# ---- axil_uart_lite_flat ----
Fig. 1: axil_uart_lite_flat, clock network drawn from the DEF
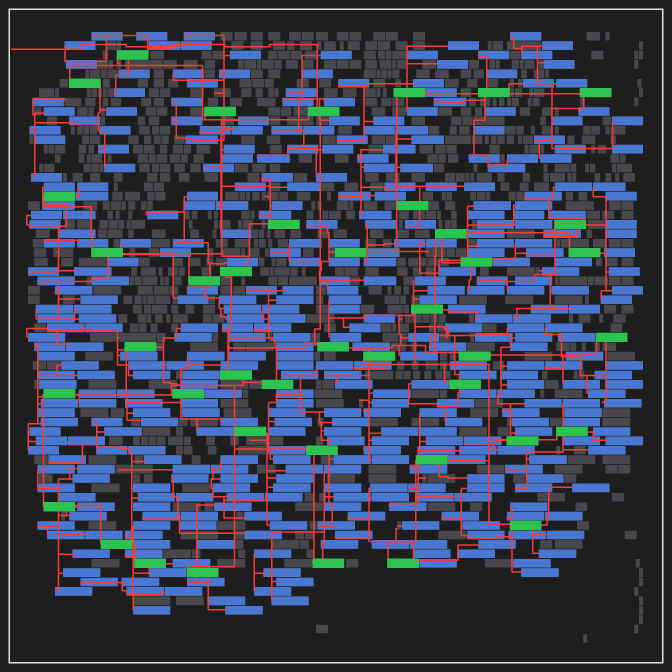

### config.mk
export PLATFORM = sky130hd
export DESIGN_NAME = axil_uart_lite_flat
export DESIGN_NICKNAME = d
export VERILOG_FILES = /design/src/rtl/axil_uart_lite_if.sv /design/src/rtl/axil_uart_lite.sv /design/src/flat_wrapper.sv
export SDC_FILE = /design/constraint.sdc
export NUM_CORES = 1
export LEC_CHECK = 0
export CAP_MARGIN = 40
export CORE_MARGIN = 5
export CORE_UTILIZATION = 55
export DETAILED_ROUTE_END_ITERATION = 16
export GPL_ROUTABILITY_DRIVEN = 0
export HOLD_SLACK_MARGIN = 0.05
export PLACE_DENSITY = 0.74
export SLEW_MARGIN = 20
export SYNTH_ARGS = -nofsm -noshare
export SYNTH_HDL_FRONTEND = slang
export SYNTH_SLANG_ARGS = --single-unit
### constraint.sdc
create_clock -name clock -period 3.7 [get_ports clock]
set_input_delay 0.74 -clock clock [delete_from_list [all_inputs] [get_ports clock]]
set_output_delay 0.74 -clock clock [all_outputs]
set_load 0.03 [all_outputs]
### src/rtl/axil_uart_lite_if.sv
// axil_uart_lite_if
// AXI4-Lite bus bundle for the UART slave: 13-bit byte address, 32-bit data.
// Ports (per channel):
//   AW: s_axi_awaddr, s_axi_awvalid, s_axi_awready
//   W : s_axi_wdata, s_axi_wstrb, s_axi_wvalid, s_axi_wready
//   B : s_axi_bresp, s_axi_bvalid, s_axi_bready
//   AR: s_axi_araddr, s_axi_arvalid, s_axi_arready
//   R : s_axi_rdata, s_axi_rresp, s_axi_rvalid, s_axi_rready
// Modports: slave (the UART), master (the bridge or a testbench).
interface axil_uart_lite_if;
    logic [12:0] s_axi_awaddr;
    logic        s_axi_awvalid;
    logic        s_axi_awready;
    logic [31:0] s_axi_wdata;
    logic [3:0]  s_axi_wstrb;
    logic        s_axi_wvalid;
    logic        s_axi_wready;
    logic [1:0]  s_axi_bresp;
    logic        s_axi_bvalid;
    logic        s_axi_bready;
    logic [12:0] s_axi_araddr;
    logic        s_axi_arvalid;
    logic        s_axi_arready;
    logic [31:0] s_axi_rdata;
    logic [1:0]  s_axi_rresp;
    logic        s_axi_rvalid;
    logic        s_axi_rready;

    modport slave (
        input  s_axi_awaddr, s_axi_awvalid, s_axi_wdata, s_axi_wstrb, s_axi_wvalid,
               s_axi_bready, s_axi_araddr, s_axi_arvalid, s_axi_rready,
        output s_axi_awready, s_axi_wready, s_axi_bresp, s_axi_bvalid,
               s_axi_arready, s_axi_rdata, s_axi_rresp, s_axi_rvalid
    );

    modport master (
        output s_axi_awaddr, s_axi_awvalid, s_axi_wdata, s_axi_wstrb, s_axi_wvalid,
               s_axi_bready, s_axi_araddr, s_axi_arvalid, s_axi_rready,
        input  s_axi_awready, s_axi_wready, s_axi_bresp, s_axi_bvalid,
               s_axi_arready, s_axi_rdata, s_axi_rresp, s_axi_rvalid
    );
endinterface

### src/rtl/axil_uart_lite.sv
// axil_uart_lite
// AXI4-Lite UART slave: 8N1 framing, programmable baud divisor, TX/RX byte FIFOs.
// Ports:
//   clock    sole clock
//   resetn   asynchronous active-low reset
//   s_axi    AXI4-Lite slave bundle (axil_uart_lite_if.slave)
//   uart_RX  serial input, asynchronous to clock
//   uart_TX  serial output, idle high
//   irq      level interrupt, only when UART_LITE_IRQ_EN is defined
// Register map (addr[4:2]): 0x00 RXDATA, 0x04 TXDATA, 0x08 STATUS, 0x0C DIV,
// 0x10 IE (only when UART_LITE_IRQ_EN is defined). Everything else is SLVERR.
// Optional feature macro: UART_LITE_IRQ_EN.
module axil_uart_lite #(
    parameter int FIFO_DEPTH = 16,
    parameter int DIV_RESET  = 433
) (
    input  logic            clock,
    input  logic            resetn,
    axil_uart_lite_if.slave s_axi,
    input  logic            uart_RX,
`ifdef UART_LITE_IRQ_EN
    output logic            irq,
`endif
    output logic            uart_TX
);
    localparam int AW = $clog2(FIFO_DEPTH);
    localparam logic [15:0] DIV_INIT = 16'(DIV_RESET);
`ifdef UART_LITE_IRQ_EN
    localparam logic [2:0] LAST_IDX = 3'd4;
`else
    localparam logic [2:0] LAST_IDX = 3'd3;
`endif

    typedef enum logic [1:0] {TX_IDLE, TX_START, TX_DATA, TX_STOP} txState_t;
    typedef enum logic [2:0] {RX_IDLE, RX_START, RX_DATA, RX_STOP, RX_WAIT} rxState_t;

    logic        bvalid_q, rvalid_q;
    logic [1:0]  bresp_q, rresp_q, rresp_d;
    logic [31:0] rdata_q, rdata_d;
    logic [15:0] div_q;
    logic        rxOvr_q, txOvf_q, frameErr_q;
    logic [7:0]  txMem [FIFO_DEPTH];
    logic [7:0]  rxMem [FIFO_DEPTH];
    logic [AW:0] txWr_q, txRd_q, rxWr_q, rxRd_q;
    txState_t    txState_q;
    rxState_t    rxState_q;
    logic [15:0] txCnt_q, txDiv_q, rxCnt_q, rxDiv_q;
    logic [2:0]  txBit_q, rxBit_q, rxSync_q;
    logic [7:0]  txShift_q, rxShift_q;
    logic        txOut_q;

    logic        wrAccept, wrHit, rdAccept, rdHit, statusClr;
    logic [2:0]  wrIdx, rdIdx;
    logic        txEmpty, txFull, rxEmpty, rxFull, txIdleEmpty;
    logic        txPushReq, txPush, txPop, rxPushReq, rxPush, rxPop, rxLine, frameEvt;
    logic [6:0]  status;
    logic        unusedBits;

    // Both AW and W must be present together; a pending B response blocks new writes.
    assign wrAccept = s_axi.s_axi_awvalid & s_axi.s_axi_wvalid & ~bvalid_q;
    assign wrIdx    = s_axi.s_axi_awaddr[4:2];
    assign wrHit    = (s_axi.s_axi_awaddr[12:5] == 8'd0) && (wrIdx <= LAST_IDX);
    assign rdAccept = s_axi.s_axi_arvalid & ~rvalid_q;
    assign rdIdx    = s_axi.s_axi_araddr[4:2];
    assign rdHit    = (s_axi.s_axi_araddr[12:5] == 8'd0) && (rdIdx <= LAST_IDX);

    assign s_axi.s_axi_awready = wrAccept;
    assign s_axi.s_axi_wready  = wrAccept;
    assign s_axi.s_axi_bvalid  = bvalid_q;
    assign s_axi.s_axi_bresp   = bresp_q;
    assign s_axi.s_axi_arready = ~rvalid_q;
    assign s_axi.s_axi_rvalid  = rvalid_q;
    assign s_axi.s_axi_rdata   = rdata_q;
    assign s_axi.s_axi_rresp   = rresp_q;
    assign uart_TX             = txOut_q;

    assign unusedBits = ^{s_axi.s_axi_awaddr[1:0], s_axi.s_axi_araddr[1:0],
                          s_axi.s_axi_wdata[31:16], s_axi.s_axi_wstrb[3:2]};

    // Full when the wrap bits differ and the index bits match.
    assign txEmpty = (txWr_q == txRd_q);
    assign rxEmpty = (rxWr_q == rxRd_q);
    assign txFull  = (txWr_q[AW] != txRd_q[AW]) && (txWr_q[AW-1:0] == txRd_q[AW-1:0]);
    assign rxFull  = (rxWr_q[AW] != rxRd_q[AW]) && (rxWr_q[AW-1:0] == rxRd_q[AW-1:0]);
    assign txIdleEmpty = txEmpty && (txState_q == TX_IDLE);

    // A simultaneous pop frees the slot, so a push into a full FIFO still lands.
    assign txPushReq = wrAccept & wrHit & (wrIdx == 3'd1) & s_axi.s_axi_wstrb[0];
    assign txPop     = ~txEmpty & ((txState_q == TX_IDLE) |
                                   ((txState_q == TX_STOP) & (txCnt_q == txDiv_q)));
    assign txPush    = txPushReq & (~txFull | txPop);
    assign rxLine    = rxSync_q[1];
    assign rxPushReq = (rxState_q == RX_STOP) & (rxCnt_q == rxDiv_q) & rxLine;
    assign frameEvt  = (rxState_q == RX_STOP) & (rxCnt_q == rxDiv_q) & ~rxLine;
    assign rxPop     = rdAccept & rdHit & (rdIdx == 3'd0) & ~rxEmpty;
    assign rxPush    = rxPushReq & (~rxFull | rxPop);
    assign statusClr = rdAccept & rdHit & (rdIdx == 3'd2);
    assign status    = {frameErr_q, txOvf_q, rxOvr_q, txFull, txIdleEmpty, rxFull, ~rxEmpty};

`ifdef UART_LITE_IRQ_EN
    logic [1:0] ie_q;
    logic       irq_q;
    assign irq = irq_q;

    // Interrupt enables and the registered interrupt level.
    always_ff @(posedge clock or negedge resetn) begin
        if (!resetn) begin
            ie_q  <= 2'b00;
            irq_q <= 1'b0;
        end else begin
            if (wrAccept && wrHit && wrIdx == 3'd4 && s_axi.s_axi_wstrb[0])
                ie_q <= s_axi.s_axi_wdata[1:0];
            irq_q <= (ie_q[0] & ~rxEmpty) | (ie_q[1] & txIdleEmpty);
        end
    end
`endif

    // Read data mux, captured into rdata_q at AR acceptance.
    always_comb begin
        rdata_d = 32'd0;
        rresp_d = rdHit ? 2'b00 : 2'b10;
        if (rdHit) begin
            case (rdIdx)
                3'd0:    rdata_d = rxEmpty ? 32'h8000_0000 : {24'd0, rxMem[rxRd_q[AW-1:0]]};
                3'd2:    rdata_d = {25'd0, status};
                3'd3:    rdata_d = {16'd0, div_q};
`ifdef UART_LITE_IRQ_EN
                3'd4:    rdata_d = {30'd0, ie_q};
`endif
                default: rdata_d = 32'd0;
            endcase
        end
    end

    // FIFO storage carries no reset; the pointers define what is valid.
    always_ff @(posedge clock) begin
        if (txPush) txMem[txWr_q[AW-1:0]] <= s_axi.s_axi_wdata[7:0];
        if (rxPush) rxMem[rxWr_q[AW-1:0]] <= rxShift_q;
    end

    // Bus responses, DIV, FIFO pointers and sticky status. An event in the same
    // cycle as a STATUS read clear keeps the bit set.
    always_ff @(posedge clock or negedge resetn) begin
        if (!resetn) begin
            bvalid_q <= 1'b0;  bresp_q <= 2'b00;
            rvalid_q <= 1'b0;  rresp_q <= 2'b00;  rdata_q <= 32'd0;
            div_q    <= DIV_INIT;
            txWr_q   <= '0;  txRd_q <= '0;  rxWr_q <= '0;  rxRd_q <= '0;
            rxOvr_q  <= 1'b0;  txOvf_q <= 1'b0;  frameErr_q <= 1'b0;
        end else begin
            if (wrAccept) begin
                bvalid_q <= 1'b1;
                bresp_q  <= wrHit ? 2'b00 : 2'b10;
            end else if (s_axi.s_axi_bready) begin
                bvalid_q <= 1'b0;
            end
            if (rdAccept) begin
                rvalid_q <= 1'b1;
                rdata_q  <= rdata_d;
                rresp_q  <= rresp_d;
            end else if (s_axi.s_axi_rready) begin
                rvalid_q <= 1'b0;
            end
            if (wrAccept && wrHit && wrIdx == 3'd3) begin
                if (s_axi.s_axi_wstrb[0]) div_q[7:0]  <= s_axi.s_axi_wdata[7:0];
                if (s_axi.s_axi_wstrb[1]) div_q[15:8] <= s_axi.s_axi_wdata[15:8];
            end
            if (txPush) txWr_q <= txWr_q + 1'b1;
            if (txPop)  txRd_q <= txRd_q + 1'b1;
            if (rxPush) rxWr_q <= rxWr_q + 1'b1;
            if (rxPop)  rxRd_q <= rxRd_q + 1'b1;
            rxOvr_q    <= (rxOvr_q & ~statusClr) | (rxPushReq & ~rxPush);
            txOvf_q    <= (txOvf_q & ~statusClr) | (txPushReq & ~txPush);
            frameErr_q <= (frameErr_q & ~statusClr) | frameEvt;
        end
    end

    // TX FSM: each state lasts txDiv_q+1 cycles; the shifter presents the next
    // bit on every bit boundary and STOP chains straight into START if data waits.
    always_ff @(posedge clock or negedge resetn) begin
        if (!resetn) begin
            txState_q <= TX_IDLE;  txCnt_q <= 16'd0;  txBit_q <= 3'd0;
            txShift_q <= 8'd0;     txDiv_q <= DIV_INIT; txOut_q <= 1'b1;
        end else begin
            txCnt_q <= txCnt_q + 16'd1;
            if (txPop) begin
                txState_q <= TX_START;
                txCnt_q   <= 16'd0;
                txDiv_q   <= div_q;
                txShift_q <= txMem[txRd_q[AW-1:0]];
                txOut_q   <= 1'b0;
            end else if (txCnt_q == txDiv_q) begin
                txCnt_q <= 16'd0;
                case (txState_q)
                    TX_START: begin
                        txState_q <= TX_DATA;
                        txBit_q   <= 3'd0;
                        txOut_q   <= txShift_q[0];
                        txShift_q <= txShift_q >> 1;
                    end
                    TX_DATA: begin
                        if (txBit_q == 3'd7) begin
                            txState_q <= TX_STOP;
                            txOut_q   <= 1'b1;
                        end else begin
                            txBit_q   <= txBit_q + 3'd1;
                            txOut_q   <= txShift_q[0];
                            txShift_q <= txShift_q >> 1;
                        end
                    end
                    TX_STOP: txState_q <= TX_IDLE;
                    default: txState_q <= TX_IDLE;
                endcase
            end
        end
    end

    // RX FSM: rxSync_q[1] is the synchronised line, rxSync_q[2] its previous
    // value for falling-edge detection. START samples half a bit in to reject glitches.
    always_ff @(posedge clock or negedge resetn) begin
        if (!resetn) begin
            rxSync_q  <= 3'b111;   rxState_q <= RX_IDLE;  rxCnt_q <= 16'd0;
            rxBit_q   <= 3'd0;     rxShift_q <= 8'd0;     rxDiv_q <= DIV_INIT;
        end else begin
            rxSync_q <= {rxSync_q[1:0], uart_RX};
            rxCnt_q  <= rxCnt_q + 16'd1;
            case (rxState_q)
                RX_IDLE: if (rxSync_q[2] && !rxLine) begin
                    rxState_q <= RX_START;
                    rxCnt_q   <= 16'd0;
                    rxDiv_q   <= div_q;
                end
                RX_START: if (rxCnt_q == (rxDiv_q >> 1)) begin
                    rxState_q <= rxLine ? RX_IDLE : RX_DATA;
                    rxCnt_q   <= 16'd0;
                    rxBit_q   <= 3'd0;
                end
                RX_DATA: if (rxCnt_q == rxDiv_q) begin
                    rxCnt_q   <= 16'd0;
                    rxShift_q <= {rxLine, rxShift_q[7:1]};
                    rxBit_q   <= rxBit_q + 3'd1;
                    if (rxBit_q == 3'd7) rxState_q <= RX_STOP;
                end
                RX_STOP: if (rxCnt_q == rxDiv_q) begin
                    rxCnt_q   <= 16'd0;
                    rxState_q <= rxLine ? RX_IDLE : RX_WAIT;
                end
                RX_WAIT: if (rxLine) rxState_q <= RX_IDLE;
                default: rxState_q <= RX_IDLE;
            endcase
        end
    end
endmodule

### src/flat_wrapper.sv
// flat-port wrapper written by rule: the top's interface ports become plain ports
module axil_uart_lite_flat 
#(
    parameter int FIFO_DEPTH = 16,
    parameter int DIV_RESET  = 433
)
  (clock, resetn, uart_RX, uart_TX, s_axi_s_axi_awaddr, s_axi_s_axi_awvalid, s_axi_s_axi_wdata, s_axi_s_axi_wstrb, s_axi_s_axi_wvalid, s_axi_s_axi_bready, s_axi_s_axi_araddr, s_axi_s_axi_arvalid, s_axi_s_axi_rready, s_axi_s_axi_awready, s_axi_s_axi_wready, s_axi_s_axi_bresp, s_axi_s_axi_bvalid, s_axi_s_axi_arready, s_axi_s_axi_rdata, s_axi_s_axi_rresp, s_axi_s_axi_rvalid);
  axil_uart_lite_if s_axi_i ();
  input  logic clock;
  input  logic resetn;
  input  logic uart_RX;
  output logic uart_TX;
  input wire logic [$bits(s_axi_i.s_axi_awaddr)-1:0] s_axi_s_axi_awaddr;
  input wire logic [$bits(s_axi_i.s_axi_awvalid)-1:0] s_axi_s_axi_awvalid;
  input wire logic [$bits(s_axi_i.s_axi_wdata)-1:0] s_axi_s_axi_wdata;
  input wire logic [$bits(s_axi_i.s_axi_wstrb)-1:0] s_axi_s_axi_wstrb;
  input wire logic [$bits(s_axi_i.s_axi_wvalid)-1:0] s_axi_s_axi_wvalid;
  input wire logic [$bits(s_axi_i.s_axi_bready)-1:0] s_axi_s_axi_bready;
  input wire logic [$bits(s_axi_i.s_axi_araddr)-1:0] s_axi_s_axi_araddr;
  input wire logic [$bits(s_axi_i.s_axi_arvalid)-1:0] s_axi_s_axi_arvalid;
  input wire logic [$bits(s_axi_i.s_axi_rready)-1:0] s_axi_s_axi_rready;
  output wire logic [$bits(s_axi_i.s_axi_awready)-1:0] s_axi_s_axi_awready;
  output wire logic [$bits(s_axi_i.s_axi_wready)-1:0] s_axi_s_axi_wready;
  output wire logic [$bits(s_axi_i.s_axi_bresp)-1:0] s_axi_s_axi_bresp;
  output wire logic [$bits(s_axi_i.s_axi_bvalid)-1:0] s_axi_s_axi_bvalid;
  output wire logic [$bits(s_axi_i.s_axi_arready)-1:0] s_axi_s_axi_arready;
  output wire logic [$bits(s_axi_i.s_axi_rdata)-1:0] s_axi_s_axi_rdata;
  output wire logic [$bits(s_axi_i.s_axi_rresp)-1:0] s_axi_s_axi_rresp;
  output wire logic [$bits(s_axi_i.s_axi_rvalid)-1:0] s_axi_s_axi_rvalid;
  assign s_axi_i.s_axi_awaddr = s_axi_s_axi_awaddr;
  assign s_axi_i.s_axi_awvalid = s_axi_s_axi_awvalid;
  assign s_axi_i.s_axi_wdata = s_axi_s_axi_wdata;
  assign s_axi_i.s_axi_wstrb = s_axi_s_axi_wstrb;
  assign s_axi_i.s_axi_wvalid = s_axi_s_axi_wvalid;
  assign s_axi_i.s_axi_bready = s_axi_s_axi_bready;
  assign s_axi_i.s_axi_araddr = s_axi_s_axi_araddr;
  assign s_axi_i.s_axi_arvalid = s_axi_s_axi_arvalid;
  assign s_axi_i.s_axi_rready = s_axi_s_axi_rready;
  assign s_axi_s_axi_awready = s_axi_i.s_axi_awready;
  assign s_axi_s_axi_wready = s_axi_i.s_axi_wready;
  assign s_axi_s_axi_bresp = s_axi_i.s_axi_bresp;
  assign s_axi_s_axi_bvalid = s_axi_i.s_axi_bvalid;
  assign s_axi_s_axi_arready = s_axi_i.s_axi_arready;
  assign s_axi_s_axi_rdata = s_axi_i.s_axi_rdata;
  assign s_axi_s_axi_rresp = s_axi_i.s_axi_rresp;
  assign s_axi_s_axi_rvalid = s_axi_i.s_axi_rvalid;
  axil_uart_lite #(.FIFO_DEPTH(FIFO_DEPTH), .DIV_RESET(DIV_RESET)) u_core (.clock(clock), .resetn(resetn), .s_axi(s_axi_i), .uart_RX(uart_RX), .uart_TX(uart_TX));
endmodule
# ---- module_serial_alu_sequencer_flat ----
--- config.mk ---
export PLATFORM = sky130hd
export DESIGN_NAME = module_serial_alu_sequencer_flat
export DESIGN_NICKNAME = d
export VERILOG_FILES = /design/src/rtl/module_serial_alu_sequencer_pkg.sv /design/src/rtl/module_serial_alu_sequencer_if.sv /design/src/rtl/module_serial_alu_sequencer_slice.sv /design/src/rtl/module_serial_alu_sequencer.sv /design/src/flat_wrapper.sv
export SDC_FILE = /design/constraint.sdc
export NUM_CORES = 1
export LEC_CHECK = 0
export CAP_MARGIN = 25
export CORE_MARGIN = 1
export CORE_UTILIZATION = 57
export CTS_BUF_LIST = sky130_fd_sc_hd__clkbuf_16
export CTS_CLUSTER_SIZE = 28
export DETAILED_ROUTE_END_ITERATION = 8
export PLACE_DENSITY = 0.85
export SLEW_MARGIN = 20
export SYNTH_ARGS = -nofsm -noshare
export SYNTH_HDL_FRONTEND = slang
export SYNTH_HIERARCHICAL = 1
export SYNTH_SLANG_ARGS = --single-unit
--- constraint.sdc ---
create_clock -name clk -period 10.2 [get_ports clk]
set_input_delay 2.04 -clock clk [delete_from_list [all_inputs] [get_ports clk]]
set_output_delay 2.04 -clock clk [all_outputs]
set_load 0.1 [all_outputs]
--- src/rtl/module_serial_alu_sequencer_pkg.sv ---
// Shared ALU opcode constants and sequencer state encoding.
package module_serial_alu_sequencer_pkg;

  localparam logic [2:0] ALUOP_AND = 3'b000;
  localparam logic [2:0] ALUOP_OR  = 3'b001;
  localparam logic [2:0] ALUOP_ADD = 3'b010;
  localparam logic [2:0] ALUOP_SUB = 3'b110;
  localparam logic [2:0] ALUOP_SLT = 3'b111;

  typedef enum logic [1:0] {
    IDLE = 2'd0,
    RUN  = 2'd1,
    DONE = 2'd2
  } seq_state_e;

  // SUB and SLT both run the adder with B inverted and carry-in forced to 1.
  function automatic logic is_subtract(input logic [2:0] op);
    return (op == ALUOP_SUB) || (op == ALUOP_SLT);
  endfunction

endpackage

--- src/rtl/module_serial_alu_sequencer_if.sv ---
// Operand/op request and result/flag response channels of the serial ALU.
interface module_serial_alu_sequencer_if #(
  parameter int unsigned WIDTH = 32
);
  logic             in_valid;
  logic             in_ready;
  logic [WIDTH-1:0] a;
  logic [WIDTH-1:0] b;
  logic [2:0]       aluop;
  logic             out_valid;
  logic             out_ready;
  logic [WIDTH-1:0] result;
  logic             zero;
  logic             overflow;
  logic             carry_out;

  modport master (
    output in_valid, a, b, aluop, out_ready,
    input  in_ready, out_valid, result, zero, overflow, carry_out
  );

  modport slave (
    input  in_valid, a, b, aluop, out_ready,
    output in_ready, out_valid, result, zero, overflow, carry_out
  );
endinterface

--- src/rtl/module_serial_alu_sequencer_slice.sv ---
// Classic MIPS 1-bit ALU slice: AND/OR/full-add with optional B inversion, SLT passes lessi.
module module_alu_bit_slice
  import module_serial_alu_sequencer_pkg::*;
(
  input  logic       ai,
  input  logic       bi,
  input  logic       binvert,
  input  logic       ci,
  input  logic       lessi,
  input  logic [2:0] aluop,
  output logic       ri,
  output logic       co
);

  logic bb;

  assign bb = bi ^ binvert;
  assign co = (ai & bb) | (ai & ci) | (bb & ci);

  // Result multiplexer; unknown opcodes yield 0.
  always_comb begin
    ri = 1'b0;
    case (aluop)
      ALUOP_AND: ri = ai & bb;
      ALUOP_OR:  ri = ai | bb;
      ALUOP_ADD,
      ALUOP_SUB: ri = ai ^ bb ^ ci;
      ALUOP_SLT: ri = lessi;
      default:   ri = 1'b0;
    endcase
  end

endmodule

--- src/rtl/module_serial_alu_sequencer.sv ---
// Bit-serial ALU: streams operands LSB first through one 1-bit slice, then
// presents the full-width result with zero/overflow/carry flags.
module module_serial_alu_sequencer
  import module_serial_alu_sequencer_pkg::*;
#(
  parameter int unsigned WIDTH = 32,
  parameter int unsigned CNT_W = 5
) (
  input logic                          clk,
  input logic                          reset,
  module_serial_alu_sequencer_if.slave bus
);

  localparam logic [CNT_W-1:0] CNT_LAST = CNT_W'(WIDTH - 1);

  seq_state_e       state_q, state_d;
  logic [WIDTH-1:0] a_q, a_d;
  logic [WIDTH-1:0] b_q, b_d;
  logic [2:0]       op_q, op_d;
  logic [WIDTH-1:0] sh_q, sh_d;
  logic [CNT_W-1:0] cnt_q, cnt_d;
  logic             carry_q, carry_d;
  logic [WIDTH-1:0] result_q, result_d;
  logic             zero_q, zero_d;
  logic             ovf_q, ovf_d;
  logic             cout_q, cout_d;
  logic             in_ready_q, in_ready_d;
  logic             out_valid_q, out_valid_d;

  logic             binv_c;
  logic             ri_c;
  logic             co_c;
  logic             ovf_raw_c;
  logic             sum_msb_c;
  logic [WIDTH-1:0] word_c;

  assign binv_c    = is_subtract(op_q);
  assign ovf_raw_c = carry_q ^ co_c;
  // Adder sum of the current bit, independent of the slice's SLT routing.
  assign sum_msb_c = a_q[0] ^ b_q[0] ^ binv_c ^ carry_q;
  assign word_c    = {ri_c, sh_q[WIDTH-1:1]};

  module_alu_bit_slice u_slice (
    .ai      (a_q[0]),
    .bi      (b_q[0]),
    .binvert (binv_c),
    .ci      (carry_q),
    .lessi   (1'b0),
    .aluop   (op_q),
    .ri      (ri_c),
    .co      (co_c)
  );

  // State and datapath registers.
  always_ff @(posedge clk or posedge reset) begin
    if (reset) begin
      state_q     <= IDLE;
      a_q         <= '0;
      b_q         <= '0;
      op_q        <= '0;
      sh_q        <= '0;
      cnt_q       <= '0;
      carry_q     <= 1'b0;
      result_q    <= '0;
      zero_q      <= 1'b0;
      ovf_q       <= 1'b0;
      cout_q      <= 1'b0;
      in_ready_q  <= 1'b1;
      out_valid_q <= 1'b0;
    end else begin
      state_q     <= state_d;
      a_q         <= a_d;
      b_q         <= b_d;
      op_q        <= op_d;
      sh_q        <= sh_d;
      cnt_q       <= cnt_d;
      carry_q     <= carry_d;
      result_q    <= result_d;
      zero_q      <= zero_d;
      ovf_q       <= ovf_d;
      cout_q      <= cout_d;
      in_ready_q  <= in_ready_d;
      out_valid_q <= out_valid_d;
    end
  end

  // Next-state, bit sequencing and flag capture on the final RUN edge.
  always_comb begin
    state_d     = state_q;
    a_d         = a_q;
    b_d         = b_q;
    op_d        = op_q;
    sh_d        = sh_q;
    cnt_d       = cnt_q;
    carry_d     = carry_q;
    result_d    = result_q;
    zero_d      = zero_q;
    ovf_d       = ovf_q;
    cout_d      = cout_q;
    in_ready_d  = in_ready_q;
    out_valid_d = out_valid_q;

    case (state_q)
      IDLE: begin
        if (bus.in_valid) begin
          a_d        = bus.a;
          b_d        = bus.b;
          op_d       = bus.aluop;
          sh_d       = '0;
          cnt_d      = '0;
          carry_d    = is_subtract(bus.aluop);
          in_ready_d = 1'b0;
          state_d    = RUN;
        end
      end

      RUN: begin
        a_d     = a_q >> 1;
        b_d     = b_q >> 1;
        sh_d    = word_c;
        carry_d = co_c;
        cnt_d   = cnt_q + CNT_W'(1);
        if (cnt_q == CNT_LAST) begin
          cnt_d       = '0;
          out_valid_d = 1'b1;
          state_d     = DONE;
          ovf_d       = 1'b0;
          cout_d      = 1'b0;
          case (op_q)
            ALUOP_AND,
            ALUOP_OR:  result_d = word_c;
            ALUOP_ADD,
            ALUOP_SUB: begin
              result_d = word_c;
              ovf_d    = ovf_raw_c;
              cout_d   = co_c;
            end
            ALUOP_SLT: result_d = WIDTH'(sum_msb_c ^ ovf_raw_c);
            default:   result_d = '0;
          endcase
          zero_d = (result_d == '0);
        end
      end

      DONE: begin
        if (bus.out_ready) begin
          out_valid_d = 1'b0;
          in_ready_d  = 1'b1;
          state_d     = IDLE;
        end
      end

      default: begin
        state_d     = IDLE;
        in_ready_d  = 1'b1;
        out_valid_d = 1'b0;
      end
    endcase
  end

  assign bus.in_ready  = in_ready_q;
  assign bus.out_valid = out_valid_q;
  assign bus.result    = result_q;
  assign bus.zero      = zero_q;
  assign bus.overflow  = ovf_q;
  assign bus.carry_out = cout_q;

endmodule

--- src/flat_wrapper.sv ---
// flat-port wrapper written by rule: the top's interface ports become plain ports
module module_serial_alu_sequencer_flat import module_serial_alu_sequencer_pkg::*;
#(
  parameter int unsigned WIDTH = 32,
  parameter int unsigned CNT_W = 5
)
  (clk, reset, bus_in_valid, bus_a, bus_b, bus_aluop, bus_out_ready, bus_in_ready, bus_out_valid, bus_result, bus_zero, bus_overflow, bus_carry_out);
  module_serial_alu_sequencer_if #(.WIDTH(WIDTH)) bus_i ();
  input logic clk;
  input logic reset;
  input wire logic [$bits(bus_i.in_valid)-1:0] bus_in_valid;
  input wire logic [$bits(bus_i.a)-1:0] bus_a;
  input wire logic [$bits(bus_i.b)-1:0] bus_b;
  input wire logic [$bits(bus_i.aluop)-1:0] bus_aluop;
  input wire logic [$bits(bus_i.out_ready)-1:0] bus_out_ready;
  output wire logic [$bits(bus_i.in_ready)-1:0] bus_in_ready;
  output wire logic [$bits(bus_i.out_valid)-1:0] bus_out_valid;
  output wire logic [$bits(bus_i.result)-1:0] bus_result;
  output wire logic [$bits(bus_i.zero)-1:0] bus_zero;
  output wire logic [$bits(bus_i.overflow)-1:0] bus_overflow;
  output wire logic [$bits(bus_i.carry_out)-1:0] bus_carry_out;
  assign bus_i.in_valid = bus_in_valid;
  assign bus_i.a = bus_a;
  assign bus_i.b = bus_b;
  assign bus_i.aluop = bus_aluop;
  assign bus_i.out_ready = bus_out_ready;
  assign bus_in_ready = bus_i.in_ready;
  assign bus_out_valid = bus_i.out_valid;
  assign bus_result = bus_i.result;
  assign bus_zero = bus_i.zero;
  assign bus_overflow = bus_i.overflow;
  assign bus_carry_out = bus_i.carry_out;
  module_serial_alu_sequencer #(.WIDTH(WIDTH), .CNT_W(CNT_W)) u_core (.clk(clk), .reset(reset), .bus(bus_i));
endmodule
# ---- fc_wr_burst_ctrl ----
$ cat src/rtl/fc_wr_pkg.sv
// Shared types and constants for the fully-connected result write-back controller.
package fc_wr_pkg;

    typedef enum logic [2:0] {
        ST_IDLE = 3'd0,
        ST_AW   = 3'd1,
        ST_W    = 3'd2,
        ST_B    = 3'd3,
        ST_DONE = 3'd4
    } wr_state_e;

    localparam logic [3:0] AWID_DEFAULT = 4'b0110;
    localparam logic [1:0] BRESP_OKAY   = 2'b00;

    // Number of bursts needed to move n_words at up to burst_len beats each.
    function automatic int calc_nb(input int n_words, input int burst_len);
        return (n_words + burst_len - 1) / burst_len;
    endfunction

endpackage

$ cat src/rtl/fc_wr_word_sel.sv
// Combinational word-index to write-data mux over the captured result array.
module fc_wr_word_sel
    import fc_wr_pkg::*;
#(
    parameter int N_WORDS  = 10,
    parameter int WORD_LEN = 32,
    parameter int IDX_W    = 4
) (
    input  logic [N_WORDS*WORD_LEN-1:0] words,
    input  logic [IDX_W-1:0]            idx,
    output logic [WORD_LEN-1:0]         word
);

    // Out-of-range indices read as zero so the mux never indexes past the array.
    always_comb begin
        word = '0;
        if (int'(idx) < N_WORDS) begin
            word = words[int'(idx)*WORD_LEN +: WORD_LEN];
        end else begin
            word = '0;
        end
    end

endmodule

$ cat src/rtl/fc_wr_burst_ctrl.sv
// Writes a captured BATCH_SIZE x BIAS_SIZE result array to the bus as a sequence
// of AW/W/B bursts of up to BURST_LEN beats, then pulses done.
module fc_wr_burst_ctrl
    import fc_wr_pkg::*;
#(
    parameter int         BATCH_SIZE = 1,
    parameter int         BIAS_SIZE  = 10,
    parameter int         WORD_LEN   = 32,
    parameter int         BURST_LEN  = 16,
    parameter int         ADDR_W     = 28,
    parameter logic [3:0] AWID       = AWID_DEFAULT
) (
    input  logic                                  clk,
    input  logic                                  rst_n,
    input  logic                                  FcNwc_result_en,
    input  logic [BATCH_SIZE*BIAS_SIZE*WORD_LEN-1:0] FcNwc_result,
    output logic                                  NwcFc_busy,
    input  logic [ADDR_W-1:0]                     NcNwc_initAddr,
    input  logic                                  NcNwc_initAddrEn,
    output logic                                  NwcNc_done,
    output logic                                  NwcBus_awvalid,
    output logic [ADDR_W-1:0]                     NwcBus_awaddr,
    output logic [3:0]                            NwcBus_awlen,
    output logic [3:0]                            NwcBus_awuser_id,
    output logic                                  NwcBus_awuser_ap,
    input  logic                                  BusNwc_awready,
    output logic                                  NwcBus_wvalid,
    output logic [WORD_LEN-1:0]                   NwcBus_wdata,
    output logic [WORD_LEN/8-1:0]                 NwcBus_wstrb,
    output logic                                  NwcBus_wlast,
    input  logic                                  BusNwc_wready,
    input  logic                                  BusNwc_bvalid,
    input  logic [1:0]                            BusNwc_bresp,
    output logic                                  NwcBus_bready,
    output logic                                  NwcNc_err
);

    localparam int N_WORDS    = BATCH_SIZE * BIAS_SIZE;
    localparam int NB         = calc_nb(N_WORDS, BURST_LEN);
    localparam int LAST_BEATS = N_WORDS - (NB - 1) * BURST_LEN;
    localparam int IDX_W      = $clog2(N_WORDS + 1);
    localparam int BCNT_W     = $clog2(NB + 1);
    localparam int STRB_W     = WORD_LEN / 8;

    localparam logic [3:0]        FULL_LEN   = 4'(BURST_LEN - 1);
    localparam logic [3:0]        LAST_LEN   = 4'(LAST_BEATS - 1);
    localparam logic [ADDR_W-1:0] STRIDE     = ADDR_W'(BURST_LEN * STRB_W);
    localparam logic [BCNT_W-1:0] LAST_BURST = BCNT_W'(NB - 1);

    wr_state_e                    state_r, state_nxt_s;
    logic [BCNT_W-1:0]            burst_r, burst_nxt_s;
    logic [3:0]                   beat_r, beat_nxt_s;
    logic [IDX_W-1:0]             word_idx_r, word_idx_nxt_s;
    logic [ADDR_W-1:0]            base_r;
    logic [N_WORDS*WORD_LEN-1:0]  data_r;
    logic                         capture_s;
    logic [IDX_W-1:0]             sel_idx_s;
    logic [WORD_LEN-1:0]          sel_word_s;

    logic                         awvalid_r, awvalid_nxt_s;
    logic [ADDR_W-1:0]            awaddr_r, awaddr_nxt_s;
    logic [3:0]                   awlen_r, awlen_nxt_s;
    logic                         wvalid_r, wvalid_nxt_s;
    logic [WORD_LEN-1:0]          wdata_r, wdata_nxt_s;
    logic                         wlast_r, wlast_nxt_s;
    logic                         bready_r, bready_nxt_s;
    logic                         done_r, done_nxt_s;
    logic                         busy_r, busy_nxt_s;
    logic                         err_r, err_nxt_s;

    // In W the register loads the word after the one currently on the bus.
    always_comb begin
        sel_idx_s = word_idx_r;
        if (state_r == ST_W) begin
            sel_idx_s = word_idx_r + IDX_W'(1);
        end else begin
            sel_idx_s = word_idx_r;
        end
    end

    fc_wr_word_sel #(
        .N_WORDS  (N_WORDS),
        .WORD_LEN (WORD_LEN),
        .IDX_W    (IDX_W)
    ) u_word_sel (
        .words (data_r),
        .idx   (sel_idx_s),
        .word  (sel_word_s)
    );

    // Next-state and next-output logic; every output is then registered.
    always_comb begin
        state_nxt_s    = state_r;
        burst_nxt_s    = burst_r;
        beat_nxt_s     = beat_r;
        word_idx_nxt_s = word_idx_r;
        capture_s      = 1'b0;
        awvalid_nxt_s  = awvalid_r;
        awaddr_nxt_s   = awaddr_r;
        awlen_nxt_s    = awlen_r;
        wvalid_nxt_s   = wvalid_r;
        wdata_nxt_s    = wdata_r;
        wlast_nxt_s    = wlast_r;
        bready_nxt_s   = bready_r;
        done_nxt_s     = 1'b0;
        busy_nxt_s     = busy_r;
        err_nxt_s      = err_r;
        case (state_r)
            ST_IDLE: begin
                if (FcNwc_result_en) begin
                    capture_s      = 1'b1;
                    state_nxt_s    = ST_AW;
                    busy_nxt_s     = 1'b1;
                    err_nxt_s      = 1'b0;
                    awvalid_nxt_s  = 1'b1;
                    awaddr_nxt_s   = base_r;
                    awlen_nxt_s    = (NB == 1) ? LAST_LEN : FULL_LEN;
                    burst_nxt_s    = '0;
                    word_idx_nxt_s = '0;
                end else begin
                    state_nxt_s = ST_IDLE;
                end
            end
            ST_AW: begin
                if (BusNwc_awready) begin
                    awvalid_nxt_s = 1'b0;
                    state_nxt_s   = ST_W;
                    wvalid_nxt_s  = 1'b1;
                    wdata_nxt_s   = sel_word_s;
                    wlast_nxt_s   = (awlen_r == 4'd0);
                    beat_nxt_s    = 4'd0;
                end else begin
                    state_nxt_s = ST_AW;
                end
            end
            ST_W: begin
                if (BusNwc_wready) begin
                    word_idx_nxt_s = word_idx_r + IDX_W'(1);
                    if (wlast_r) begin
                        wvalid_nxt_s = 1'b0;
                        wlast_nxt_s  = 1'b0;
                        bready_nxt_s = 1'b1;
                        state_nxt_s  = ST_B;
                    end else begin
                        beat_nxt_s  = beat_r + 4'd1;
                        wdata_nxt_s = sel_word_s;
                        wlast_nxt_s = ((beat_r + 4'd1) == awlen_r);
                    end
                end else begin
                    state_nxt_s = ST_W;
                end
            end
            ST_B: begin
                if (BusNwc_bvalid) begin
                    bready_nxt_s = 1'b0;
                    if (BusNwc_bresp != BRESP_OKAY) begin
                        err_nxt_s = 1'b1;
                    end else begin
                        err_nxt_s = err_r;
                    end
                    if (burst_r == LAST_BURST) begin
                        state_nxt_s = ST_DONE;
                        done_nxt_s  = 1'b1;
                        busy_nxt_s  = 1'b0;
                    end else begin
                        state_nxt_s   = ST_AW;
                        burst_nxt_s   = burst_r + BCNT_W'(1);
                        awvalid_nxt_s = 1'b1;
                        awaddr_nxt_s  = awaddr_r + STRIDE;
                        awlen_nxt_s   = ((burst_r + BCNT_W'(1)) == LAST_BURST) ? LAST_LEN : FULL_LEN;
                    end
                end else begin
                    state_nxt_s = ST_B;
                end
            end
            ST_DONE: begin
                state_nxt_s = ST_IDLE;
            end
            default: begin
                state_nxt_s = ST_IDLE;
            end
        endcase
    end

    // FSM, counters and registered bus outputs.
    always_ff @(posedge clk) begin
        if (!rst_n) begin
            state_r    <= ST_IDLE;
            burst_r    <= '0;
            beat_r     <= 4'd0;
            word_idx_r <= '0;
            awvalid_r  <= 1'b0;
            awaddr_r   <= '0;
            awlen_r    <= 4'd0;
            wvalid_r   <= 1'b0;
            wdata_r    <= '0;
            wlast_r    <= 1'b0;
            bready_r   <= 1'b0;
            done_r     <= 1'b0;
            busy_r     <= 1'b0;
            err_r      <= 1'b0;
        end else begin
            state_r    <= state_nxt_s;
            burst_r    <= burst_nxt_s;
            beat_r     <= beat_nxt_s;
            word_idx_r <= word_idx_nxt_s;
            awvalid_r  <= awvalid_nxt_s;
            awaddr_r   <= awaddr_nxt_s;
            awlen_r    <= awlen_nxt_s;
            wvalid_r   <= wvalid_nxt_s;
            wdata_r    <= wdata_nxt_s;
            wlast_r    <= wlast_nxt_s;
            bready_r   <= bready_nxt_s;
            done_r     <= done_nxt_s;
            busy_r     <= busy_nxt_s;
            err_r      <= err_nxt_s;
        end
    end

    // Base address may be reloaded at any time; a running job already holds its copy in awaddr.
    always_ff @(posedge clk) begin
        if (!rst_n) begin
            base_r <= '0;
        end else if (NcNwc_initAddrEn) begin
            base_r <= NcNwc_initAddr;
        end else begin
            base_r <= base_r;
        end
    end

    // Result array capture, only when a job starts from IDLE.
    always_ff @(posedge clk) begin
        if (!rst_n) begin
            data_r <= '0;
        end else if (capture_s) begin
            data_r <= FcNwc_result;
        end else begin
            data_r <= data_r;
        end
    end

    assign NwcFc_busy       = busy_r;
    assign NwcNc_done       = done_r;
    assign NwcNc_err        = err_r;
    assign NwcBus_awvalid   = awvalid_r;
    assign NwcBus_awaddr    = awaddr_r;
    assign NwcBus_awlen     = awlen_r;
    assign NwcBus_awuser_id = AWID;
    assign NwcBus_awuser_ap = 1'b1;
    assign NwcBus_wvalid    = wvalid_r;
    assign NwcBus_wdata     = wdata_r;
    assign NwcBus_wstrb     = {STRB_W{1'b1}};
    assign NwcBus_wlast     = wlast_r;
    assign NwcBus_bready    = bready_r;

endmodule

$ cat config.mk
export PLATFORM = sky130hd
export DESIGN_NAME = fc_wr_burst_ctrl
export DESIGN_NICKNAME = d
export VERILOG_FILES = /design/src/rtl/fc_wr_pkg.sv /design/src/rtl/fc_wr_word_sel.sv /design/src/rtl/fc_wr_burst_ctrl.sv
export SDC_FILE = /design/constraint.sdc
export NUM_CORES = 1
export LEC_CHECK = 0
export CAP_MARGIN = 20
export CORE_MARGIN = 5
export CORE_UTILIZATION = 50
export DETAILED_ROUTE_END_ITERATION = 10
export HOLD_SLACK_MARGIN = 0.12
export MAX_ROUTING_LAYER = met4
export PLACE_DENSITY = 0.79
export SETUP_SLACK_MARGIN = 0.4
export SLEW_MARGIN = 10
export SYNTH_ARGS = -nofsm -noshare
export SYNTH_HDL_FRONTEND = slang
export SYNTH_SLANG_ARGS = --single-unit
export TNS_END_PERCENT = 10
$ cat constraint.sdc
create_clock -name clk -period 4.02 [get_ports clk]
set_input_delay 1.005 -clock clk [delete_from_list [all_inputs] [get_ports clk]]
set_output_delay 1.005 -clock clk [all_outputs]
set_load 0.02 [all_outputs]
Fig. 2: fc_wr_burst_ctrl, clock network drawn from the DEF
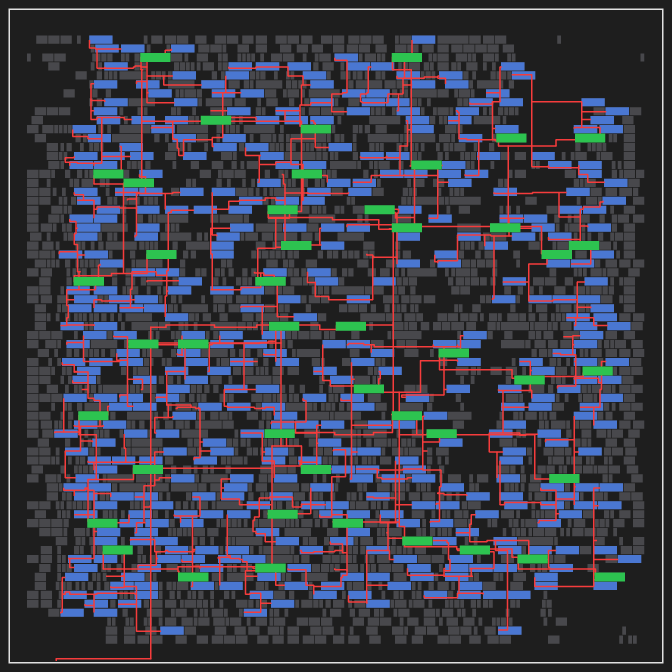
- flip-flops: blue (count 428)
- clock wires: red (length 4860 um)
- clock drivers: green (count 45)
- routed clock nets: 46
- flops lie: spread over the die

Fig. 3: fc_wr_burst_ctrl, cells by drive strength
The bar under the picture is 50 um long.
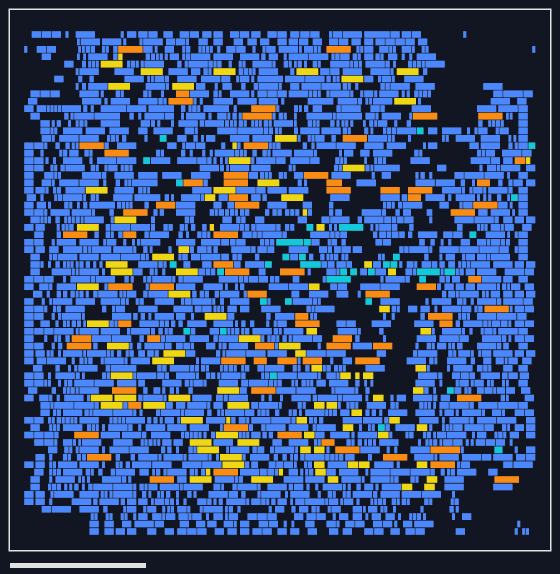
- _0 and _1 cells: blue (cells 2246)
- _3 and _4 cells: cyan (cells 36)
- _6 and larger: orange (cells 75)
- _2 cells: yellow (cells 93)

==> results_slide.txt, fc_wr_burst_ctrl <==
Flow Results at a Glance

Layout
  • Cell type taking the most area: registers
  • Number of sequential cells: 428
  • Logic share of the area: 0.350
  • End-of-flow core utilization: 0.684
  • Layout overhead on the synthesized area: 34.3%

Critical path
  • Slowest stage delay, CP: 0.57 ns
  • Dominant cell type by count on the critical path: a21oi_1
  • WS Path Type: reg2reg
  • Capturing point of the worst reg2reg path: NwcBus_wdata[18]$_SDFFE_PN0P_
  • R2R setup slack: 0.73 ns
  • Worst setup path startpoint: state_r[0]$_SDFFE_PN0P_
  • Worst path top cell family by delay: buffers and inverters
  • Endpoint type of the worst setup path: register

Drt
  • Met1 layer wirelength in the final routing: 24100 um
  • Met3 WL post-DR: 5810 um
  • Residual DRC count: 0
  • Remaining antenna violation count: 0

Floorplan
  • DIE WIDTH: 198 um
  • Top Ports: 437
  • Tapcell Cnt: 455

Final timing
  • Final slew viol count: 0
  • Slew @ Worst Pin: 0.989 ns
  • RSZ-0062 raised after global routing: false
  • Setup violations, final: 0

Global route
  • GR met3 Demand/Resource: 0.0655
  • Number of antenna violations at the first check in global routing: 13
  • Vias in the first global route: 16220
  • First-pass GRT wire length: 93200 um

Status
  • Outcome: finished clean

Power and ir drop
  • Worst supply voltage drop on vdd: 0.304 mV
  • Logic gate share of total power: 0.173
  • Total power per unit cell area: 456 mW/mm^2

Synth
  • Seq/Total Area, Yosys: 0.485
  • Count of flip-flops with a built-in enable after synthesis: 0
  • And+or+nand+nor area frac: 0.180
  • Post-synth design cell area: 0.0177 sq mm

Clock network
  • Setup fix buffers added after clock tree synthesis: 0
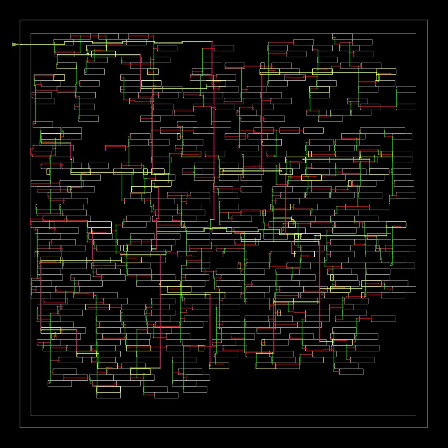
Fig. 4. Clock nets (axil_uart_lite_flat).
number of buffers inserted during clock tree synthesis: 41
Num Clock Sinks: 411
clock latency on the worst-skew pair: 0.54 ns
clock buffer count in the final layout: 56

Notes on Fig. 1 above:
- flip-flops: blue (count 411)
- clock drivers: green (count 41)
- clock wires: red (length 4460 um)
- flops lie: spread over the die
- routed clock nets: 42

==> results_slide.txt, axil_uart_lite_flat <==
Flow Results at a Glance

Layout
  • Multi-input gate area: 0.00559 sq mm
  • Logic share of the area: 0.276
  • Number of diodes: 0

Power and ir drop
  • Total power: 12.0 mW
  • Leakage Power: 7.69 nW

Drt
  • Met2 wire len: 17500 um
  • First-pass DRT Iterations: 5
  • Via count: 9493

Global route
  • Top Usage Layer GRT: met2
  • Vias in the first global route: 9809
  • Number of antenna violations at the first check in global routing: 0
  • First-pass GRT wire length: 56600 um
  • Overall fraction of global-route tracks in use: 0.203

Critical path
  • Capturing point of the worst reg2reg path: u_core.rxMem[3][1]$_DFFE_PP_
  • Worst path buffer plus inverter count: 2
  • Worst setup path startpoint: s_axi_s_axi_awvalid
  • Endpoint of the most critical setup path: s_axi_s_axi_awready

Final timing
  • RSZ-0062 raised after global routing: false
  • Post-layout worst setup margin: 0.711 ns
  • Hold Violations, Final: 0

Synth
  • Xor+xnor area frac: 0.0510
  • Synthesized instance count: 1104
  • Synth warnings: 0
  • Synth top cells by count: edfxtp_1, dfrtp_1, mux2_2
  • Proportion of register bits with asynchronous set or reset after synthesis: 0.377
  • And+or+nand+nor area frac: 0.0730

Status
  • Outcome: finished clean

Floorplan
  • Standard cell core area: 0.0315 sq mm
  • Std cell rows: 65

Clock network
  • Setup fix buffers added after clock tree synthesis: 0

Worst hold path
  • Sink of the worst hold path: u_core.rxSync_q[1]$_DFF_PN1_
  • HP Class: reg2reg

Flow run
  • Max cap viols: 0
Fig. 5: module_serial_alu_sequencer_flat, clock network drawn from the DEF
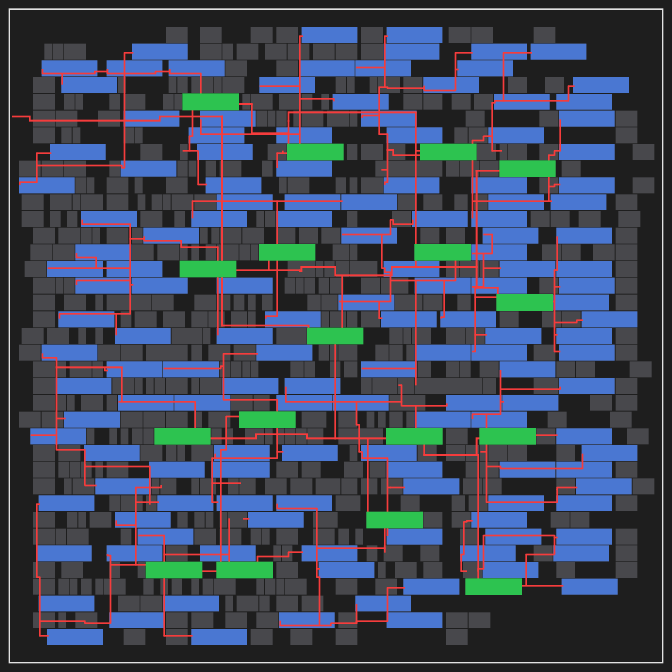
- flip-flops: blue (count 143)
- clock drivers: green (count 17)
- clock wires: red (length 1610 um)
- routed clock nets: 18
- flops lie: spread over the die

==> results_slide.txt, module_serial_alu_sequencer_flat <==
Flow Results at a Glance

Power and ir drop
  • Reported sequential group power: 0.918 mW
  • Logic gate share of total power: 0.278
  • Worst supply voltage drop on vdd: 0.128 mV

Placement
  • Post-Place Cells: 731

Layout
  • Seq area share: 0.458
  • Multi-input gate area: 0.00231 sq mm
  • Logic share of the area: 0.296
  • Clock network share of area: 0.0732
  • Commonest non-fill, non-tap cells in the layout: dfrtp_1, clkdlybuf4s50_1, nand2_1, o21ai_0, a22o_1

Floorplan
  • DIE WIDTH: 106 um
  • Std cell rows: 37
  • Vert. Die Dim: 106 um

Synth
  • Synth top cells by count: dfrtp_1, nand2_1, o21ai_0
  • And+or+nand+nor area frac: 0.0780
  • AND-OR/OR-AND share of the synthesized area: 0.168
  • FF+latch count, synth: 143
  • Number of distinct library cell variants in the gate-level netlist after synthesis: 43

Status
  • Outcome: finished clean

Critical path
  • Required arrival time at the worst endpoint: 8.16 ns
  • Endpoint of the most critical setup path: bus_in_ready

Final timing
  • Post-layout worst setup margin: 6.06 ns
  • RSZ-0062 raised after global routing: false

Global route
  • GRT met1 Usage: 0.320
  • Top Usage Layer GRT: met2

Worst hold path
  • Hold path cells: 2

Clock network
  • Clock tree root driver cell: clkbuf_16

# ---- bif_bdlbd_seq ----
Fig. 6: bif_bdlbd_seq, placed cells, one colour a class
The bar under the picture is 20 um long.
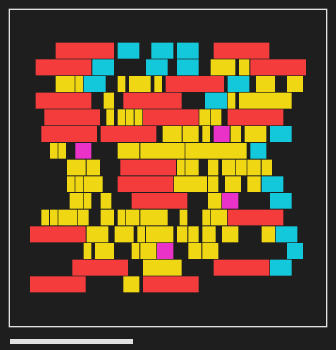

===== config.mk =====
export PLATFORM = sky130hd
export DESIGN_NAME = bif_bdlbd_seq
export DESIGN_NICKNAME = d
export VERILOG_FILES = /design/src/rtl/bif_pkg.sv /design/src/rtl/bif_tmo_cnt.sv /design/src/rtl/bif_bdlbd_seq.sv
export SDC_FILE = /design/constraint.sdc
export NUM_CORES = 1
export LEC_CHECK = 0
export CAP_MARGIN = 5
export CORE_MARGIN = 3
export CORE_UTILIZATION = 54
export CTS_BUF_LIST = sky130_fd_sc_hd__clkbuf_4 sky130_fd_sc_hd__clkbuf_8
export CTS_CLUSTER_SIZE = 40
export DETAILED_ROUTE_END_ITERATION = 6
export PLACE_DENSITY = 0.89
export SKIP_LAST_GASP = 1
export SLEW_MARGIN = 20
export SYNTH_ARGS = -nofsm -noshare
export SYNTH_HDL_FRONTEND = slang
export SYNTH_SLANG_ARGS = --single-unit

===== constraint.sdc =====
create_clock -name sysclk -period 2 [get_ports sysclk]
set_input_delay 0.4 -clock sysclk [delete_from_list [all_inputs] [get_ports sysclk]]
set_output_delay 0.4 -clock sysclk [all_outputs]
set_load 0.02 [all_outputs]

===== src/rtl/bif_pkg.sv =====
// Shared types for the BIF BD<->LBD sequencer: FSM states, strobe bundle
// and the per-state strobe decode used to load the output register.
package bif_pkg;

  typedef enum logic [2:0] {
    S_IDLE, S_ARB, S_ADDR, S_DATA, S_WAIT, S_LATCH, S_DONE
  } state_t;

  // Inactive levels of the active-low strobes.
  localparam logic BREQ_OFF     = 1'b1;
  localparam logic BGNTCACT_OFF = 1'b1;
  localparam logic EBD_OFF      = 1'b1;
  localparam logic WBD_OFF      = 1'b1;

  typedef struct packed {
    logic breq_n;
    logic bgntcact_n;
    logic ebadr;
    logic ebd_n;
    logic wbd_n;
    logic clkbd;
    logic busy;
    logic done;
    logic tmo;
  } ctl_t;

  localparam ctl_t CTL_IDLE = '{breq_n: BREQ_OFF, bgntcact_n: BGNTCACT_OFF,
                                ebadr: 1'b0, ebd_n: EBD_OFF, wbd_n: WBD_OFF,
                                clkbd: 1'b0, busy: 1'b0, done: 1'b0, tmo: 1'b0};

  function automatic ctl_t ctl_decode(input state_t s, input logic wr_q,
                                      input logic tmo_hit);
    ctl_t c;
    c = CTL_IDLE;
    case (s)
      S_ARB: begin
        c.breq_n = 1'b0;
        c.busy   = 1'b1;
      end
      S_ADDR: begin
        c.breq_n     = 1'b0;
        c.bgntcact_n = 1'b0;
        c.ebadr      = 1'b1;
        c.ebd_n      = 1'b0;
        c.wbd_n      = 1'b0;
        c.busy       = 1'b1;
      end
      // Reads release the BD drivers here for bus turnaround.
      S_DATA, S_WAIT: begin
        c.breq_n     = 1'b0;
        c.bgntcact_n = 1'b0;
        c.ebd_n      = wr_q ? 1'b0 : EBD_OFF;
        c.wbd_n      = wr_q ? 1'b0 : WBD_OFF;
        c.busy       = 1'b1;
      end
      S_LATCH: begin
        c.breq_n     = 1'b0;
        c.bgntcact_n = 1'b0;
        c.clkbd      = 1'b1;
        c.busy       = 1'b1;
      end
      S_DONE: begin
        c.busy = 1'b1;
        c.done = 1'b1;
        c.tmo  = tmo_hit;
      end
      default: c = CTL_IDLE;
    endcase
    return c;
  endfunction

endpackage


===== src/rtl/bif_tmo_cnt.sv =====
// Saturating wait counter; o_tc flags the TMO_CYC-th counted cycle.
module bif_tmo_cnt #(
  parameter int TMO_CYC = 255
) (
  input  logic i_clk,
  input  logic i_rst_n,
  input  logic i_clr,
  input  logic i_en,
  output logic o_tc
);

  localparam int CW = $clog2(TMO_CYC + 1);

  logic [CW-1:0] r_cnt;

  always_ff @(posedge i_clk or negedge i_rst_n) begin
    if (!i_rst_n)                              r_cnt <= '0;
    else if (i_clr)                            r_cnt <= '0;
    else if (i_en && r_cnt != CW'(TMO_CYC))    r_cnt <= r_cnt + 1'b1;
  end

  // Terminal while sitting in the last allowed cycle of the wait.
  assign o_tc = (r_cnt >= CW'(TMO_CYC - 1));

endmodule


===== src/rtl/bif_bdlbd_seq.sv =====
// BIF BD<->LBD transfer sequencer: arbitration, address/data phases, ack wait
// and read capture, with all datapath strobes driven from a register.
module bif_bdlbd_seq
  import bif_pkg::*;
#(
  parameter int ADDR_CYC = 2,
  parameter int TMO_CYC  = 255
) (
  input  logic sysclk,
  input  logic sys_rst_n,
  input  logic req,
  input  logic wr,
  input  logic BGNT_n,
  input  logic BACK_n,
  output logic BREQ_n,
  output logic BGNTCACT_n,
  output logic EBADR,
  output logic EBD_n,
  output logic WBD_n,
  output logic CLKBD,
  output logic busy,
  output logic done,
  output logic tmo
);

  localparam int AW = (ADDR_CYC > 1) ? $clog2(ADDR_CYC) : 1;

  state_t        r_state;
  state_t        w_nxt;
  logic          r_wr_q;
  logic          w_wr_nxt;
  logic [AW-1:0] r_acnt;
  logic          w_acnt_last;
  logic          w_tmo_hit;
  logic          w_tc;
  logic          w_cnt_clr;
  logic          w_cnt_en;
  ctl_t          r_ctl;

  bif_tmo_cnt #(.TMO_CYC(TMO_CYC)) u_tmo (
    .i_clk   (sysclk),
    .i_rst_n (sys_rst_n),
    .i_clr   (w_cnt_clr),
    .i_en    (w_cnt_en),
    .o_tc    (w_tc)
  );

  // Counter is held clear outside the two waiting states so each wait starts at 0.
  assign w_cnt_en    = (r_state == S_ARB) || (r_state == S_WAIT);
  assign w_cnt_clr   = !w_cnt_en || ((r_state == S_ARB) && !BGNT_n);
  assign w_acnt_last = (r_acnt == AW'(ADDR_CYC - 1));

  always_comb begin
    w_nxt     = r_state;
    w_tmo_hit = 1'b0;
    w_wr_nxt  = r_wr_q;
    case (r_state)
      S_IDLE: begin
        if (req) begin
          w_nxt    = S_ARB;
          w_wr_nxt = wr;
        end
      end
      // Grant/ack is checked before the terminal count so it wins a tie.
      S_ARB: begin
        if (!BGNT_n) w_nxt = S_ADDR;
        else if (w_tc) begin
          w_nxt     = S_DONE;
          w_tmo_hit = 1'b1;
        end
      end
      S_ADDR:  if (w_acnt_last) w_nxt = S_DATA;
      S_DATA:  w_nxt = S_WAIT;
      S_WAIT: begin
        if (!BACK_n) w_nxt = r_wr_q ? S_DONE : S_LATCH;
        else if (w_tc) begin
          w_nxt     = S_DONE;
          w_tmo_hit = 1'b1;
        end
      end
      S_LATCH: w_nxt = S_DONE;
      S_DONE:  w_nxt = S_IDLE;
      default: w_nxt = S_IDLE;
    endcase
  end

  always_ff @(posedge sysclk or negedge sys_rst_n) begin
    if (!sys_rst_n) begin
      r_state <= S_IDLE;
      r_wr_q  <= 1'b0;
      r_acnt  <= '0;
      r_ctl   <= CTL_IDLE;
    end else begin
      r_state <= w_nxt;
      r_wr_q  <= w_wr_nxt;
      r_acnt  <= ((r_state == S_ADDR) && !w_acnt_last) ? r_acnt + 1'b1 : '0;
      r_ctl   <= ctl_decode(w_nxt, w_wr_nxt, w_tmo_hit);
    end
  end

  assign BREQ_n     = r_ctl.breq_n;
  assign BGNTCACT_n = r_ctl.bgntcact_n;
  assign EBADR      = r_ctl.ebadr;
  assign EBD_n      = r_ctl.ebd_n;
  assign WBD_n      = r_ctl.wbd_n;
  assign CLKBD      = r_ctl.clkbd;
  assign busy       = r_ctl.busy;
  assign done       = r_ctl.done;
  assign tmo        = r_ctl.tmo;

endmodule


# ---- alu_cmd_sequencer ----
$ cat config.mk
export PLATFORM = sky130hd
export DESIGN_NAME = alu_cmd_sequencer
export DESIGN_NICKNAME = d
export VERILOG_FILES = /design/src/rtl/alu_seq_pkg.sv /design/src/rtl/alu_cmd_sequencer_phase_timer.sv /design/src/rtl/alu_cmd_sequencer.sv
export SDC_FILE = /design/constraint.sdc
export NUM_CORES = 1
export LEC_CHECK = 0
export CAP_MARGIN = 20
export CORE_ASPECT_RATIO = 0.6
export CORE_MARGIN = 2
export CORE_UTILIZATION = 35
export DETAILED_ROUTE_END_ITERATION = 12
export PLACE_DENSITY = 0.58
export SLEW_MARGIN = 40
export SYNTH_ARGS = -nofsm -noshare
export SYNTH_HDL_FRONTEND = slang
export SYNTH_HIERARCHICAL = 1
export SYNTH_SLANG_ARGS = --single-unit
export TNS_END_PERCENT = 10
$ cat constraint.sdc
create_clock -name clk -period 3.3 [get_ports clk]
set_input_delay 0.66 -clock clk [delete_from_list [all_inputs] [get_ports clk]]
set_output_delay 0.66 -clock clk [all_outputs]
set_load 0.03 [all_outputs]
$ cat src/rtl/alu_seq_pkg.sv
// alu_seq_pkg: shared types and constants for the ALU command sequencer.
//   state_t  : sequencer FSM states
//   field_t  : which ALU input (A, B, opcode) is being loaded
//   BTN_*    : one-hot pulsador strobe patterns
//   DEF_*    : default widths and phase lengths
//   btn_of() : strobe pattern for a given field
package alu_seq_pkg;

   typedef enum logic [2:0] {
      S_IDLE,
      S_SETUP,
      S_STROBE,
      S_GAP,
      S_SETTLE,
      S_DONE
   } state_t;

   typedef enum logic [1:0] {
      F_A,
      F_B,
      F_OP
   } field_t;

   localparam logic [2:0] BTN_A  = 3'b001;
   localparam logic [2:0] BTN_B  = 3'b010;
   localparam logic [2:0] BTN_OP = 3'b100;

   localparam int DEF_NBITS      = 8;
   localparam int DEF_COD_OP     = 6;
   localparam int DEF_SETUP_CYC  = 10;
   localparam int DEF_PULSE_CYC  = 10;
   localparam int DEF_GAP_CYC    = 10;
   localparam int DEF_SETTLE_CYC = 2;
   localparam int DEF_CNT_W      = 8;

   function automatic logic [2:0] btn_of(input field_t f);
      return (f == F_A) ? BTN_A : (f == F_B) ? BTN_B : BTN_OP;
   endfunction

endpackage

$ cat src/rtl/alu_cmd_sequencer_phase_timer.sv
// phase_timer: loadable down-counter that flags the last cycle of a phase.
//   clk, rst_n  : clock, asynchronous active-low reset
//   i_load      : load i_load_val (phase length minus one)
//   i_load_val  : value loaded on i_load
//   i_en        : count down while not yet at zero
//   o_expired   : high when the counter is zero, i.e. the final cycle of the phase
module phase_timer
   import alu_seq_pkg::*;
#(
   parameter int CNT_W = DEF_CNT_W
) (
   input  logic             clk,
   input  logic             rst_n,
   input  logic             i_load,
   input  logic [CNT_W-1:0] i_load_val,
   input  logic             i_en,
   output logic             o_expired
);

   logic [CNT_W-1:0] r_cnt;

   always_ff @(posedge clk or negedge rst_n) begin
      if (!rst_n)
         r_cnt <= '0;
      else if (i_load)
         r_cnt <= i_load_val;
      else if (i_en && r_cnt != '0)
         r_cnt <= r_cnt - 1'b1;
   end

   assign o_expired = (r_cnt == '0);

endmodule

$ cat src/rtl/alu_cmd_sequencer.sv
// alu_cmd_sequencer: drives the ALU top's switch/button interface to load A, B
// and the opcode with fixed setup/strobe/gap timing, then captures ALU_Out.
//   clk, rst_n     : clock, asynchronous active-low reset
//   i_start        : request, sampled only in IDLE
//   i_a_val/i_b_val: operands, latched on an accepted start
//   i_op_code      : opcode, latched on an accepted start
//   i_alu_result   : ALU top ALU_Out
//   o_entrada      : switch-bus value to the ALU top
//   o_pulsador     : one-hot load strobe (001=A, 010=B, 100=OP)
//   o_busy         : high from the cycle after accept through the last settle cycle
//   o_done         : one-cycle pulse, o_result valid
//   o_result       : captured ALU result, held until the next capture
module alu_cmd_sequencer
   import alu_seq_pkg::*;
#(
   parameter int NBITS      = DEF_NBITS,
   parameter int COD_OP     = DEF_COD_OP,
   parameter int SETUP_CYC  = DEF_SETUP_CYC,
   parameter int PULSE_CYC  = DEF_PULSE_CYC,
   parameter int GAP_CYC    = DEF_GAP_CYC,
   parameter int SETTLE_CYC = DEF_SETTLE_CYC,
   parameter int CNT_W      = DEF_CNT_W
) (
   input  logic              clk,
   input  logic              rst_n,
   input  logic              i_start,
   input  logic [NBITS-1:0]  i_a_val,
   input  logic [NBITS-1:0]  i_b_val,
   input  logic [COD_OP-1:0] i_op_code,
   input  logic [NBITS-1:0]  i_alu_result,
   output logic [NBITS-1:0]  o_entrada,
   output logic [2:0]        o_pulsador,
   output logic              o_busy,
   output logic              o_done,
   output logic [NBITS-1:0]  o_result
);

   // Timer holds (length - 1) so that zero marks the last cycle of a phase.
   localparam logic [CNT_W-1:0] L_SETUP  = CNT_W'(SETUP_CYC - 1);
   localparam logic [CNT_W-1:0] L_PULSE  = CNT_W'(PULSE_CYC - 1);
   localparam logic [CNT_W-1:0] L_GAP    = CNT_W'(GAP_CYC - 1);
   localparam logic [CNT_W-1:0] L_SETTLE = CNT_W'(SETTLE_CYC - 1);

   state_t              r_state;
   field_t              r_field;
   logic [NBITS-1:0]    r_a;
   logic [NBITS-1:0]    r_b;
   logic [COD_OP-1:0]   r_op;
   logic [NBITS-1:0]    r_entrada;
   logic [2:0]          r_pulsador;
   logic                r_busy;
   logic                r_done;
   logic [NBITS-1:0]    r_result;

   logic                w_timed;
   logic                w_expired;
   logic                w_load;
   logic [CNT_W-1:0]    w_load_val;

   assign w_timed = (r_state == S_SETUP) || (r_state == S_STROBE) ||
                    (r_state == S_GAP)   || (r_state == S_SETTLE);

   // Reload on every state entry: accept from IDLE or end of a timed phase.
   assign w_load = ((r_state == S_IDLE) && i_start) || (w_timed && w_expired);

   // Length of the phase being entered.
   always_comb begin
      w_load_val = '0;
      case (r_state)
         S_IDLE:   w_load_val = L_SETUP;
         S_SETUP:  w_load_val = L_PULSE;
         S_STROBE: w_load_val = L_GAP;
         S_GAP:    w_load_val = (r_field == F_OP) ? L_SETTLE : L_SETUP;
         default:  w_load_val = '0;
      endcase
   end

   phase_timer #(
      .CNT_W(CNT_W)
   ) u_timer (
      .clk       (clk),
      .rst_n     (rst_n),
      .i_load    (w_load),
      .i_load_val(w_load_val),
      .i_en      (w_timed),
      .o_expired (w_expired)
   );

   // entrada only changes on entry to SETUP (or back to 0 in IDLE), and
   // pulsador only on entry to/exit from STROBE, so they never move together.
   always_ff @(posedge clk or negedge rst_n) begin
      if (!rst_n) begin
         r_state    <= S_IDLE;
         r_field    <= F_A;
         r_a        <= '0;
         r_b        <= '0;
         r_op       <= '0;
         r_entrada  <= '0;
         r_pulsador <= '0;
         r_busy     <= 1'b0;
         r_done     <= 1'b0;
         r_result   <= '0;
      end else begin
         case (r_state)
            S_IDLE: begin
               if (i_start) begin
                  r_a       <= i_a_val;
                  r_b       <= i_b_val;
                  r_op      <= i_op_code;
                  r_field   <= F_A;
                  r_entrada <= i_a_val;
                  r_busy    <= 1'b1;
                  r_state   <= S_SETUP;
               end
            end
            S_SETUP: begin
               if (w_expired) begin
                  r_pulsador <= btn_of(r_field);
                  r_state    <= S_STROBE;
               end
            end
            S_STROBE: begin
               if (w_expired) begin
                  r_pulsador <= '0;
                  r_state    <= S_GAP;
               end
            end
            S_GAP: begin
               if (w_expired) begin
                  if (r_field == F_OP) begin
                     r_state <= S_SETTLE;
                  end else begin
                     r_field   <= (r_field == F_A) ? F_B : F_OP;
                     r_entrada <= (r_field == F_A) ? r_b : NBITS'(r_op);
                     r_state   <= S_SETUP;
                  end
               end
            end
            S_SETTLE: begin
               if (w_expired) begin
                  r_result <= i_alu_result;
                  r_busy   <= 1'b0;
                  r_done   <= 1'b1;
                  r_state  <= S_DONE;
               end
            end
            S_DONE: begin
               r_done    <= 1'b0;
               r_entrada <= '0;
               r_state   <= S_IDLE;
            end
            default: r_state <= S_IDLE;
         endcase
      end
   end

   assign o_entrada  = r_entrada;
   assign o_pulsador = r_pulsador;
   assign o_busy     = r_busy;
   assign o_done     = r_done;
   assign o_result   = r_result;

endmodule

# ---- packet_rx_deframer ----
==> src/rtl/packet_rx_pkg.sv <==
// Shared types and constants for the packet receive deframer.
//   state_t    : deframer FSM states
//   err_code_t : drop reason reported alongside pkt_err
//   SOF_DEFAULT: default start-of-frame marker byte
package packet_rx_pkg;

    typedef enum logic [2:0] {
        ST_HUNT  = 3'd0,
        ST_LEN   = 3'd1,
        ST_PAY   = 3'd2,
        ST_CSUM  = 3'd3,
        ST_DRAIN = 3'd4
    } state_t;

    typedef enum logic [1:0] {
        ERR_NONE = 2'b00,
        ERR_LEN  = 2'b01,
        ERR_CSUM = 2'b10
    } err_code_t;

    localparam logic [7:0] SOF_DEFAULT = 8'hA5;

endpackage

==> src/rtl/packet_rx_buf.sv <==
// Payload buffer for the deframer: simple dual-port RAM, DEPTH x 8.
// Ports:
//   clk     : clock
//   wr_en   : write strobe, wr_data stored at wr_addr
//   wr_addr : write address
//   wr_data : write byte
//   rd_en   : read strobe; rd_data updates on the next edge, holds otherwise
//   rd_addr : read address
//   rd_data : registered read byte
module packet_rx_buf #(
    parameter int DEPTH = 64,
    parameter int AW    = 6
) (
    input  logic          clk,
    input  logic          wr_en,
    input  logic [AW-1:0] wr_addr,
    input  logic [7:0]    wr_data,
    input  logic          rd_en,
    input  logic [AW-1:0] rd_addr,
    output logic [7:0]    rd_data
);

    logic [7:0] mem [DEPTH];

    always_ff @(posedge clk) begin
        if (wr_en) begin
            mem[wr_addr] <= wr_data;
        end
    end

    always_ff @(posedge clk) begin
        if (rd_en) begin
            rd_data <= mem[rd_addr];
        end
    end

endmodule

==> src/rtl/packet_rx_deframer.sv <==
// Byte-serial packet deframer. Frame: SOF, LEN, LEN payload bytes, CSUM where
// CSUM = (LEN + sum of payload) mod 256. Good frames are buffered and released
// downstream; bad-length or bad-checksum frames are dropped whole.
// Ports:
//   clk, rst             : clock, synchronous active-high reset
//   in_valid/in_data     : link byte stream, in_ready = accept
//   out_valid/out_data   : payload stream with out_sop/out_eop, out_ready = accept
//   pkt_ok / pkt_err     : one-cycle result pulses, err_code valid with pkt_err
//   pkt_cnt / err_cnt    : saturating good/dropped frame counters
//
// state    | meaning
// ---------+----------------------------------------------
// ST_HUNT  | discard bytes until SOF
// ST_LEN   | expect length byte, validate 1..MAX_LEN
// ST_PAY   | store payload bytes, accumulate checksum
// ST_CSUM  | compare checksum byte, start prefetch of byte 0
// ST_DRAIN | release buffered payload, input stalled
module packet_rx_deframer
    import packet_rx_pkg::*;
#(
    parameter int         MAX_LEN = 64,
    parameter logic [7:0] SOF     = SOF_DEFAULT,
    parameter int         CNT_W   = 16
) (
    input  logic             clk,
    input  logic             rst,
    input  logic             in_valid,
    input  logic [7:0]       in_data,
    output logic             in_ready,
    output logic             out_valid,
    output logic [7:0]       out_data,
    output logic             out_sop,
    output logic             out_eop,
    input  logic             out_ready,
    output logic             pkt_ok,
    output logic             pkt_err,
    output logic [1:0]       err_code,
    output logic [CNT_W-1:0] pkt_cnt,
    output logic [CNT_W-1:0] err_cnt
);

    localparam int         AW        = (MAX_LEN > 1) ? $clog2(MAX_LEN) : 1;
    localparam logic [7:0] MAX_LEN_B = MAX_LEN[7:0];

    state_t    state, state_nxt;
    err_code_t code_nxt;
    logic      ok_nxt, err_nxt;
    logic [7:0] len_q, wr_ptr, rd_ptr, sum;
    logic       take, out_take, last_out;
    logic       buf_we, buf_re;
    logic [AW-1:0] buf_raddr;

    // Decoded from the state register only, so no path from in_valid.
    assign in_ready  = (state != ST_DRAIN);
    assign take      = in_valid & in_ready;
    assign out_valid = (state == ST_DRAIN);
    assign out_take  = out_valid & out_ready;
    assign last_out  = (rd_ptr == len_q - 8'd1);
    assign out_sop   = out_valid & (rd_ptr == 8'd0);
    assign out_eop   = out_valid & last_out;

    always_comb begin
        state_nxt = state;
        ok_nxt    = 1'b0;
        err_nxt   = 1'b0;
        code_nxt  = ERR_NONE;
        buf_we    = 1'b0;
        buf_re    = 1'b0;
        buf_raddr = AW'(rd_ptr + 8'd1);
        case (state)
            ST_HUNT: begin
                if (take && in_data == SOF) state_nxt = ST_LEN;
            end
            ST_LEN: begin
                if (take) begin
                    if (in_data == 8'd0 || in_data > MAX_LEN_B) begin
                        err_nxt   = 1'b1;
                        code_nxt  = ERR_LEN;
                        state_nxt = ST_HUNT;
                    end else begin
                        state_nxt = ST_PAY;
                    end
                end
            end
            ST_PAY: begin
                if (take) begin
                    buf_we = 1'b1;
                    if (wr_ptr == len_q - 8'd1) state_nxt = ST_CSUM;
                end
            end
            ST_CSUM: begin
                if (take) begin
                    // Prefetch byte 0 so out_data is ready in the first DRAIN cycle.
                    buf_re    = 1'b1;
                    buf_raddr = '0;
                    if (in_data == sum) begin
                        ok_nxt    = 1'b1;
                        state_nxt = ST_DRAIN;
                    end else begin
                        err_nxt   = 1'b1;
                        code_nxt  = ERR_CSUM;
                        state_nxt = ST_HUNT;
                    end
                end
            end
            ST_DRAIN: begin
                if (out_take) begin
                    if (last_out) state_nxt = ST_HUNT;
                    else          buf_re    = 1'b1;
                end
            end
            default: state_nxt = ST_HUNT;
        endcase
    end

    always_ff @(posedge clk) begin
        if (rst) begin
            state    <= ST_HUNT;
            pkt_ok   <= 1'b0;
            pkt_err  <= 1'b0;
            err_code <= ERR_NONE;
            pkt_cnt  <= '0;
            err_cnt  <= '0;
            len_q    <= '0;
            wr_ptr   <= '0;
            rd_ptr   <= '0;
            sum      <= '0;
        end else begin
            state    <= state_nxt;
            pkt_ok   <= ok_nxt;
            pkt_err  <= err_nxt;
            err_code <= code_nxt;
            if (ok_nxt && pkt_cnt != '1)  pkt_cnt <= pkt_cnt + 1'b1;
            if (err_nxt && err_cnt != '1) err_cnt <= err_cnt + 1'b1;
            if (state == ST_LEN && take) begin
                len_q  <= in_data;
                sum    <= in_data;
                wr_ptr <= '0;
            end
            if (state == ST_PAY && take) begin
                sum    <= sum + in_data;
                wr_ptr <= wr_ptr + 8'd1;
            end
            if (state == ST_CSUM && take)  rd_ptr <= '0;
            if (out_take)                  rd_ptr <= rd_ptr + 8'd1;
        end
    end

    packet_rx_buf #(
        .DEPTH (MAX_LEN),
        .AW    (AW)
    ) u_buf (
        .clk     (clk),
        .wr_en   (buf_we),
        .wr_addr (wr_ptr[AW-1:0]),
        .wr_data (in_data),
        .rd_en   (buf_re),
        .rd_addr (buf_raddr),
        .rd_data (out_data)
    );

endmodule

==> config.mk <==
export PLATFORM = sky130hd
export DESIGN_NAME = packet_rx_deframer
export DESIGN_NICKNAME = d
export VERILOG_FILES = /design/src/rtl/packet_rx_pkg.sv /design/src/rtl/packet_rx_buf.sv /design/src/rtl/packet_rx_deframer.sv
export SDC_FILE = /design/constraint.sdc
export NUM_CORES = 1
export LEC_CHECK = 0
export CAP_MARGIN = 20
export CORE_MARGIN = 1
export CORE_UTILIZATION = 38
export CTS_BUF_LIST = sky130_fd_sc_hd__clkbuf_4 sky130_fd_sc_hd__clkbuf_8
export DETAILED_ROUTE_END_ITERATION = 10
export HOLD_SLACK_MARGIN = 0.03
export PLACE_DENSITY = 0.61
export SYNTH_ARGS = -nofsm -noshare
export SYNTH_HDL_FRONTEND = slang
export SYNTH_HIERARCHICAL = 1
export SYNTH_SLANG_ARGS = --single-unit
==> constraint.sdc <==
create_clock -name clk -period 3.05 [get_ports clk]
set_clock_uncertainty 0.1 [all_clocks]
set_input_delay 0.61 -clock clk [delete_from_list [all_inputs] [get_ports clk]]
set_output_delay 0.61 -clock clk [all_outputs]
set_load 0.01 [all_outputs]
Fig. 7: bif_bdlbd_seq, clock network drawn from the DEF
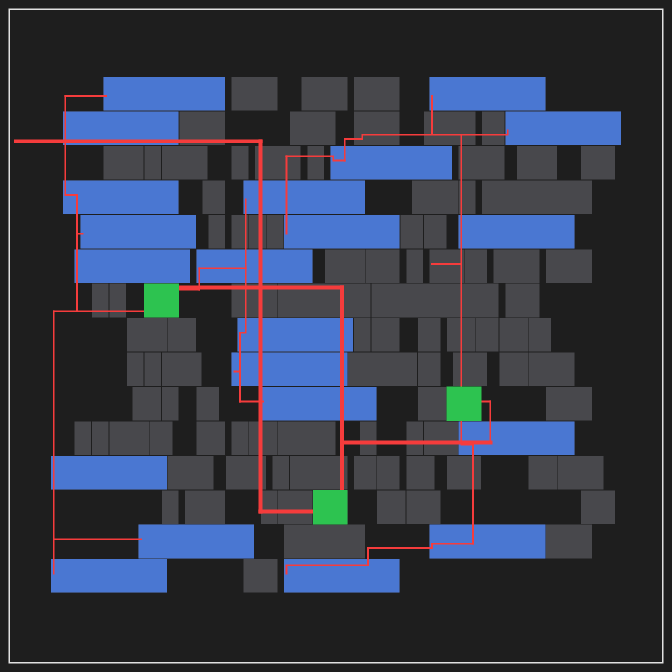
- clock wires: red (length 271 um)
- flip-flops: blue (count 21)
- clock drivers: green (count 3)
- flops lie: spread over the die

Fig. 8: bif_bdlbd_seq, cells by drive strength
The bar under the picture is 20 um long.
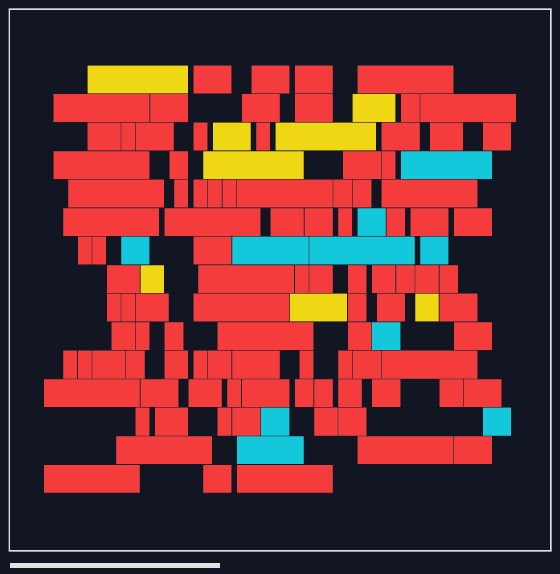
- _3 and _4 cells: cyan (cells 10)
- _2 cells: yellow (cells 8)
- _0 and _1 cells: red (cells 99)

Notes on Fig. 6 above:
- clock drivers and dummy loads: magenta (cells 4; share of their area 2.4%)
- remaining buffers and delay cells: cyan (cells 16; share of their area 12%)
- combinational and other logic: yellow (cells 76; share of their area 43%)
- sequential cells: red (cells 21; share of their area 42%)

==> results_slide.txt, bif_bdlbd_seq <==
Flow Results at a Glance

Final timing
  • Post-layout worst setup margin: 0.123 ns
  • Final slew viol count: 0

Floorplan
  • Top Ports: 15
  • Std cell rows: 15
  • Vert. Die Dim: 51.5 um

Critical path
  • Endpoint type of the worst setup path: register
  • Library cell contributing the largest single delay on the critical path: dfrtp_1

Layout
  • Number of diodes: 0
  • Layout overhead on the synthesized area: 14.7%
  • End-of-flow core utilization: 0.697
  • Clock buffer count in the final layout: 3
  • Logic share of the area: 0.410

Drt
  • WL final: 2170 um
  • Met2 wire len: 1110 um

Status
  • Outcome: finished clean

Global route
  • GR met3 Demand/Resource: 0.0774
  • Overflow left after global routing: 0
  • Met2 Use GR: 0.307

Synth
  • Top area contributor share: 0.403
  • Seq/Total Area, Yosys: 0.473
  • Number of distinct library cell variants in the gate-level netlist after synthesis: 35
  • Most frequent cell after synthesis: dfrtp_1
  • And+or+nand+nor area frac: 0.238
  • Top cells by area in the synthesized netlist: dfrtp_1, dfstp_2, buf_6

Placement
  • # port buffers: 14

Clock network
  • Clock tree root driver cell: clkbuf_4

Power and ir drop
  • Switching share of total power: 0.395
  • Clock power share: 0.142
  • Total power per unit cell area: 1180 mW/mm^2
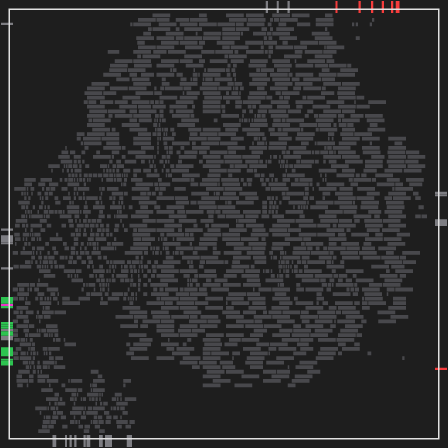
Fig. 9. Pin map (packet_rx_deframer).
Pins as bars across the die edge, other pins in grey.
- in_data: red (pins 8; direction input; edge 7 top, 1 right)
- pkt_ok: magenta (pins 1; direction output; edge left)
- err_cnt: green (pins 16; direction output; edge left)

Fig. 10: packet_rx_deframer, cells by drive strength
The bar under the picture is 100 um long.
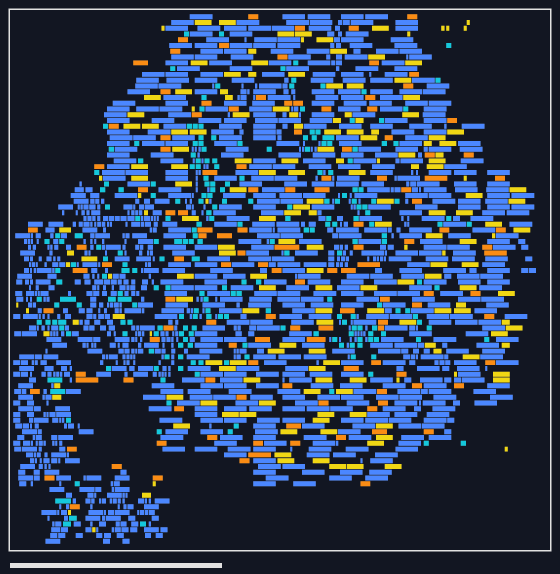
- _6 and larger: orange (cells 125)
- _2 cells: yellow (cells 183)
- _3 and _4 cells: cyan (cells 235)
- _0 and _1 cells: blue (cells 1252)

==> results_slide.txt, packet_rx_deframer <==
Flow Results at a Glance

Layout
  • Proportion of layout cells with a drive suffix above 1: 0.303
  • Register with the most flip-flops: u_buf/mem
  • Post-layout nets: 1745
  • Number of diodes: 2

Final timing
  • Post-layout worst setup margin: -0.121 ns
  • Worst max-slew margin expressed relative to the limit: 0.524
  • Setup violations, final: 2
  • Max Clock Freq: 315 MHz
  • Setup TNS: -0.137 ns

Synth
  • AND-OR/OR-AND share of the synthesized area: 0.0394
  • Synth top cells by count: edfxtp_1, nor2_1, mux4_2
  • Main combinational cell family by area after synthesis: multiplexers
  • Top area contributor share: 0.643
  • Synth warnings: 6

Clock network
  • H-Tree Level Count: 3
  • TritonCTS clock tree: built

Power and ir drop
  • Relative contribution of sequential cells to total power: 0.554
  • Leakage Power: 9.75 nW
  • Internal power summed over all cells: 12.6 mW
  • Comb power: 0.289 mW
  • Clock power share: 0.428
  • Reported sequential group power: 8.81 mW

Status
  • Outcome: complete, but fails checks
  • Violations in the final reports: setup timing

Drt
  • Routed vias/inst: 5.34
  • Met3 WL post-DR: 4680 um
  • Met2 wire len: 28200 um
  • Wirelength per Cell: 22.8 um

Critical path
  • Crit. path cell count: 7
  • Worst path buffer plus inverter count: 1

Global route
  • Number of antenna violations at the first check in global routing: 6
  • Overall fraction of global-route tracks in use: 0.190
Fig. 11: alu_cmd_sequencer, cells by drive strength
The bar under the picture is 20 um long.
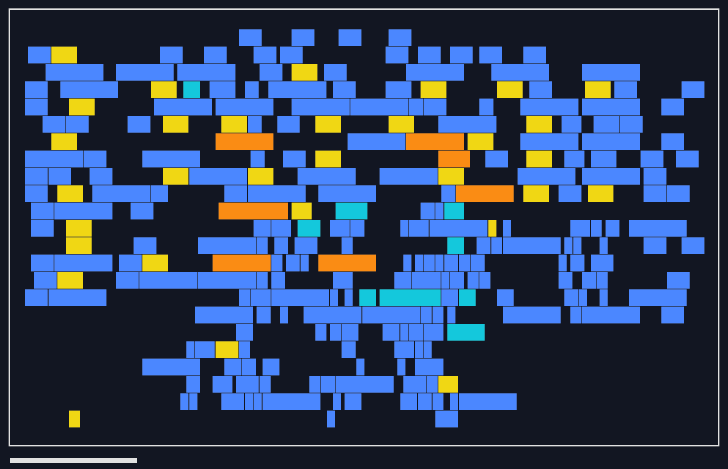
- _6 and larger: orange (cells 7)
- _3 and _4 cells: cyan (cells 9)
- _0 and _1 cells: blue (cells 221)
- _2 cells: yellow (cells 31)

Fig. 12: alu_cmd_sequencer, pin map
Pins as bars across the die edge, other pins in grey.
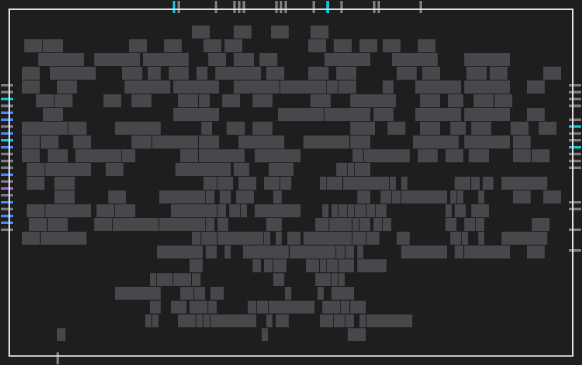
- o_result: blue (pins 8; direction output; edge left)
- o_done: purple (pins 1; direction output; edge left)
- i_op_code: cyan (pins 6; direction input; edge 2 top, 2 right, 2 left)

==> results_slide.txt, alu_cmd_sequencer <==
Flow Results at a Glance

Synth
  • Most frequent cell after synthesis: dfrtp_1
  • Count of instantiated cells in the yosys netlist: 210
  • Main combinational cell family by area after synthesis: AND-OR/OR-AND gates
  • Adder Share, Synth: 0.0104
  • Synthesized instance count: 210
  • Post-synth design cell area: 0.00241 sq mm
  • Top cells by area in the synthesized netlist: dfrtp_1, mux2_2, a221o_1
  • Proportion of register bits with asynchronous set or reset after synthesis: 1.00
  • Number of distinct library cell variants in the gate-level netlist after synthesis: 55
  • Main flop type: dfrtp_1
  • Synth warnings: 6
  • Cell taking the most area after synthesis: dfrtp_1

Layout
  • Commonest non-fill, non-tap cells in the layout: clkdlybuf4s50_1, dfrtp_1, mux2_2, nor2_1, nand2_1
  • Number of sequential cells: 48
  • Repair and plain buffers: 57
  • Flip-flop and latch area: 0.00120 sq mm
  • Clock buffer count in the final layout: 6
  • Proportion of layout cells with a drive suffix above 1: 0.175
  • Multi-input gates: 149
  • Layout overhead on the synthesized area: 33.0%
  • Number of diodes: 0
  • Fill cell instance count of the final layout: 627
  • Logic share of the area: 0.355

Clock network
  • Clock transition time at the flip-flop clock pins of the worst setup and hold paths: 0.07 ns
  • Total of cells resized after clock tree synthesis: 0
  • CTS Hold Buffers Added: 0
  • Setup fix buffers added after clock tree synthesis: 0
  • Number of buffers inserted during clock tree synthesis: 5
  • Clock tree root driver cell: clkbuf_16
  • H-Tree Level Count: 2

Final timing
  • Post-layout worst setup margin: 0.381 ns
  • Hold Violations, Final: 0
  • Slew @ Worst Pin: 0.793 ns
  • Setup violations, final: 0
  • Hold_ws: 0.390 ns
  • RSZ-0062 raised after global routing: false
  • Final critical-path required period: 2.92 ns
  • Setup TNS: 0 ns
  • Max Clock Freq: 343 MHz

Power and ir drop
  • Worst supply voltage drop on vdd: 0.316 mV
  • NetSw: 0.916 mW
  • Clock network power: 0.597 mW
  • Switching share of total power: 0.351
  • Clock power share: 0.229
  • Reported sequential group power: 0.979 mW
  • Internal power summed over all cells: 1.69 mW
  • Logic gate share of total power: 0.395
  • Heaviest power group: combinational logic
  • Total power per unit cell area: 813 mW/mm^2

Floorplan
  • Tapcell Cnt: 87
  • Top Ports: 54
  • Init Core Util: 0.361

Placement
  • Setup slack after placement: 0.409 ns
  • Post-Place Cells: 347
  • Routability congestion estimate from global placement: 0.766

Critical path
  • Required arrival time at the worst endpoint: 3.47 ns
  • WS Path Type: reg2reg
  • Worst setup path startpoint: u_timer/r_cnt[0]$_DFFE_PN0P_
  • FF-to-FF path depth: 9

Global route
  • Overflow left after global routing: 0
  • Largest net degree at the start of global routing: 28
  • Top Usage Layer GRT: met1
  • Vias in the first global route: 1799

Drt
  • Remaining antenna violation count: 0
  • Met2 wire len: 2110 um

Status
  • Outcome: finished clean

Flow run
  • Max cap viols: 0

# ---- mem_stage_lsu_flat ----
Fig. 13: mem_stage_lsu_flat, pin map
Pins as bars across the die edge, other pins in grey.
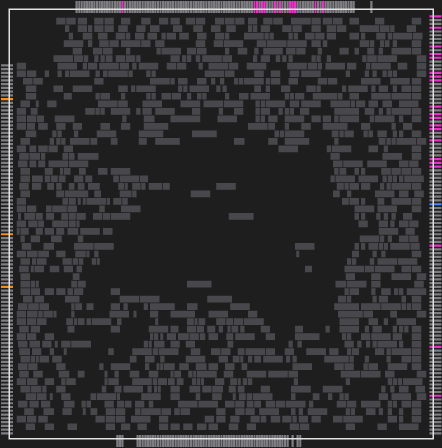

$ cat src/rtl/mem_stage_lsu_if.sv
// Data-memory bus between the load/store unit and an external data memory.
// The LSU drives a request (address, write data, byte enables, direction)
// and waits for the memory to grant it; load data comes back later with rvalid.
//
// Signals:
//   dmem_req     LSU -> mem  request valid
//   dmem_we      LSU -> mem  1 = store, 0 = load
//   dmem_addr    LSU -> mem  word-aligned address
//   dmem_wdata   LSU -> mem  store data already placed in its byte lanes
//   dmem_be      LSU -> mem  byte-lane enables
//   dmem_gnt     mem -> LSU  request accepted this cycle
//   dmem_rvalid  mem -> LSU  load data valid
//   dmem_rdata   mem -> LSU  whole aligned load word
interface mem_stage_lsu_if #(
    parameter int XLEN = 32
);
    logic              dmem_req;
    logic              dmem_we;
    logic [XLEN-1:0]   dmem_addr;
    logic [XLEN-1:0]   dmem_wdata;
    logic [XLEN/8-1:0] dmem_be;
    logic              dmem_gnt;
    logic              dmem_rvalid;
    logic [XLEN-1:0]   dmem_rdata;

    modport master (
        output dmem_req, dmem_we, dmem_addr, dmem_wdata, dmem_be,
        input  dmem_gnt, dmem_rvalid, dmem_rdata
    );

    modport slave (
        input  dmem_req, dmem_we, dmem_addr, dmem_wdata, dmem_be,
        output dmem_gnt, dmem_rvalid, dmem_rdata
    );
endinterface

$ cat src/rtl/mem_stage_lsu.sv
// Pipeline memory stage: load/store unit plus MEM/WB register.
// Issues data-memory accesses over a req/gnt/rvalid handshake, stalls the
// front of the pipeline while an access is outstanding, extracts and extends
// load data, flags misaligned accesses and response timeouts, and registers
// the writeback values.
//
// Ports:
//   clk, rst            clock, synchronous active-high reset
//   ValidM .. RdM       M-stage instruction fields (address in ALUResultM)
//   FlushW              force a bubble into the W register
//   bus                 data-memory bus (master side)
//   StallM              hold IF/ID/EX/M while an access is pending
//   MisalignM           misaligned access seen this cycle (no request issued)
//   BusErrM             load response timed out this cycle
//   RegWriteW .. RdW    W-stage register outputs
module mem_stage_lsu #(
    parameter int XLEN        = 32,
    parameter int REG_W       = 5,
    parameter int RSP_TIMEOUT = 16
) (
    input  logic             clk,
    input  logic             rst,
    input  logic             ValidM,
    input  logic             RegWriteM,
    input  logic             MemWriteM,
    input  logic             MemReadM,
    input  logic [1:0]       ResultSrcM,
    input  logic [2:0]       Funct3M,
    input  logic [XLEN-1:0]  ALUResultM,
    input  logic [XLEN-1:0]  WriteDataM,
    input  logic [XLEN-1:0]  PCPlus4M,
    input  logic [XLEN-1:0]  AuLu_ResultM,
    input  logic [REG_W-1:0] RdM,
    input  logic             FlushW,
    mem_stage_lsu_if.master  bus,
    output logic             StallM,
    output logic             MisalignM,
    output logic             BusErrM,
    output logic             RegWriteW,
    output logic [1:0]       ResultSrcW,
    output logic [XLEN-1:0]  ReadDataW,
    output logic [XLEN-1:0]  ALUResultW,
    output logic [XLEN-1:0]  PCPlus4W,
    output logic [XLEN-1:0]  AuLu_ResultW,
    output logic [REG_W-1:0] RdW
);

    localparam int BE_W   = XLEN / 8;
    localparam int LANE_W = $clog2(BE_W);
    localparam int CNT_W  = (RSP_TIMEOUT > 1) ? $clog2(RSP_TIMEOUT) : 1;
    localparam logic [CNT_W-1:0] CNT_LAST = CNT_W'((RSP_TIMEOUT > 0) ? RSP_TIMEOUT - 1 : 0);

    typedef enum logic [1:0] {
        IDLE,
        WAIT_GNT,
        WAIT_RSP
    } lsuState_t;

    lsuState_t         state;
    lsuState_t         stateNext;
    logic [CNT_W-1:0]  rspCnt;
    logic              memOp;
    logic              misaligned;
    logic              timeoutHit;
    logic              req;
    logic              loadDone;
    logic              wBubble;
    logic [1:0]        accSize;
    logic [2:0]        alignMask;
    logic [LANE_W-1:0] lane;

    // Byte enables for an access of the given size starting at lane 0.
    function automatic logic [BE_W-1:0] laneMask(input logic [1:0] size);
        logic [BE_W-1:0] m;
        case (size)
            2'b00:   m = BE_W'(1);
            2'b01:   m = BE_W'(3);
            2'b10:   m = BE_W'(15);
            default: m = '1;
        endcase
        return m;
    endfunction

    // Replicating the store datum across the word puts a copy in every lane
    // the access can start at, so byte enables alone select the right one.
    function automatic logic [XLEN-1:0] storeData(input logic [1:0] size,
                                                  input logic [XLEN-1:0] data);
        logic [XLEN-1:0] d;
        case (size)
            2'b00:   d = {BE_W{data[7:0]}};
            2'b01:   d = {(XLEN/16){data[15:0]}};
            2'b10:   d = {(XLEN/32){data[31:0]}};
            default: d = data;
        endcase
        return d;
    endfunction

    // Shift the addressed lane down to bit 0, then sign- or zero-extend.
    function automatic logic [XLEN-1:0] extractLoad(input logic [XLEN-1:0]   word,
                                                    input logic [LANE_W-1:0] ln,
                                                    input logic [2:0]        f3);
        logic [XLEN-1:0] sh;
        logic [XLEN-1:0] mask;
        logic            sgn;
        sh = word >> {ln, 3'b000};
        case (f3[1:0])
            2'b00:   begin mask = XLEN'(8'hFF);          sgn = sh[7];      end
            2'b01:   begin mask = XLEN'(16'hFFFF);       sgn = sh[15];     end
            2'b10:   begin mask = XLEN'(32'hFFFF_FFFF);  sgn = sh[31];     end
            default: begin mask = '1;                    sgn = sh[XLEN-1]; end
        endcase
        return (sh & mask) | ((sgn && !f3[2]) ? ~mask : '0);
    endfunction

    assign accSize = Funct3M[1:0];
    assign lane    = ALUResultM[LANE_W-1:0];
    assign memOp   = ValidM && (MemReadM || MemWriteM);

    always_comb begin
        alignMask = 3'b000;
        case (accSize)
            2'b00:   alignMask = 3'b000;
            2'b01:   alignMask = 3'b001;
            2'b10:   alignMask = 3'b011;
            default: alignMask = 3'b111;
        endcase
    end

    // Doubleword accesses only exist on a 64-bit datapath.
    assign misaligned = ((XLEN == 32) && (accSize == 2'b11)) ||
                        (|(ALUResultM[2:0] & alignMask));

    assign timeoutHit = (RSP_TIMEOUT != 0) && (rspCnt == CNT_LAST);

    always_ff @(posedge clk) begin
        if (rst) begin
            state  <= IDLE;
            rspCnt <= '0;
        end else begin
            state  <= stateNext;
            rspCnt <= (state == WAIT_RSP && stateNext == WAIT_RSP) ? rspCnt + CNT_W'(1) : '0;
        end
    end

    // Request fields come straight from the M inputs; StallM freezes those
    // inputs, which keeps the request stable while waiting for the grant.
    always_comb begin
        stateNext = state;
        req       = 1'b0;
        StallM    = 1'b0;
        MisalignM = 1'b0;
        BusErrM   = 1'b0;
        loadDone  = 1'b0;
        case (state)
            IDLE: begin
                if (memOp) begin
                    if (misaligned) begin
                        MisalignM = 1'b1;
                    end else begin
                        req = 1'b1;
                        if (!bus.dmem_gnt) begin
                            stateNext = WAIT_GNT;
                            StallM    = 1'b1;
                        end else if (!MemWriteM) begin
                            stateNext = WAIT_RSP;
                            StallM    = 1'b1;
                        end
                    end
                end
            end
            WAIT_GNT: begin
                req    = 1'b1;
                StallM = 1'b1;
                if (bus.dmem_gnt) begin
                    if (MemWriteM) begin
                        stateNext = IDLE;
                        StallM    = 1'b0;
                    end else begin
                        stateNext = WAIT_RSP;
                    end
                end
            end
            WAIT_RSP: begin
                // A response in the timeout cycle still counts as success.
                if (bus.dmem_rvalid) begin
                    loadDone  = 1'b1;
                    stateNext = IDLE;
                end else if (timeoutHit) begin
                    BusErrM   = 1'b1;
                    stateNext = IDLE;
                end else begin
                    StallM = 1'b1;
                end
            end
            default: stateNext = IDLE;
        endcase
    end

    assign bus.dmem_req   = req;
    assign bus.dmem_we    = MemWriteM;
    assign bus.dmem_addr  = {ALUResultM[XLEN-1:LANE_W], LANE_W'(0)};
    assign bus.dmem_wdata = storeData(accSize, WriteDataM);
    assign bus.dmem_be    = laneMask(accSize) << lane;

    // Stalled, misaligned and timed-out cycles write a bubble so that each
    // instruction reaches writeback at most once.
    assign wBubble = FlushW || StallM || MisalignM || BusErrM;

    // ---- M -> W boundary ----
    always_ff @(posedge clk) begin
        if (rst || wBubble) begin
            RegWriteW    <= 1'b0;
            ResultSrcW   <= '0;
            ReadDataW    <= '0;
            ALUResultW   <= '0;
            PCPlus4W     <= '0;
            AuLu_ResultW <= '0;
            RdW          <= '0;
        end else begin
            RegWriteW    <= RegWriteM;
            ResultSrcW   <= ResultSrcM;
            ReadDataW    <= loadDone ? extractLoad(bus.dmem_rdata, lane, Funct3M) : '0;
            ALUResultW   <= ALUResultM;
            PCPlus4W     <= PCPlus4M;
            AuLu_ResultW <= AuLu_ResultM;
            RdW          <= RdM;
        end
    end

endmodule

$ cat src/flat_wrapper.sv
// flat-port wrapper written by rule: the top's interface ports become plain ports
module mem_stage_lsu_flat 
#(
    parameter int XLEN        = 32,
    parameter int REG_W       = 5,
    parameter int RSP_TIMEOUT = 16
)
  (clk, rst, ValidM, RegWriteM, MemWriteM, MemReadM, ResultSrcM, Funct3M, ALUResultM, WriteDataM, PCPlus4M, AuLu_ResultM, RdM, FlushW, StallM, MisalignM, BusErrM, RegWriteW, ResultSrcW, ReadDataW, ALUResultW, PCPlus4W, AuLu_ResultW, RdW, bus_dmem_req, bus_dmem_we, bus_dmem_addr, bus_dmem_wdata, bus_dmem_be, bus_dmem_gnt, bus_dmem_rvalid, bus_dmem_rdata);
  mem_stage_lsu_if #(.XLEN(XLEN)) bus_i ();
  input  logic clk;
  input  logic rst;
  input  logic ValidM;
  input  logic RegWriteM;
  input  logic MemWriteM;
  input  logic MemReadM;
  input  logic [1:0] ResultSrcM;
  input  logic [2:0] Funct3M;
  input  logic [XLEN-1:0] ALUResultM;
  input  logic [XLEN-1:0] WriteDataM;
  input  logic [XLEN-1:0] PCPlus4M;
  input  logic [XLEN-1:0] AuLu_ResultM;
  input  logic [REG_W-1:0] RdM;
  input  logic FlushW;
  output logic StallM;
  output logic MisalignM;
  output logic BusErrM;
  output logic RegWriteW;
  output logic [1:0] ResultSrcW;
  output logic [XLEN-1:0] ReadDataW;
  output logic [XLEN-1:0] ALUResultW;
  output logic [XLEN-1:0] PCPlus4W;
  output logic [XLEN-1:0] AuLu_ResultW;
  output logic [REG_W-1:0] RdW;
  output wire logic [$bits(bus_i.dmem_req)-1:0] bus_dmem_req;
  output wire logic [$bits(bus_i.dmem_we)-1:0] bus_dmem_we;
  output wire logic [$bits(bus_i.dmem_addr)-1:0] bus_dmem_addr;
  output wire logic [$bits(bus_i.dmem_wdata)-1:0] bus_dmem_wdata;
  output wire logic [$bits(bus_i.dmem_be)-1:0] bus_dmem_be;
  input wire logic [$bits(bus_i.dmem_gnt)-1:0] bus_dmem_gnt;
  input wire logic [$bits(bus_i.dmem_rvalid)-1:0] bus_dmem_rvalid;
  input wire logic [$bits(bus_i.dmem_rdata)-1:0] bus_dmem_rdata;
  assign bus_dmem_req = bus_i.dmem_req;
  assign bus_dmem_we = bus_i.dmem_we;
  assign bus_dmem_addr = bus_i.dmem_addr;
  assign bus_dmem_wdata = bus_i.dmem_wdata;
  assign bus_dmem_be = bus_i.dmem_be;
  assign bus_i.dmem_gnt = bus_dmem_gnt;
  assign bus_i.dmem_rvalid = bus_dmem_rvalid;
  assign bus_i.dmem_rdata = bus_dmem_rdata;
  mem_stage_lsu #(.XLEN(XLEN), .REG_W(REG_W), .RSP_TIMEOUT(RSP_TIMEOUT)) u_core (.clk(clk), .rst(rst), .ValidM(ValidM), .RegWriteM(RegWriteM), .MemWriteM(MemWriteM), .MemReadM(MemReadM), .ResultSrcM(ResultSrcM), .Funct3M(Funct3M), .ALUResultM(ALUResultM), .WriteDataM(WriteDataM), .PCPlus4M(PCPlus4M), .AuLu_ResultM(AuLu_ResultM), .RdM(RdM), .FlushW(FlushW), .bus(bus_i), .StallM(StallM), .MisalignM(MisalignM), .BusErrM(BusErrM), .RegWriteW(RegWriteW), .ResultSrcW(ResultSrcW), .ReadDataW(ReadDataW), .ALUResultW(ALUResultW), .PCPlus4W(PCPlus4W), .AuLu_ResultW(AuLu_ResultW), .RdW(RdW));
endmodule
$ cat config.mk
export PLATFORM = sky130hd
export DESIGN_NAME = mem_stage_lsu_flat
export DESIGN_NICKNAME = d
export VERILOG_FILES = /design/src/rtl/mem_stage_lsu_if.sv /design/src/rtl/mem_stage_lsu.sv /design/src/flat_wrapper.sv
export SDC_FILE = /design/constraint.sdc
export NUM_CORES = 1
export LEC_CHECK = 0
export CORE_AREA = 2 2 151 153
export DETAILED_ROUTE_END_ITERATION = 8
export DIE_AREA = 0 0 153 155
export HOLD_SLACK_MARGIN = 0.03
export PLACE_DENSITY = 0.63
export SLEW_MARGIN = 5
export SYNTH_ARGS = -nofsm -noshare
export SYNTH_HDL_FRONTEND = slang
export SYNTH_SLANG_ARGS = --single-unit
$ cat constraint.sdc
create_clock -name clk -period 2.48 [get_ports clk]
set_input_delay 0.496 -clock clk [delete_from_list [all_inputs] [get_ports clk]]
set_output_delay 0.496 -clock clk [all_outputs]
set_load 0.01 [all_outputs]
# ---- hazard_ctrl ----
==> src/rtl/hazard_ctrl.sv <==
// hazard_ctrl: stall/flush/forward controller for the five-stage RISC-V pipeline.
// Resolves load-use and control hazards, picks EX operand forwarding sources,
// holds the pipeline during variable-latency data-memory accesses, drains the
// pipeline after reset and latches a sticky error if memory never answers.
// Optional build macro HAZARD_PERF_CNT_EN enables the StallCycles/FlushEvents
// performance counters; without it both ports read as zero.
module hazard_ctrl #(
    parameter int INIT_FLUSH = 2,
    parameter int MAX_WAIT   = 16
) (
    input  logic        clk,
    input  logic        rst_n,
    input  logic [4:0]  Rs1D,
    input  logic [4:0]  Rs2D,
    input  logic [4:0]  Rs1E,
    input  logic [4:0]  Rs2E,
    input  logic [4:0]  RdE,
    input  logic [4:0]  RdM,
    input  logic [4:0]  RdW,
    input  logic [1:0]  ResultSrcE,
    input  logic        RegWriteM,
    input  logic        RegWriteW,
    input  logic        PCSrcE,
    input  logic        MemReqM,
    input  logic        MemReadyM,
    output logic        StallF,
    output logic        StallD,
    output logic        StallE,
    output logic        StallM,
    output logic        FlushD,
    output logic        FlushE,
    output logic        FlushW,
    output logic [1:0]  ForwardAE,
    output logic [1:0]  ForwardBE,
    output logic        MemTimeout,
    output logic [31:0] StallCycles,
    output logic [31:0] FlushEvents
);

    typedef enum logic [1:0] {
        ST_INIT     = 2'd0,
        ST_RUN      = 2'd1,
        ST_MEM_WAIT = 2'd2,
        ST_ERROR    = 2'd3
    } state_e;

    // INIT_FLUSH of 0 or 1 both mean a single drain cycle.
    localparam logic [7:0] INIT_LAST  = (INIT_FLUSH > 1) ? 8'(INIT_FLUSH - 1) : 8'd0;
    localparam logic [7:0] WAIT_LIMIT = 8'(MAX_WAIT);

    state_e     state_q, state_d;
    logic [7:0] cnt_q, cnt_d;
    logic       load_use;
    logic       mem_wait;

    // M-stage result wins over W-stage result; x0 is never forwarded.
    function automatic logic [1:0] fwd_sel(input logic [4:0] rs,
                                           input logic wr_m, input logic [4:0] rd_m,
                                           input logic wr_w, input logic [4:0] rd_w);
        if (wr_m && (rd_m != 5'd0) && (rd_m == rs)) return 2'b10;
        if (wr_w && (rd_w != 5'd0) && (rd_w == rs)) return 2'b01;
        return 2'b00;
    endfunction

    // Forwarding is live in every state but forced to the register file while in reset.
    assign ForwardAE = rst_n ? fwd_sel(Rs1E, RegWriteM, RdM, RegWriteW, RdW) : 2'b00;
    assign ForwardBE = rst_n ? fwd_sel(Rs2E, RegWriteM, RdM, RegWriteW, RdW) : 2'b00;

    assign load_use = (ResultSrcE == 2'b01) && (RdE != 5'd0) &&
                      ((RdE == Rs1D) || (RdE == Rs2D));
    assign mem_wait = MemReqM && !MemReadyM;

    // State and wait/drain counter register.
    always_ff @(posedge clk or negedge rst_n) begin
        if (!rst_n) begin
            state_q <= ST_INIT;
            cnt_q   <= 8'd0;
        end else begin
            state_q <= state_d;
            cnt_q   <= cnt_d;
        end
    end

    // Next-state and hazard outputs; memory waits override load-use and branch handling.
    always_comb begin
        state_d    = state_q;
        cnt_d      = cnt_q;
        StallF     = 1'b0;
        StallD     = 1'b0;
        StallE     = 1'b0;
        StallM     = 1'b0;
        FlushD     = 1'b0;
        FlushE     = 1'b0;
        FlushW     = 1'b0;
        MemTimeout = 1'b0;
        case (state_q)
            ST_INIT: begin
                FlushD = 1'b1;
                FlushE = 1'b1;
                FlushW = 1'b1;
                if (cnt_q == INIT_LAST) begin
                    state_d = ST_RUN;
                    cnt_d   = 8'd0;
                end else begin
                    cnt_d = cnt_q + 8'd1;
                end
            end
            ST_RUN, ST_MEM_WAIT: begin
                if (mem_wait) begin
                    // Freeze F..M and feed bubbles into W; held E keeps lw/PCSrcE alive.
                    StallF = 1'b1;
                    StallD = 1'b1;
                    StallE = 1'b1;
                    StallM = 1'b1;
                    FlushW = 1'b1;
                    if (state_q == ST_RUN) begin
                        state_d = ST_MEM_WAIT;
                        cnt_d   = 8'd1;
                    end else if (cnt_q == WAIT_LIMIT) begin
                        state_d = ST_ERROR;
                    end else begin
                        cnt_d = cnt_q + 8'd1;
                    end
                end else begin
                    // A taken branch squashes the load-use stall: the stalled instruction is flushed anyway.
                    StallF  = load_use && !PCSrcE;
                    StallD  = load_use && !PCSrcE;
                    FlushD  = PCSrcE;
                    FlushE  = load_use || PCSrcE;
                    state_d = ST_RUN;
                    cnt_d   = 8'd0;
                end
            end
            ST_ERROR: begin
                StallF     = 1'b1;
                StallD     = 1'b1;
                StallE     = 1'b1;
                StallM     = 1'b1;
                FlushD     = 1'b1;
                FlushE     = 1'b1;
                FlushW     = 1'b1;
                MemTimeout = 1'b1;
            end
            default: begin
                state_d = ST_INIT;
                cnt_d   = 8'd0;
            end
        endcase
    end

`ifdef HAZARD_PERF_CNT_EN
    logic [31:0] stall_cycles_q, flush_events_q;
    logic        active;
    logic        pc_flush;

    assign active   = (state_q == ST_RUN) || (state_q == ST_MEM_WAIT);
    assign pc_flush = active && !mem_wait && PCSrcE;

    // Performance counters: count only while running, frozen during drain and error.
    always_ff @(posedge clk or negedge rst_n) begin
        if (!rst_n) begin
            stall_cycles_q <= 32'd0;
            flush_events_q <= 32'd0;
        end else begin
            if (active && StallF) stall_cycles_q <= stall_cycles_q + 32'd1;
            if (pc_flush)         flush_events_q <= flush_events_q + 32'd1;
        end
    end

    assign StallCycles = stall_cycles_q;
    assign FlushEvents = flush_events_q;
`else
    assign StallCycles = 32'd0;
    assign FlushEvents = 32'd0;
`endif

endmodule

==> config.mk <==
export PLATFORM = sky130hd
export DESIGN_NAME = hazard_ctrl
export DESIGN_NICKNAME = d
export VERILOG_FILES = /design/src/rtl/hazard_ctrl.sv
export SDC_FILE = /design/constraint.sdc
export NUM_CORES = 1
export LEC_CHECK = 0
export CORE_ASPECT_RATIO = 0.7
export CORE_MARGIN = 5
export CORE_UTILIZATION = 35
export DETAILED_ROUTE_END_ITERATION = 16
export HOLD_SLACK_MARGIN = 0.02
export PLACE_DENSITY = 0.8
export SYNTH_ARGS = -nofsm -noshare
export SYNTH_HDL_FRONTEND = slang
export SYNTH_SLANG_ARGS = --single-unit
==> constraint.sdc <==
create_clock -name clk -period 4.1 [get_ports clk]
set_input_delay 0.615 -clock clk [delete_from_list [all_inputs] [get_ports clk]]
set_output_delay 0.615 -clock clk [all_outputs]
set_load 0.02 [all_outputs]
# ---- regfile_access_ctrl ----
--- src/rtl/regfile_access_ctrl.sv ---
// Request/response front end for a word-organised register cell array.
// One request is in flight at a time: IDLE -> ACCESS -> (CAPTURE) -> RESP -> IDLE.
module regfile_access_ctrl #(
  parameter int DEPTH  = 8,
  parameter int WIDTH  = 8,
  parameter int ADDR_W = 3
) (
  input  logic                   clk,
  input  logic                   reset_n,
  input  logic                   req_valid,
  output logic                   req_ready,
  input  logic                   req_write,
  input  logic [ADDR_W-1:0]      req_addr,
  input  logic [WIDTH-1:0]       req_wdata,
  output logic                   rsp_valid,
  input  logic                   rsp_ready,
  output logic [WIDTH-1:0]       rsp_rdata,
  output logic                   rsp_err,
  output logic [DEPTH-1:0]       row_select,
  output logic                   cell_write,
  output logic                   cell_read,
  output logic [WIDTH-1:0]       cell_wdata,
  input  logic [DEPTH*WIDTH-1:0] cell_rdata
);

  typedef enum logic [1:0] {IDLE, ACCESS, CAPTURE, RESP} state_t;

  state_t              state_q;
  logic [ADDR_W-1:0]   addr_q;
  logic                write_q;
  logic                in_range_q;
  logic                req_ready_q;
  logic                rsp_valid_q;
  logic [WIDTH-1:0]    rsp_rdata_q;
  logic                rsp_err_q;
  logic [DEPTH-1:0]    row_select_q;
  logic                cell_write_q;
  logic                cell_read_q;
  logic [WIDTH-1:0]    cell_wdata_q;

  logic [DEPTH-1:0]    req_onehot;
  logic [WIDTH-1:0]    sel_word;

  // Decode only existing rows: an out-of-range address yields an all-zero
  // one-hot, and only the latched row's slice reaches the capture mux.
  always_comb begin
    req_onehot = '0;
    sel_word   = '0;
    for (int k = 0; k < DEPTH; k++) begin
      req_onehot[k] = (req_addr == ADDR_W'(k));
      if (addr_q == ADDR_W'(k)) sel_word = cell_rdata[k*WIDTH +: WIDTH];
    end
  end

  always_ff @(posedge clk or negedge reset_n) begin
    if (!reset_n) begin
      state_q      <= IDLE;
      addr_q       <= '0;
      write_q      <= 1'b0;
      in_range_q   <= 1'b0;
      req_ready_q  <= 1'b1;
      rsp_valid_q  <= 1'b0;
      rsp_rdata_q  <= '0;
      rsp_err_q    <= 1'b0;
      row_select_q <= '0;
      cell_write_q <= 1'b0;
      cell_read_q  <= 1'b0;
      cell_wdata_q <= '0;
    end else begin
      case (state_q)
        IDLE: begin
          if (req_valid && req_ready_q) begin
            addr_q      <= req_addr;
            write_q     <= req_write;
            in_range_q  <= |req_onehot;
            req_ready_q <= 1'b0;
            rsp_rdata_q <= '0;
            rsp_err_q   <= 1'b0;
            state_q     <= ACCESS;
            // Strobes are registered so they appear exactly during ACCESS.
            if (|req_onehot) begin
              row_select_q <= req_onehot;
              cell_write_q <= req_write;
              cell_read_q  <= !req_write;
              cell_wdata_q <= req_wdata;
            end
          end
        end
        ACCESS: begin
          row_select_q <= '0;
          cell_write_q <= 1'b0;
          cell_read_q  <= 1'b0;
          cell_wdata_q <= '0;
          if (!in_range_q) begin
            rsp_err_q   <= 1'b1;
            rsp_valid_q <= 1'b1;
            state_q     <= RESP;
          end else if (write_q) begin
            rsp_valid_q <= 1'b1;
            state_q     <= RESP;
          end else begin
            state_q <= CAPTURE;
          end
        end
        CAPTURE: begin
          rsp_rdata_q <= sel_word;
          rsp_valid_q <= 1'b1;
          state_q     <= RESP;
        end
        RESP: begin
          if (rsp_ready) begin
            rsp_valid_q <= 1'b0;
            req_ready_q <= 1'b1;
            state_q     <= IDLE;
          end
        end
        default: state_q <= IDLE;
      endcase
    end
  end

  assign req_ready  = req_ready_q;
  assign rsp_valid  = rsp_valid_q;
  assign rsp_rdata  = rsp_rdata_q;
  assign rsp_err    = rsp_err_q;
  assign row_select = row_select_q;
  assign cell_write = cell_write_q;
  assign cell_read  = cell_read_q;
  assign cell_wdata = cell_wdata_q;

endmodule

--- config.mk ---
export PLATFORM = sky130hd
export DESIGN_NAME = regfile_access_ctrl
export DESIGN_NICKNAME = d
export VERILOG_FILES = /design/src/rtl/regfile_access_ctrl.sv
export SDC_FILE = /design/constraint.sdc
export NUM_CORES = 1
export LEC_CHECK = 0
export CAP_MARGIN = 20
export CORE_ASPECT_RATIO = 1.2
export CORE_MARGIN = 1
export CORE_UTILIZATION = 43
export CTS_BUF_LIST = sky130_fd_sc_hd__clkbuf_4 sky130_fd_sc_hd__clkbuf_8 sky130_fd_sc_hd__clkbuf_16
export CTS_CLUSTER_DIAMETER = 150
export DETAILED_ROUTE_END_ITERATION = 16
export PLACE_DENSITY_LB_ADDON = 0.2
export SLEW_MARGIN = 20
export SYNTH_ARGS = -nofsm -noshare
export SYNTH_HDL_FRONTEND = slang
export SYNTH_SLANG_ARGS = --single-unit
--- constraint.sdc ---
create_clock -name clk -period 5.1 [get_ports clk]
set_input_delay 0.765 -clock clk [delete_from_list [all_inputs] [get_ports clk]]
set_output_delay 0.765 -clock clk [all_outputs]
set_load 0.01 [all_outputs]
Fig. 14: hazard_ctrl, pin map
Pins as bars across the die edge, other pins in grey.
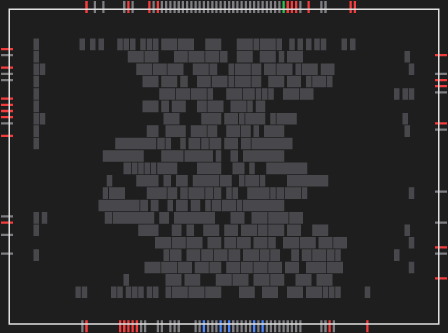
- StallCycles: red (pins 32; direction output; edge 10 top, 8 left, 8 bottom, 6 right)
- RdW: blue (pins 5; direction input; edge bottom)
- MemTimeout: green (pins 1; direction output; edge top)

Fig. 15: hazard_ctrl, cells by drive strength
The bar under the picture is 20 um long.
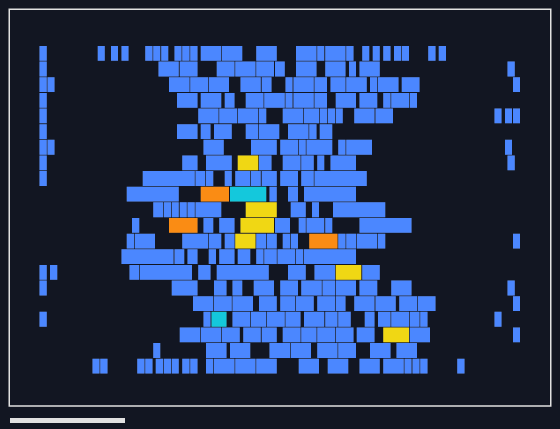
- _6 and larger: orange (cells 3)
- _2 cells: yellow (cells 6)
- _0 and _1 cells: blue (cells 257)
- _3 and _4 cells: cyan (cells 2)

==> results_slide.txt, hazard_ctrl <==
Flow Results at a Glance

Status
  • Outcome: finished clean

Drt
  • Residual DRC count: 0
  • Routed vias/inst: 4.28
  • Met1 layer wirelength in the final routing: 1750 um
  • First-pass DRT Iterations: 4
  • Met2 wire len: 1990 um
  • Number of violations reported at the end of detailed-routing iteration 0: 92
  • Met3 WL post-DR: 223 um

Layout
  • Multi-input gate area: 0.00117 sq mm
  • Layout overhead on the synthesized area: 23.9%
  • Multi-input gates: 191
  • Data-path buffer share of cell area in the final layout: 0.261
  • Proportion of layout cells with a drive suffix above 1: 0.0410

Critical path
  • Worst setup path startpoint: RdM[1]
  • Capturing point of the worst reg2reg path: cnt_q[3]$_DFFE_PN0P_
  • Endpoint type of the worst setup path: output port
  • Slowest stage delay, CP: 0.66 ns
  • Cells along the critical path: clkdlybuf4s50_1 > or4_1 > o21ai_1 > nor4_1 > nor4_2 > clkdlybuf4s50_1
  • Required arrival time at the worst endpoint: 3.48 ns
  • Crit. path cell count: 6
  • Largest fanout on the critical path: 3
  • Endpoint of the most critical setup path: ForwardAE[0]
  • FF-to-FF path depth: 6

Clock network
  • H-Tree Level Count: 1
  • Total of cells resized after clock tree synthesis: 0
  • Num Clock Sinks: 10

Synth
  • Yosys-reported design area after synthesis: 0.00173 sq mm
  • Cell taking the most area after synthesis: buf_4
  • Proportion of register bits with asynchronous set or reset after synthesis: 1.00
  • Multiplexer fraction of the synthesized cell area: 0.0116
  • And+or+nand+nor area frac: 0.205
  • Synth top cells by count: buf_4, xor2_1, nor2_1
  • Top area contributor share: 0.287
  • Post-synth design cell area: 0.00173 sq mm
  • Count of flip-flops with a built-in enable after synthesis: 0
  • Xor+xnor area frac: 0.152
  • Adder Share, Synth: 0.0508
  • Main combinational cell family by area after synthesis: buffers and inverters
  • Number of distinct library cell variants in the gate-level netlist after synthesis: 46

Placement
  • Routability congestion estimate from global placement: 0.859
  • Post-placement cell area: 0.00210 sq mm
  • Setup slack after placement: 0.618 ns
  • Post-detail-place hpwl: 3530 um

Final timing
  • Slew @ Worst Pin: 0.530 ns
  • Setup violations, final: 0
  • Hold Violations, Final: 0
  • Max Clock Freq: 287 MHz
  • Setup TNS: 0 ns
  • Final slew viol count: 0
  • Final Skew: 0.00653 ns

Global route
  • GR met3 Demand/Resource: 0.0108
  • GRT met1 Usage: 0.154
  • Largest net degree at the start of global routing: 13
  • Met2 Use GR: 0.181
  • First-pass GRT wire length: 5680 um
  • Overall fraction of global-route tracks in use: 0.110

Flow run
  • Stage-log warning count: 31

Power and ir drop
  • Clock network power: 0.101 mW
  • NetSw: 0.378 mW
  • Relative contribution of sequential cells to total power: 0.172
  • Internal power summed over all cells: 0.416 mW
  • Comb power: 0.557 mW
  • Total power per unit cell area: 372 mW/mm^2

Floorplan
  • DIE WIDTH: 93.9 um
  • Tapcell Cnt: 69
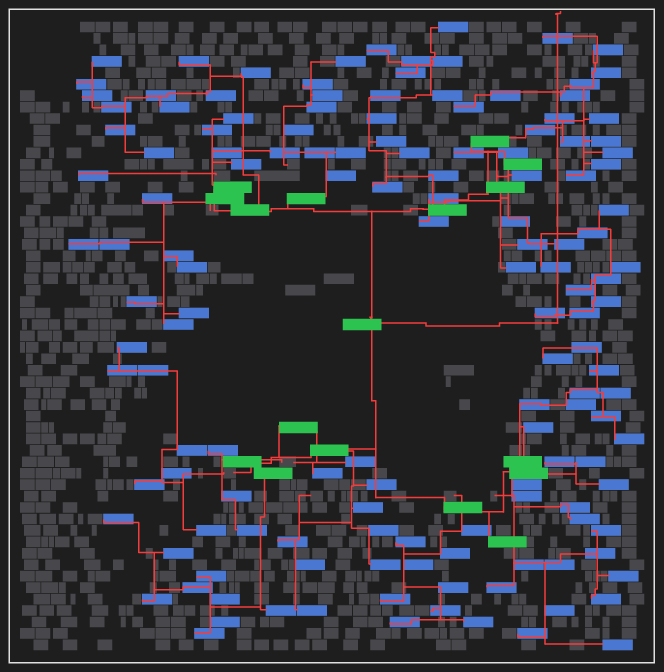
Fig. 16. Clock network drawn from the DEF (mem_stage_lsu_flat).
- clock drivers: green (count 17)
- clock wires: red (length 1960 um)
- flip-flops: blue (count 142)
- routed clock nets: 18
- flops lie: spread over the die

About Fig. 13:
- Funct3M: orange (pins 3; direction input; edge left)
- PCPlus4M: magenta (pins 32; direction input; edge 20 right, 12 top)
- MisalignM: blue (pins 1; direction output; edge right)

==> results_slide.txt, mem_stage_lsu_flat <==
Flow Results at a Glance

Status
  • Outcome: finished clean

Final timing
  • Share of the cycle needed by the critical path after routing: 0.981
  • Worst max-slew margin expressed relative to the limit: 0.472
  • Max Clock Freq: 411 MHz
  • Final critical-path required period: 2.43 ns
  • Setup violations, final: 0
  • Post-layout worst setup margin: 0.0467 ns

Critical path
  • Worst path top cell family by delay: buffers and inverters
  • Critical path startpoint category: input port
  • Library cell contributing the largest single delay on the critical path: clkdlybuf4s50_1
  • R2R setup slack: 0.50 ns
  • Cells along the critical path: dlygate4sd2_1 > nor2_2 > buf_6 > mux2_2 > clkdlybuf4s50_1

Synth
  • Main combinational cell family by area after synthesis: simple AND/OR/NAND/NOR gates
  • Cell taking the most area after synthesis: dfxtp_1
  • Top cells by area in the synthesized netlist: dfxtp_1, nor3_1, nand3_1
  • Top area contributor share: 0.486
  • Count of flip-flops with a built-in enable after synthesis: 0
  • Count of instantiated cells in the yosys netlist: 649
  • AND-OR/OR-AND share of the synthesized area: 0.0638
  • Most frequent cell after synthesis: dfxtp_1
  • Proportion of register bits with asynchronous set or reset after synthesis: 0
  • Xor+xnor area frac: 0.00449

Global route
  • Overall fraction of global-route tracks in use: 0.178
  • Top Usage Layer GRT: met2
  • Largest net degree at the start of global routing: 102
  • Vias in the first global route: 5758
  • First-pass GRT wire length: 32900 um

Layout
  • Cell type taking the most area: non-clock buffers
  • Multi-input gates: 398
  • Data-path buffer share of cell area in the final layout: 0.410
  • Number of diodes: 0
  • Number of sequential cells: 142
  • Seq area share: 0.271
  • Clock network share of area: 0.0550
  • End-of-flow core utilization: 0.472
  • Fill cell instance count of the final layout: 2134

Clock network
  • Setup fix buffers added after clock tree synthesis: 3
  • H-Tree Level Count: 4
  • Number of buffers inserted during clock tree synthesis: 17
  • CTS Buffer Depth: 2
  • CTS Hold Buffers Added: 0

Worst hold path
  • HP Class: reg2reg
  • Hold path cells: 1

Placement
  • Post-placement cell area: 0.00988 sq mm
  • Post-detail-place hpwl: 16500 um

Drt
  • Routed vias/inst: 4.65
  • Number of violations reported at the end of detailed-routing iteration 0: 291
  • WL final: 22100 um
  • Met2 wire len: 10400 um

Power and ir drop
  • Relative contribution of sequential cells to total power: 0.393
  • Total power: 6.05 mW

Floorplan
  • Tapcell Cnt: 285
  • Init Core Util: 0.263

Flow run
  • Max cap viols: 0
Fig. 17: regfile_access_ctrl, cells by drive strength
The bar under the picture is 20 um long.
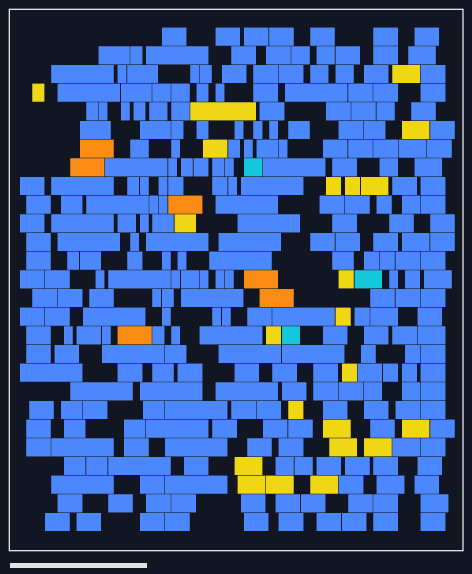
- _2 cells: yellow (cells 22)
- _0 and _1 cells: blue (cells 272)
- _3 and _4 cells: cyan (cells 3)
- _6 and larger: orange (cells 6)

Fig. 18: regfile_access_ctrl, clock network drawn from the DEF
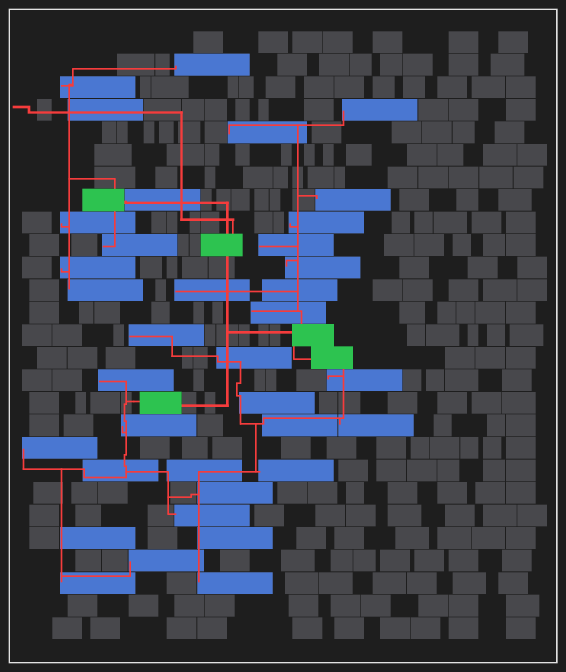
- flip-flops: blue (count 36)
- clock wires: red (length 402 um)
- clock drivers: green (count 5)
- routed clock nets: 6

==> results_slide.txt, regfile_access_ctrl <==
Flow Results at a Glance

Final timing
  • Hold Violations, Final: 0
  • Final slew viol count: 0
  • Final Skew: 0.00547 ns
  • Final critical-path required period: 2.24 ns

Power and ir drop
  • Switching share of total power: 0.391
  • Relative contribution of sequential cells to total power: 0.341
  • Logic gate share of total power: 0.520
  • Worst supply voltage drop on vdd: 0.294 mV

Clock network
  • Clock latency on the worst-skew pair: 0.28 ns
  • TritonCTS clock tree: built
  • Number of buffers inserted during clock tree synthesis: 5
  • Clock tree root driver cell: clkbuf_8
  • CTS Hold Buffers Added: 0

Drt
  • Via count: 2023
  • WL final: 6160 um
  • Top routing layer used: met4
  • Remaining antenna violation count: 0
  • Routed vias/inst: 5.60

Synth
  • Xor+xnor area frac: 0
  • Synthesized instance count: 198
  • Yosys-reported design area after synthesis: 0.00211 sq mm
  • Post-synth design cell area: 0.00211 sq mm
  • Most frequent cell after synthesis: dfrtp_1

Worst hold path
  • HP Class: reg2reg
  • Hold path cells: 2

Critical path
  • FF-to-FF path depth: 4
  • Capturing point of the worst reg2reg path: rsp_rdata[5]$_DFFE_PN0P_

Floorplan
  • Init Core Util: 0.452
  • Tapcell Cnt: 58

Layout
  • End-of-flow core utilization: 0.702
  • Number of diodes: 0
  • Most common logic cell in the routed design: clkdlybuf4s50_1

Flow run
  • Stage-log warning count: 30

Status
  • Outcome: finished clean

Placement
  • Post-placement cell area: 0.00317 sq mm

Global route
  • Number of antenna violations at the first check in global routing: 0


## Gallery

Cells by drive strength.
Plate I
The bar under the picture is 50 um long.
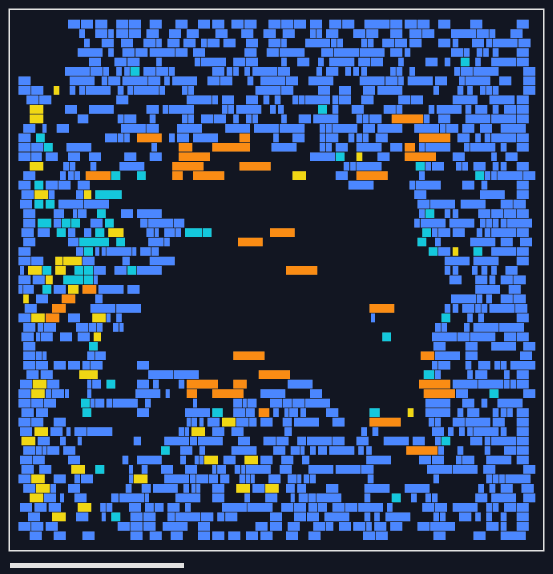
Plate II
The bar under the picture is 50 um long.
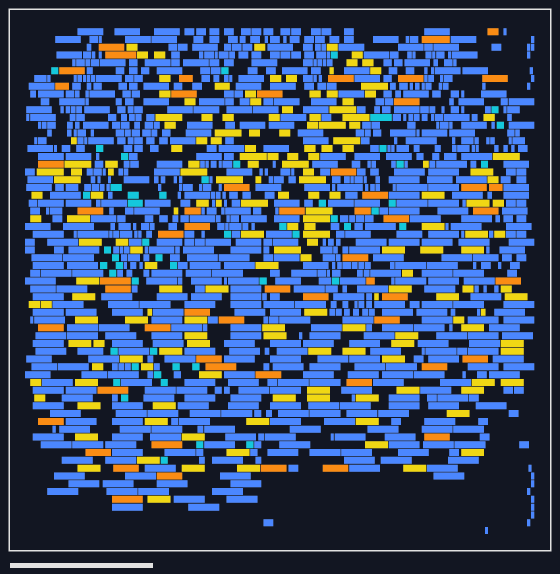
Plate III
The bar under the picture is 20 um long.
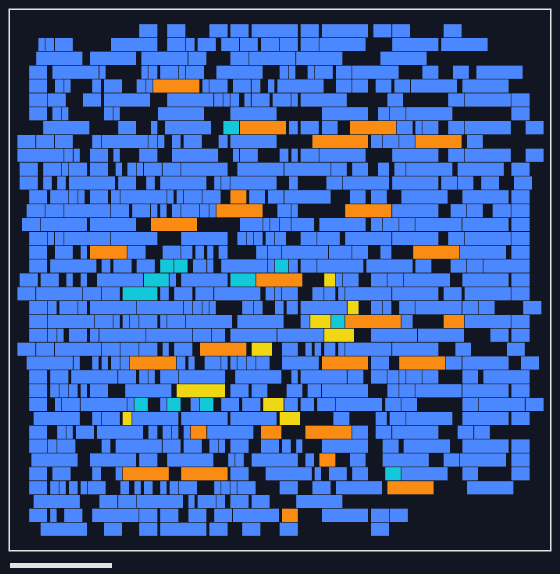
Of these, smallest die: Plate III
Of these, largest die: Plate II
mem_stage_lsu_flat -> Plate I
axil_uart_lite_flat -> Plate II
module_serial_alu_sequencer_flat -> Plate III

Key to Plate II:
- _2 cells: yellow (cells 172)
- _0 and _1 cells: blue (cells 960)
- _6 and larger: orange (cells 56)
- _3 and _4 cells: cyan (cells 50)


==> layout pictures side by side <==
Placed cells, one colour a class.
The bar under the picture is 20 um long.
image #1
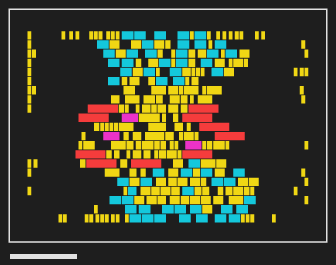
image #2
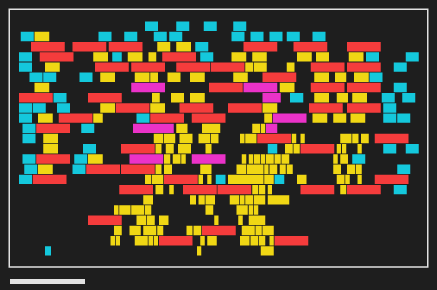
image #3
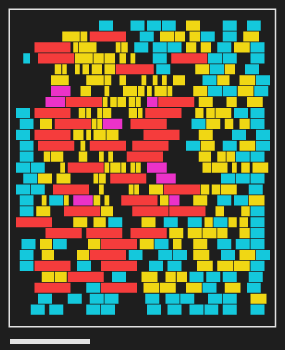
regfile_access_ctrl is image #3.
hazard_ctrl is image #1.
alu_cmd_sequencer is image #2.
The one with the largest die is image #2.
The one with the fewest sequential cells is image #1.

Key to image #1:
- clock drivers: magenta (cells 3; share of their area 2.0%)
- remaining buffers and delay cells: cyan (cells 56; share of their area 27%)
- sequential cells: red (cells 10; share of their area 12%)
- combinational and other logic: yellow (cells 199; share of their area 59%)

No activity file was given, so power comes from the tool's default toggle rates.
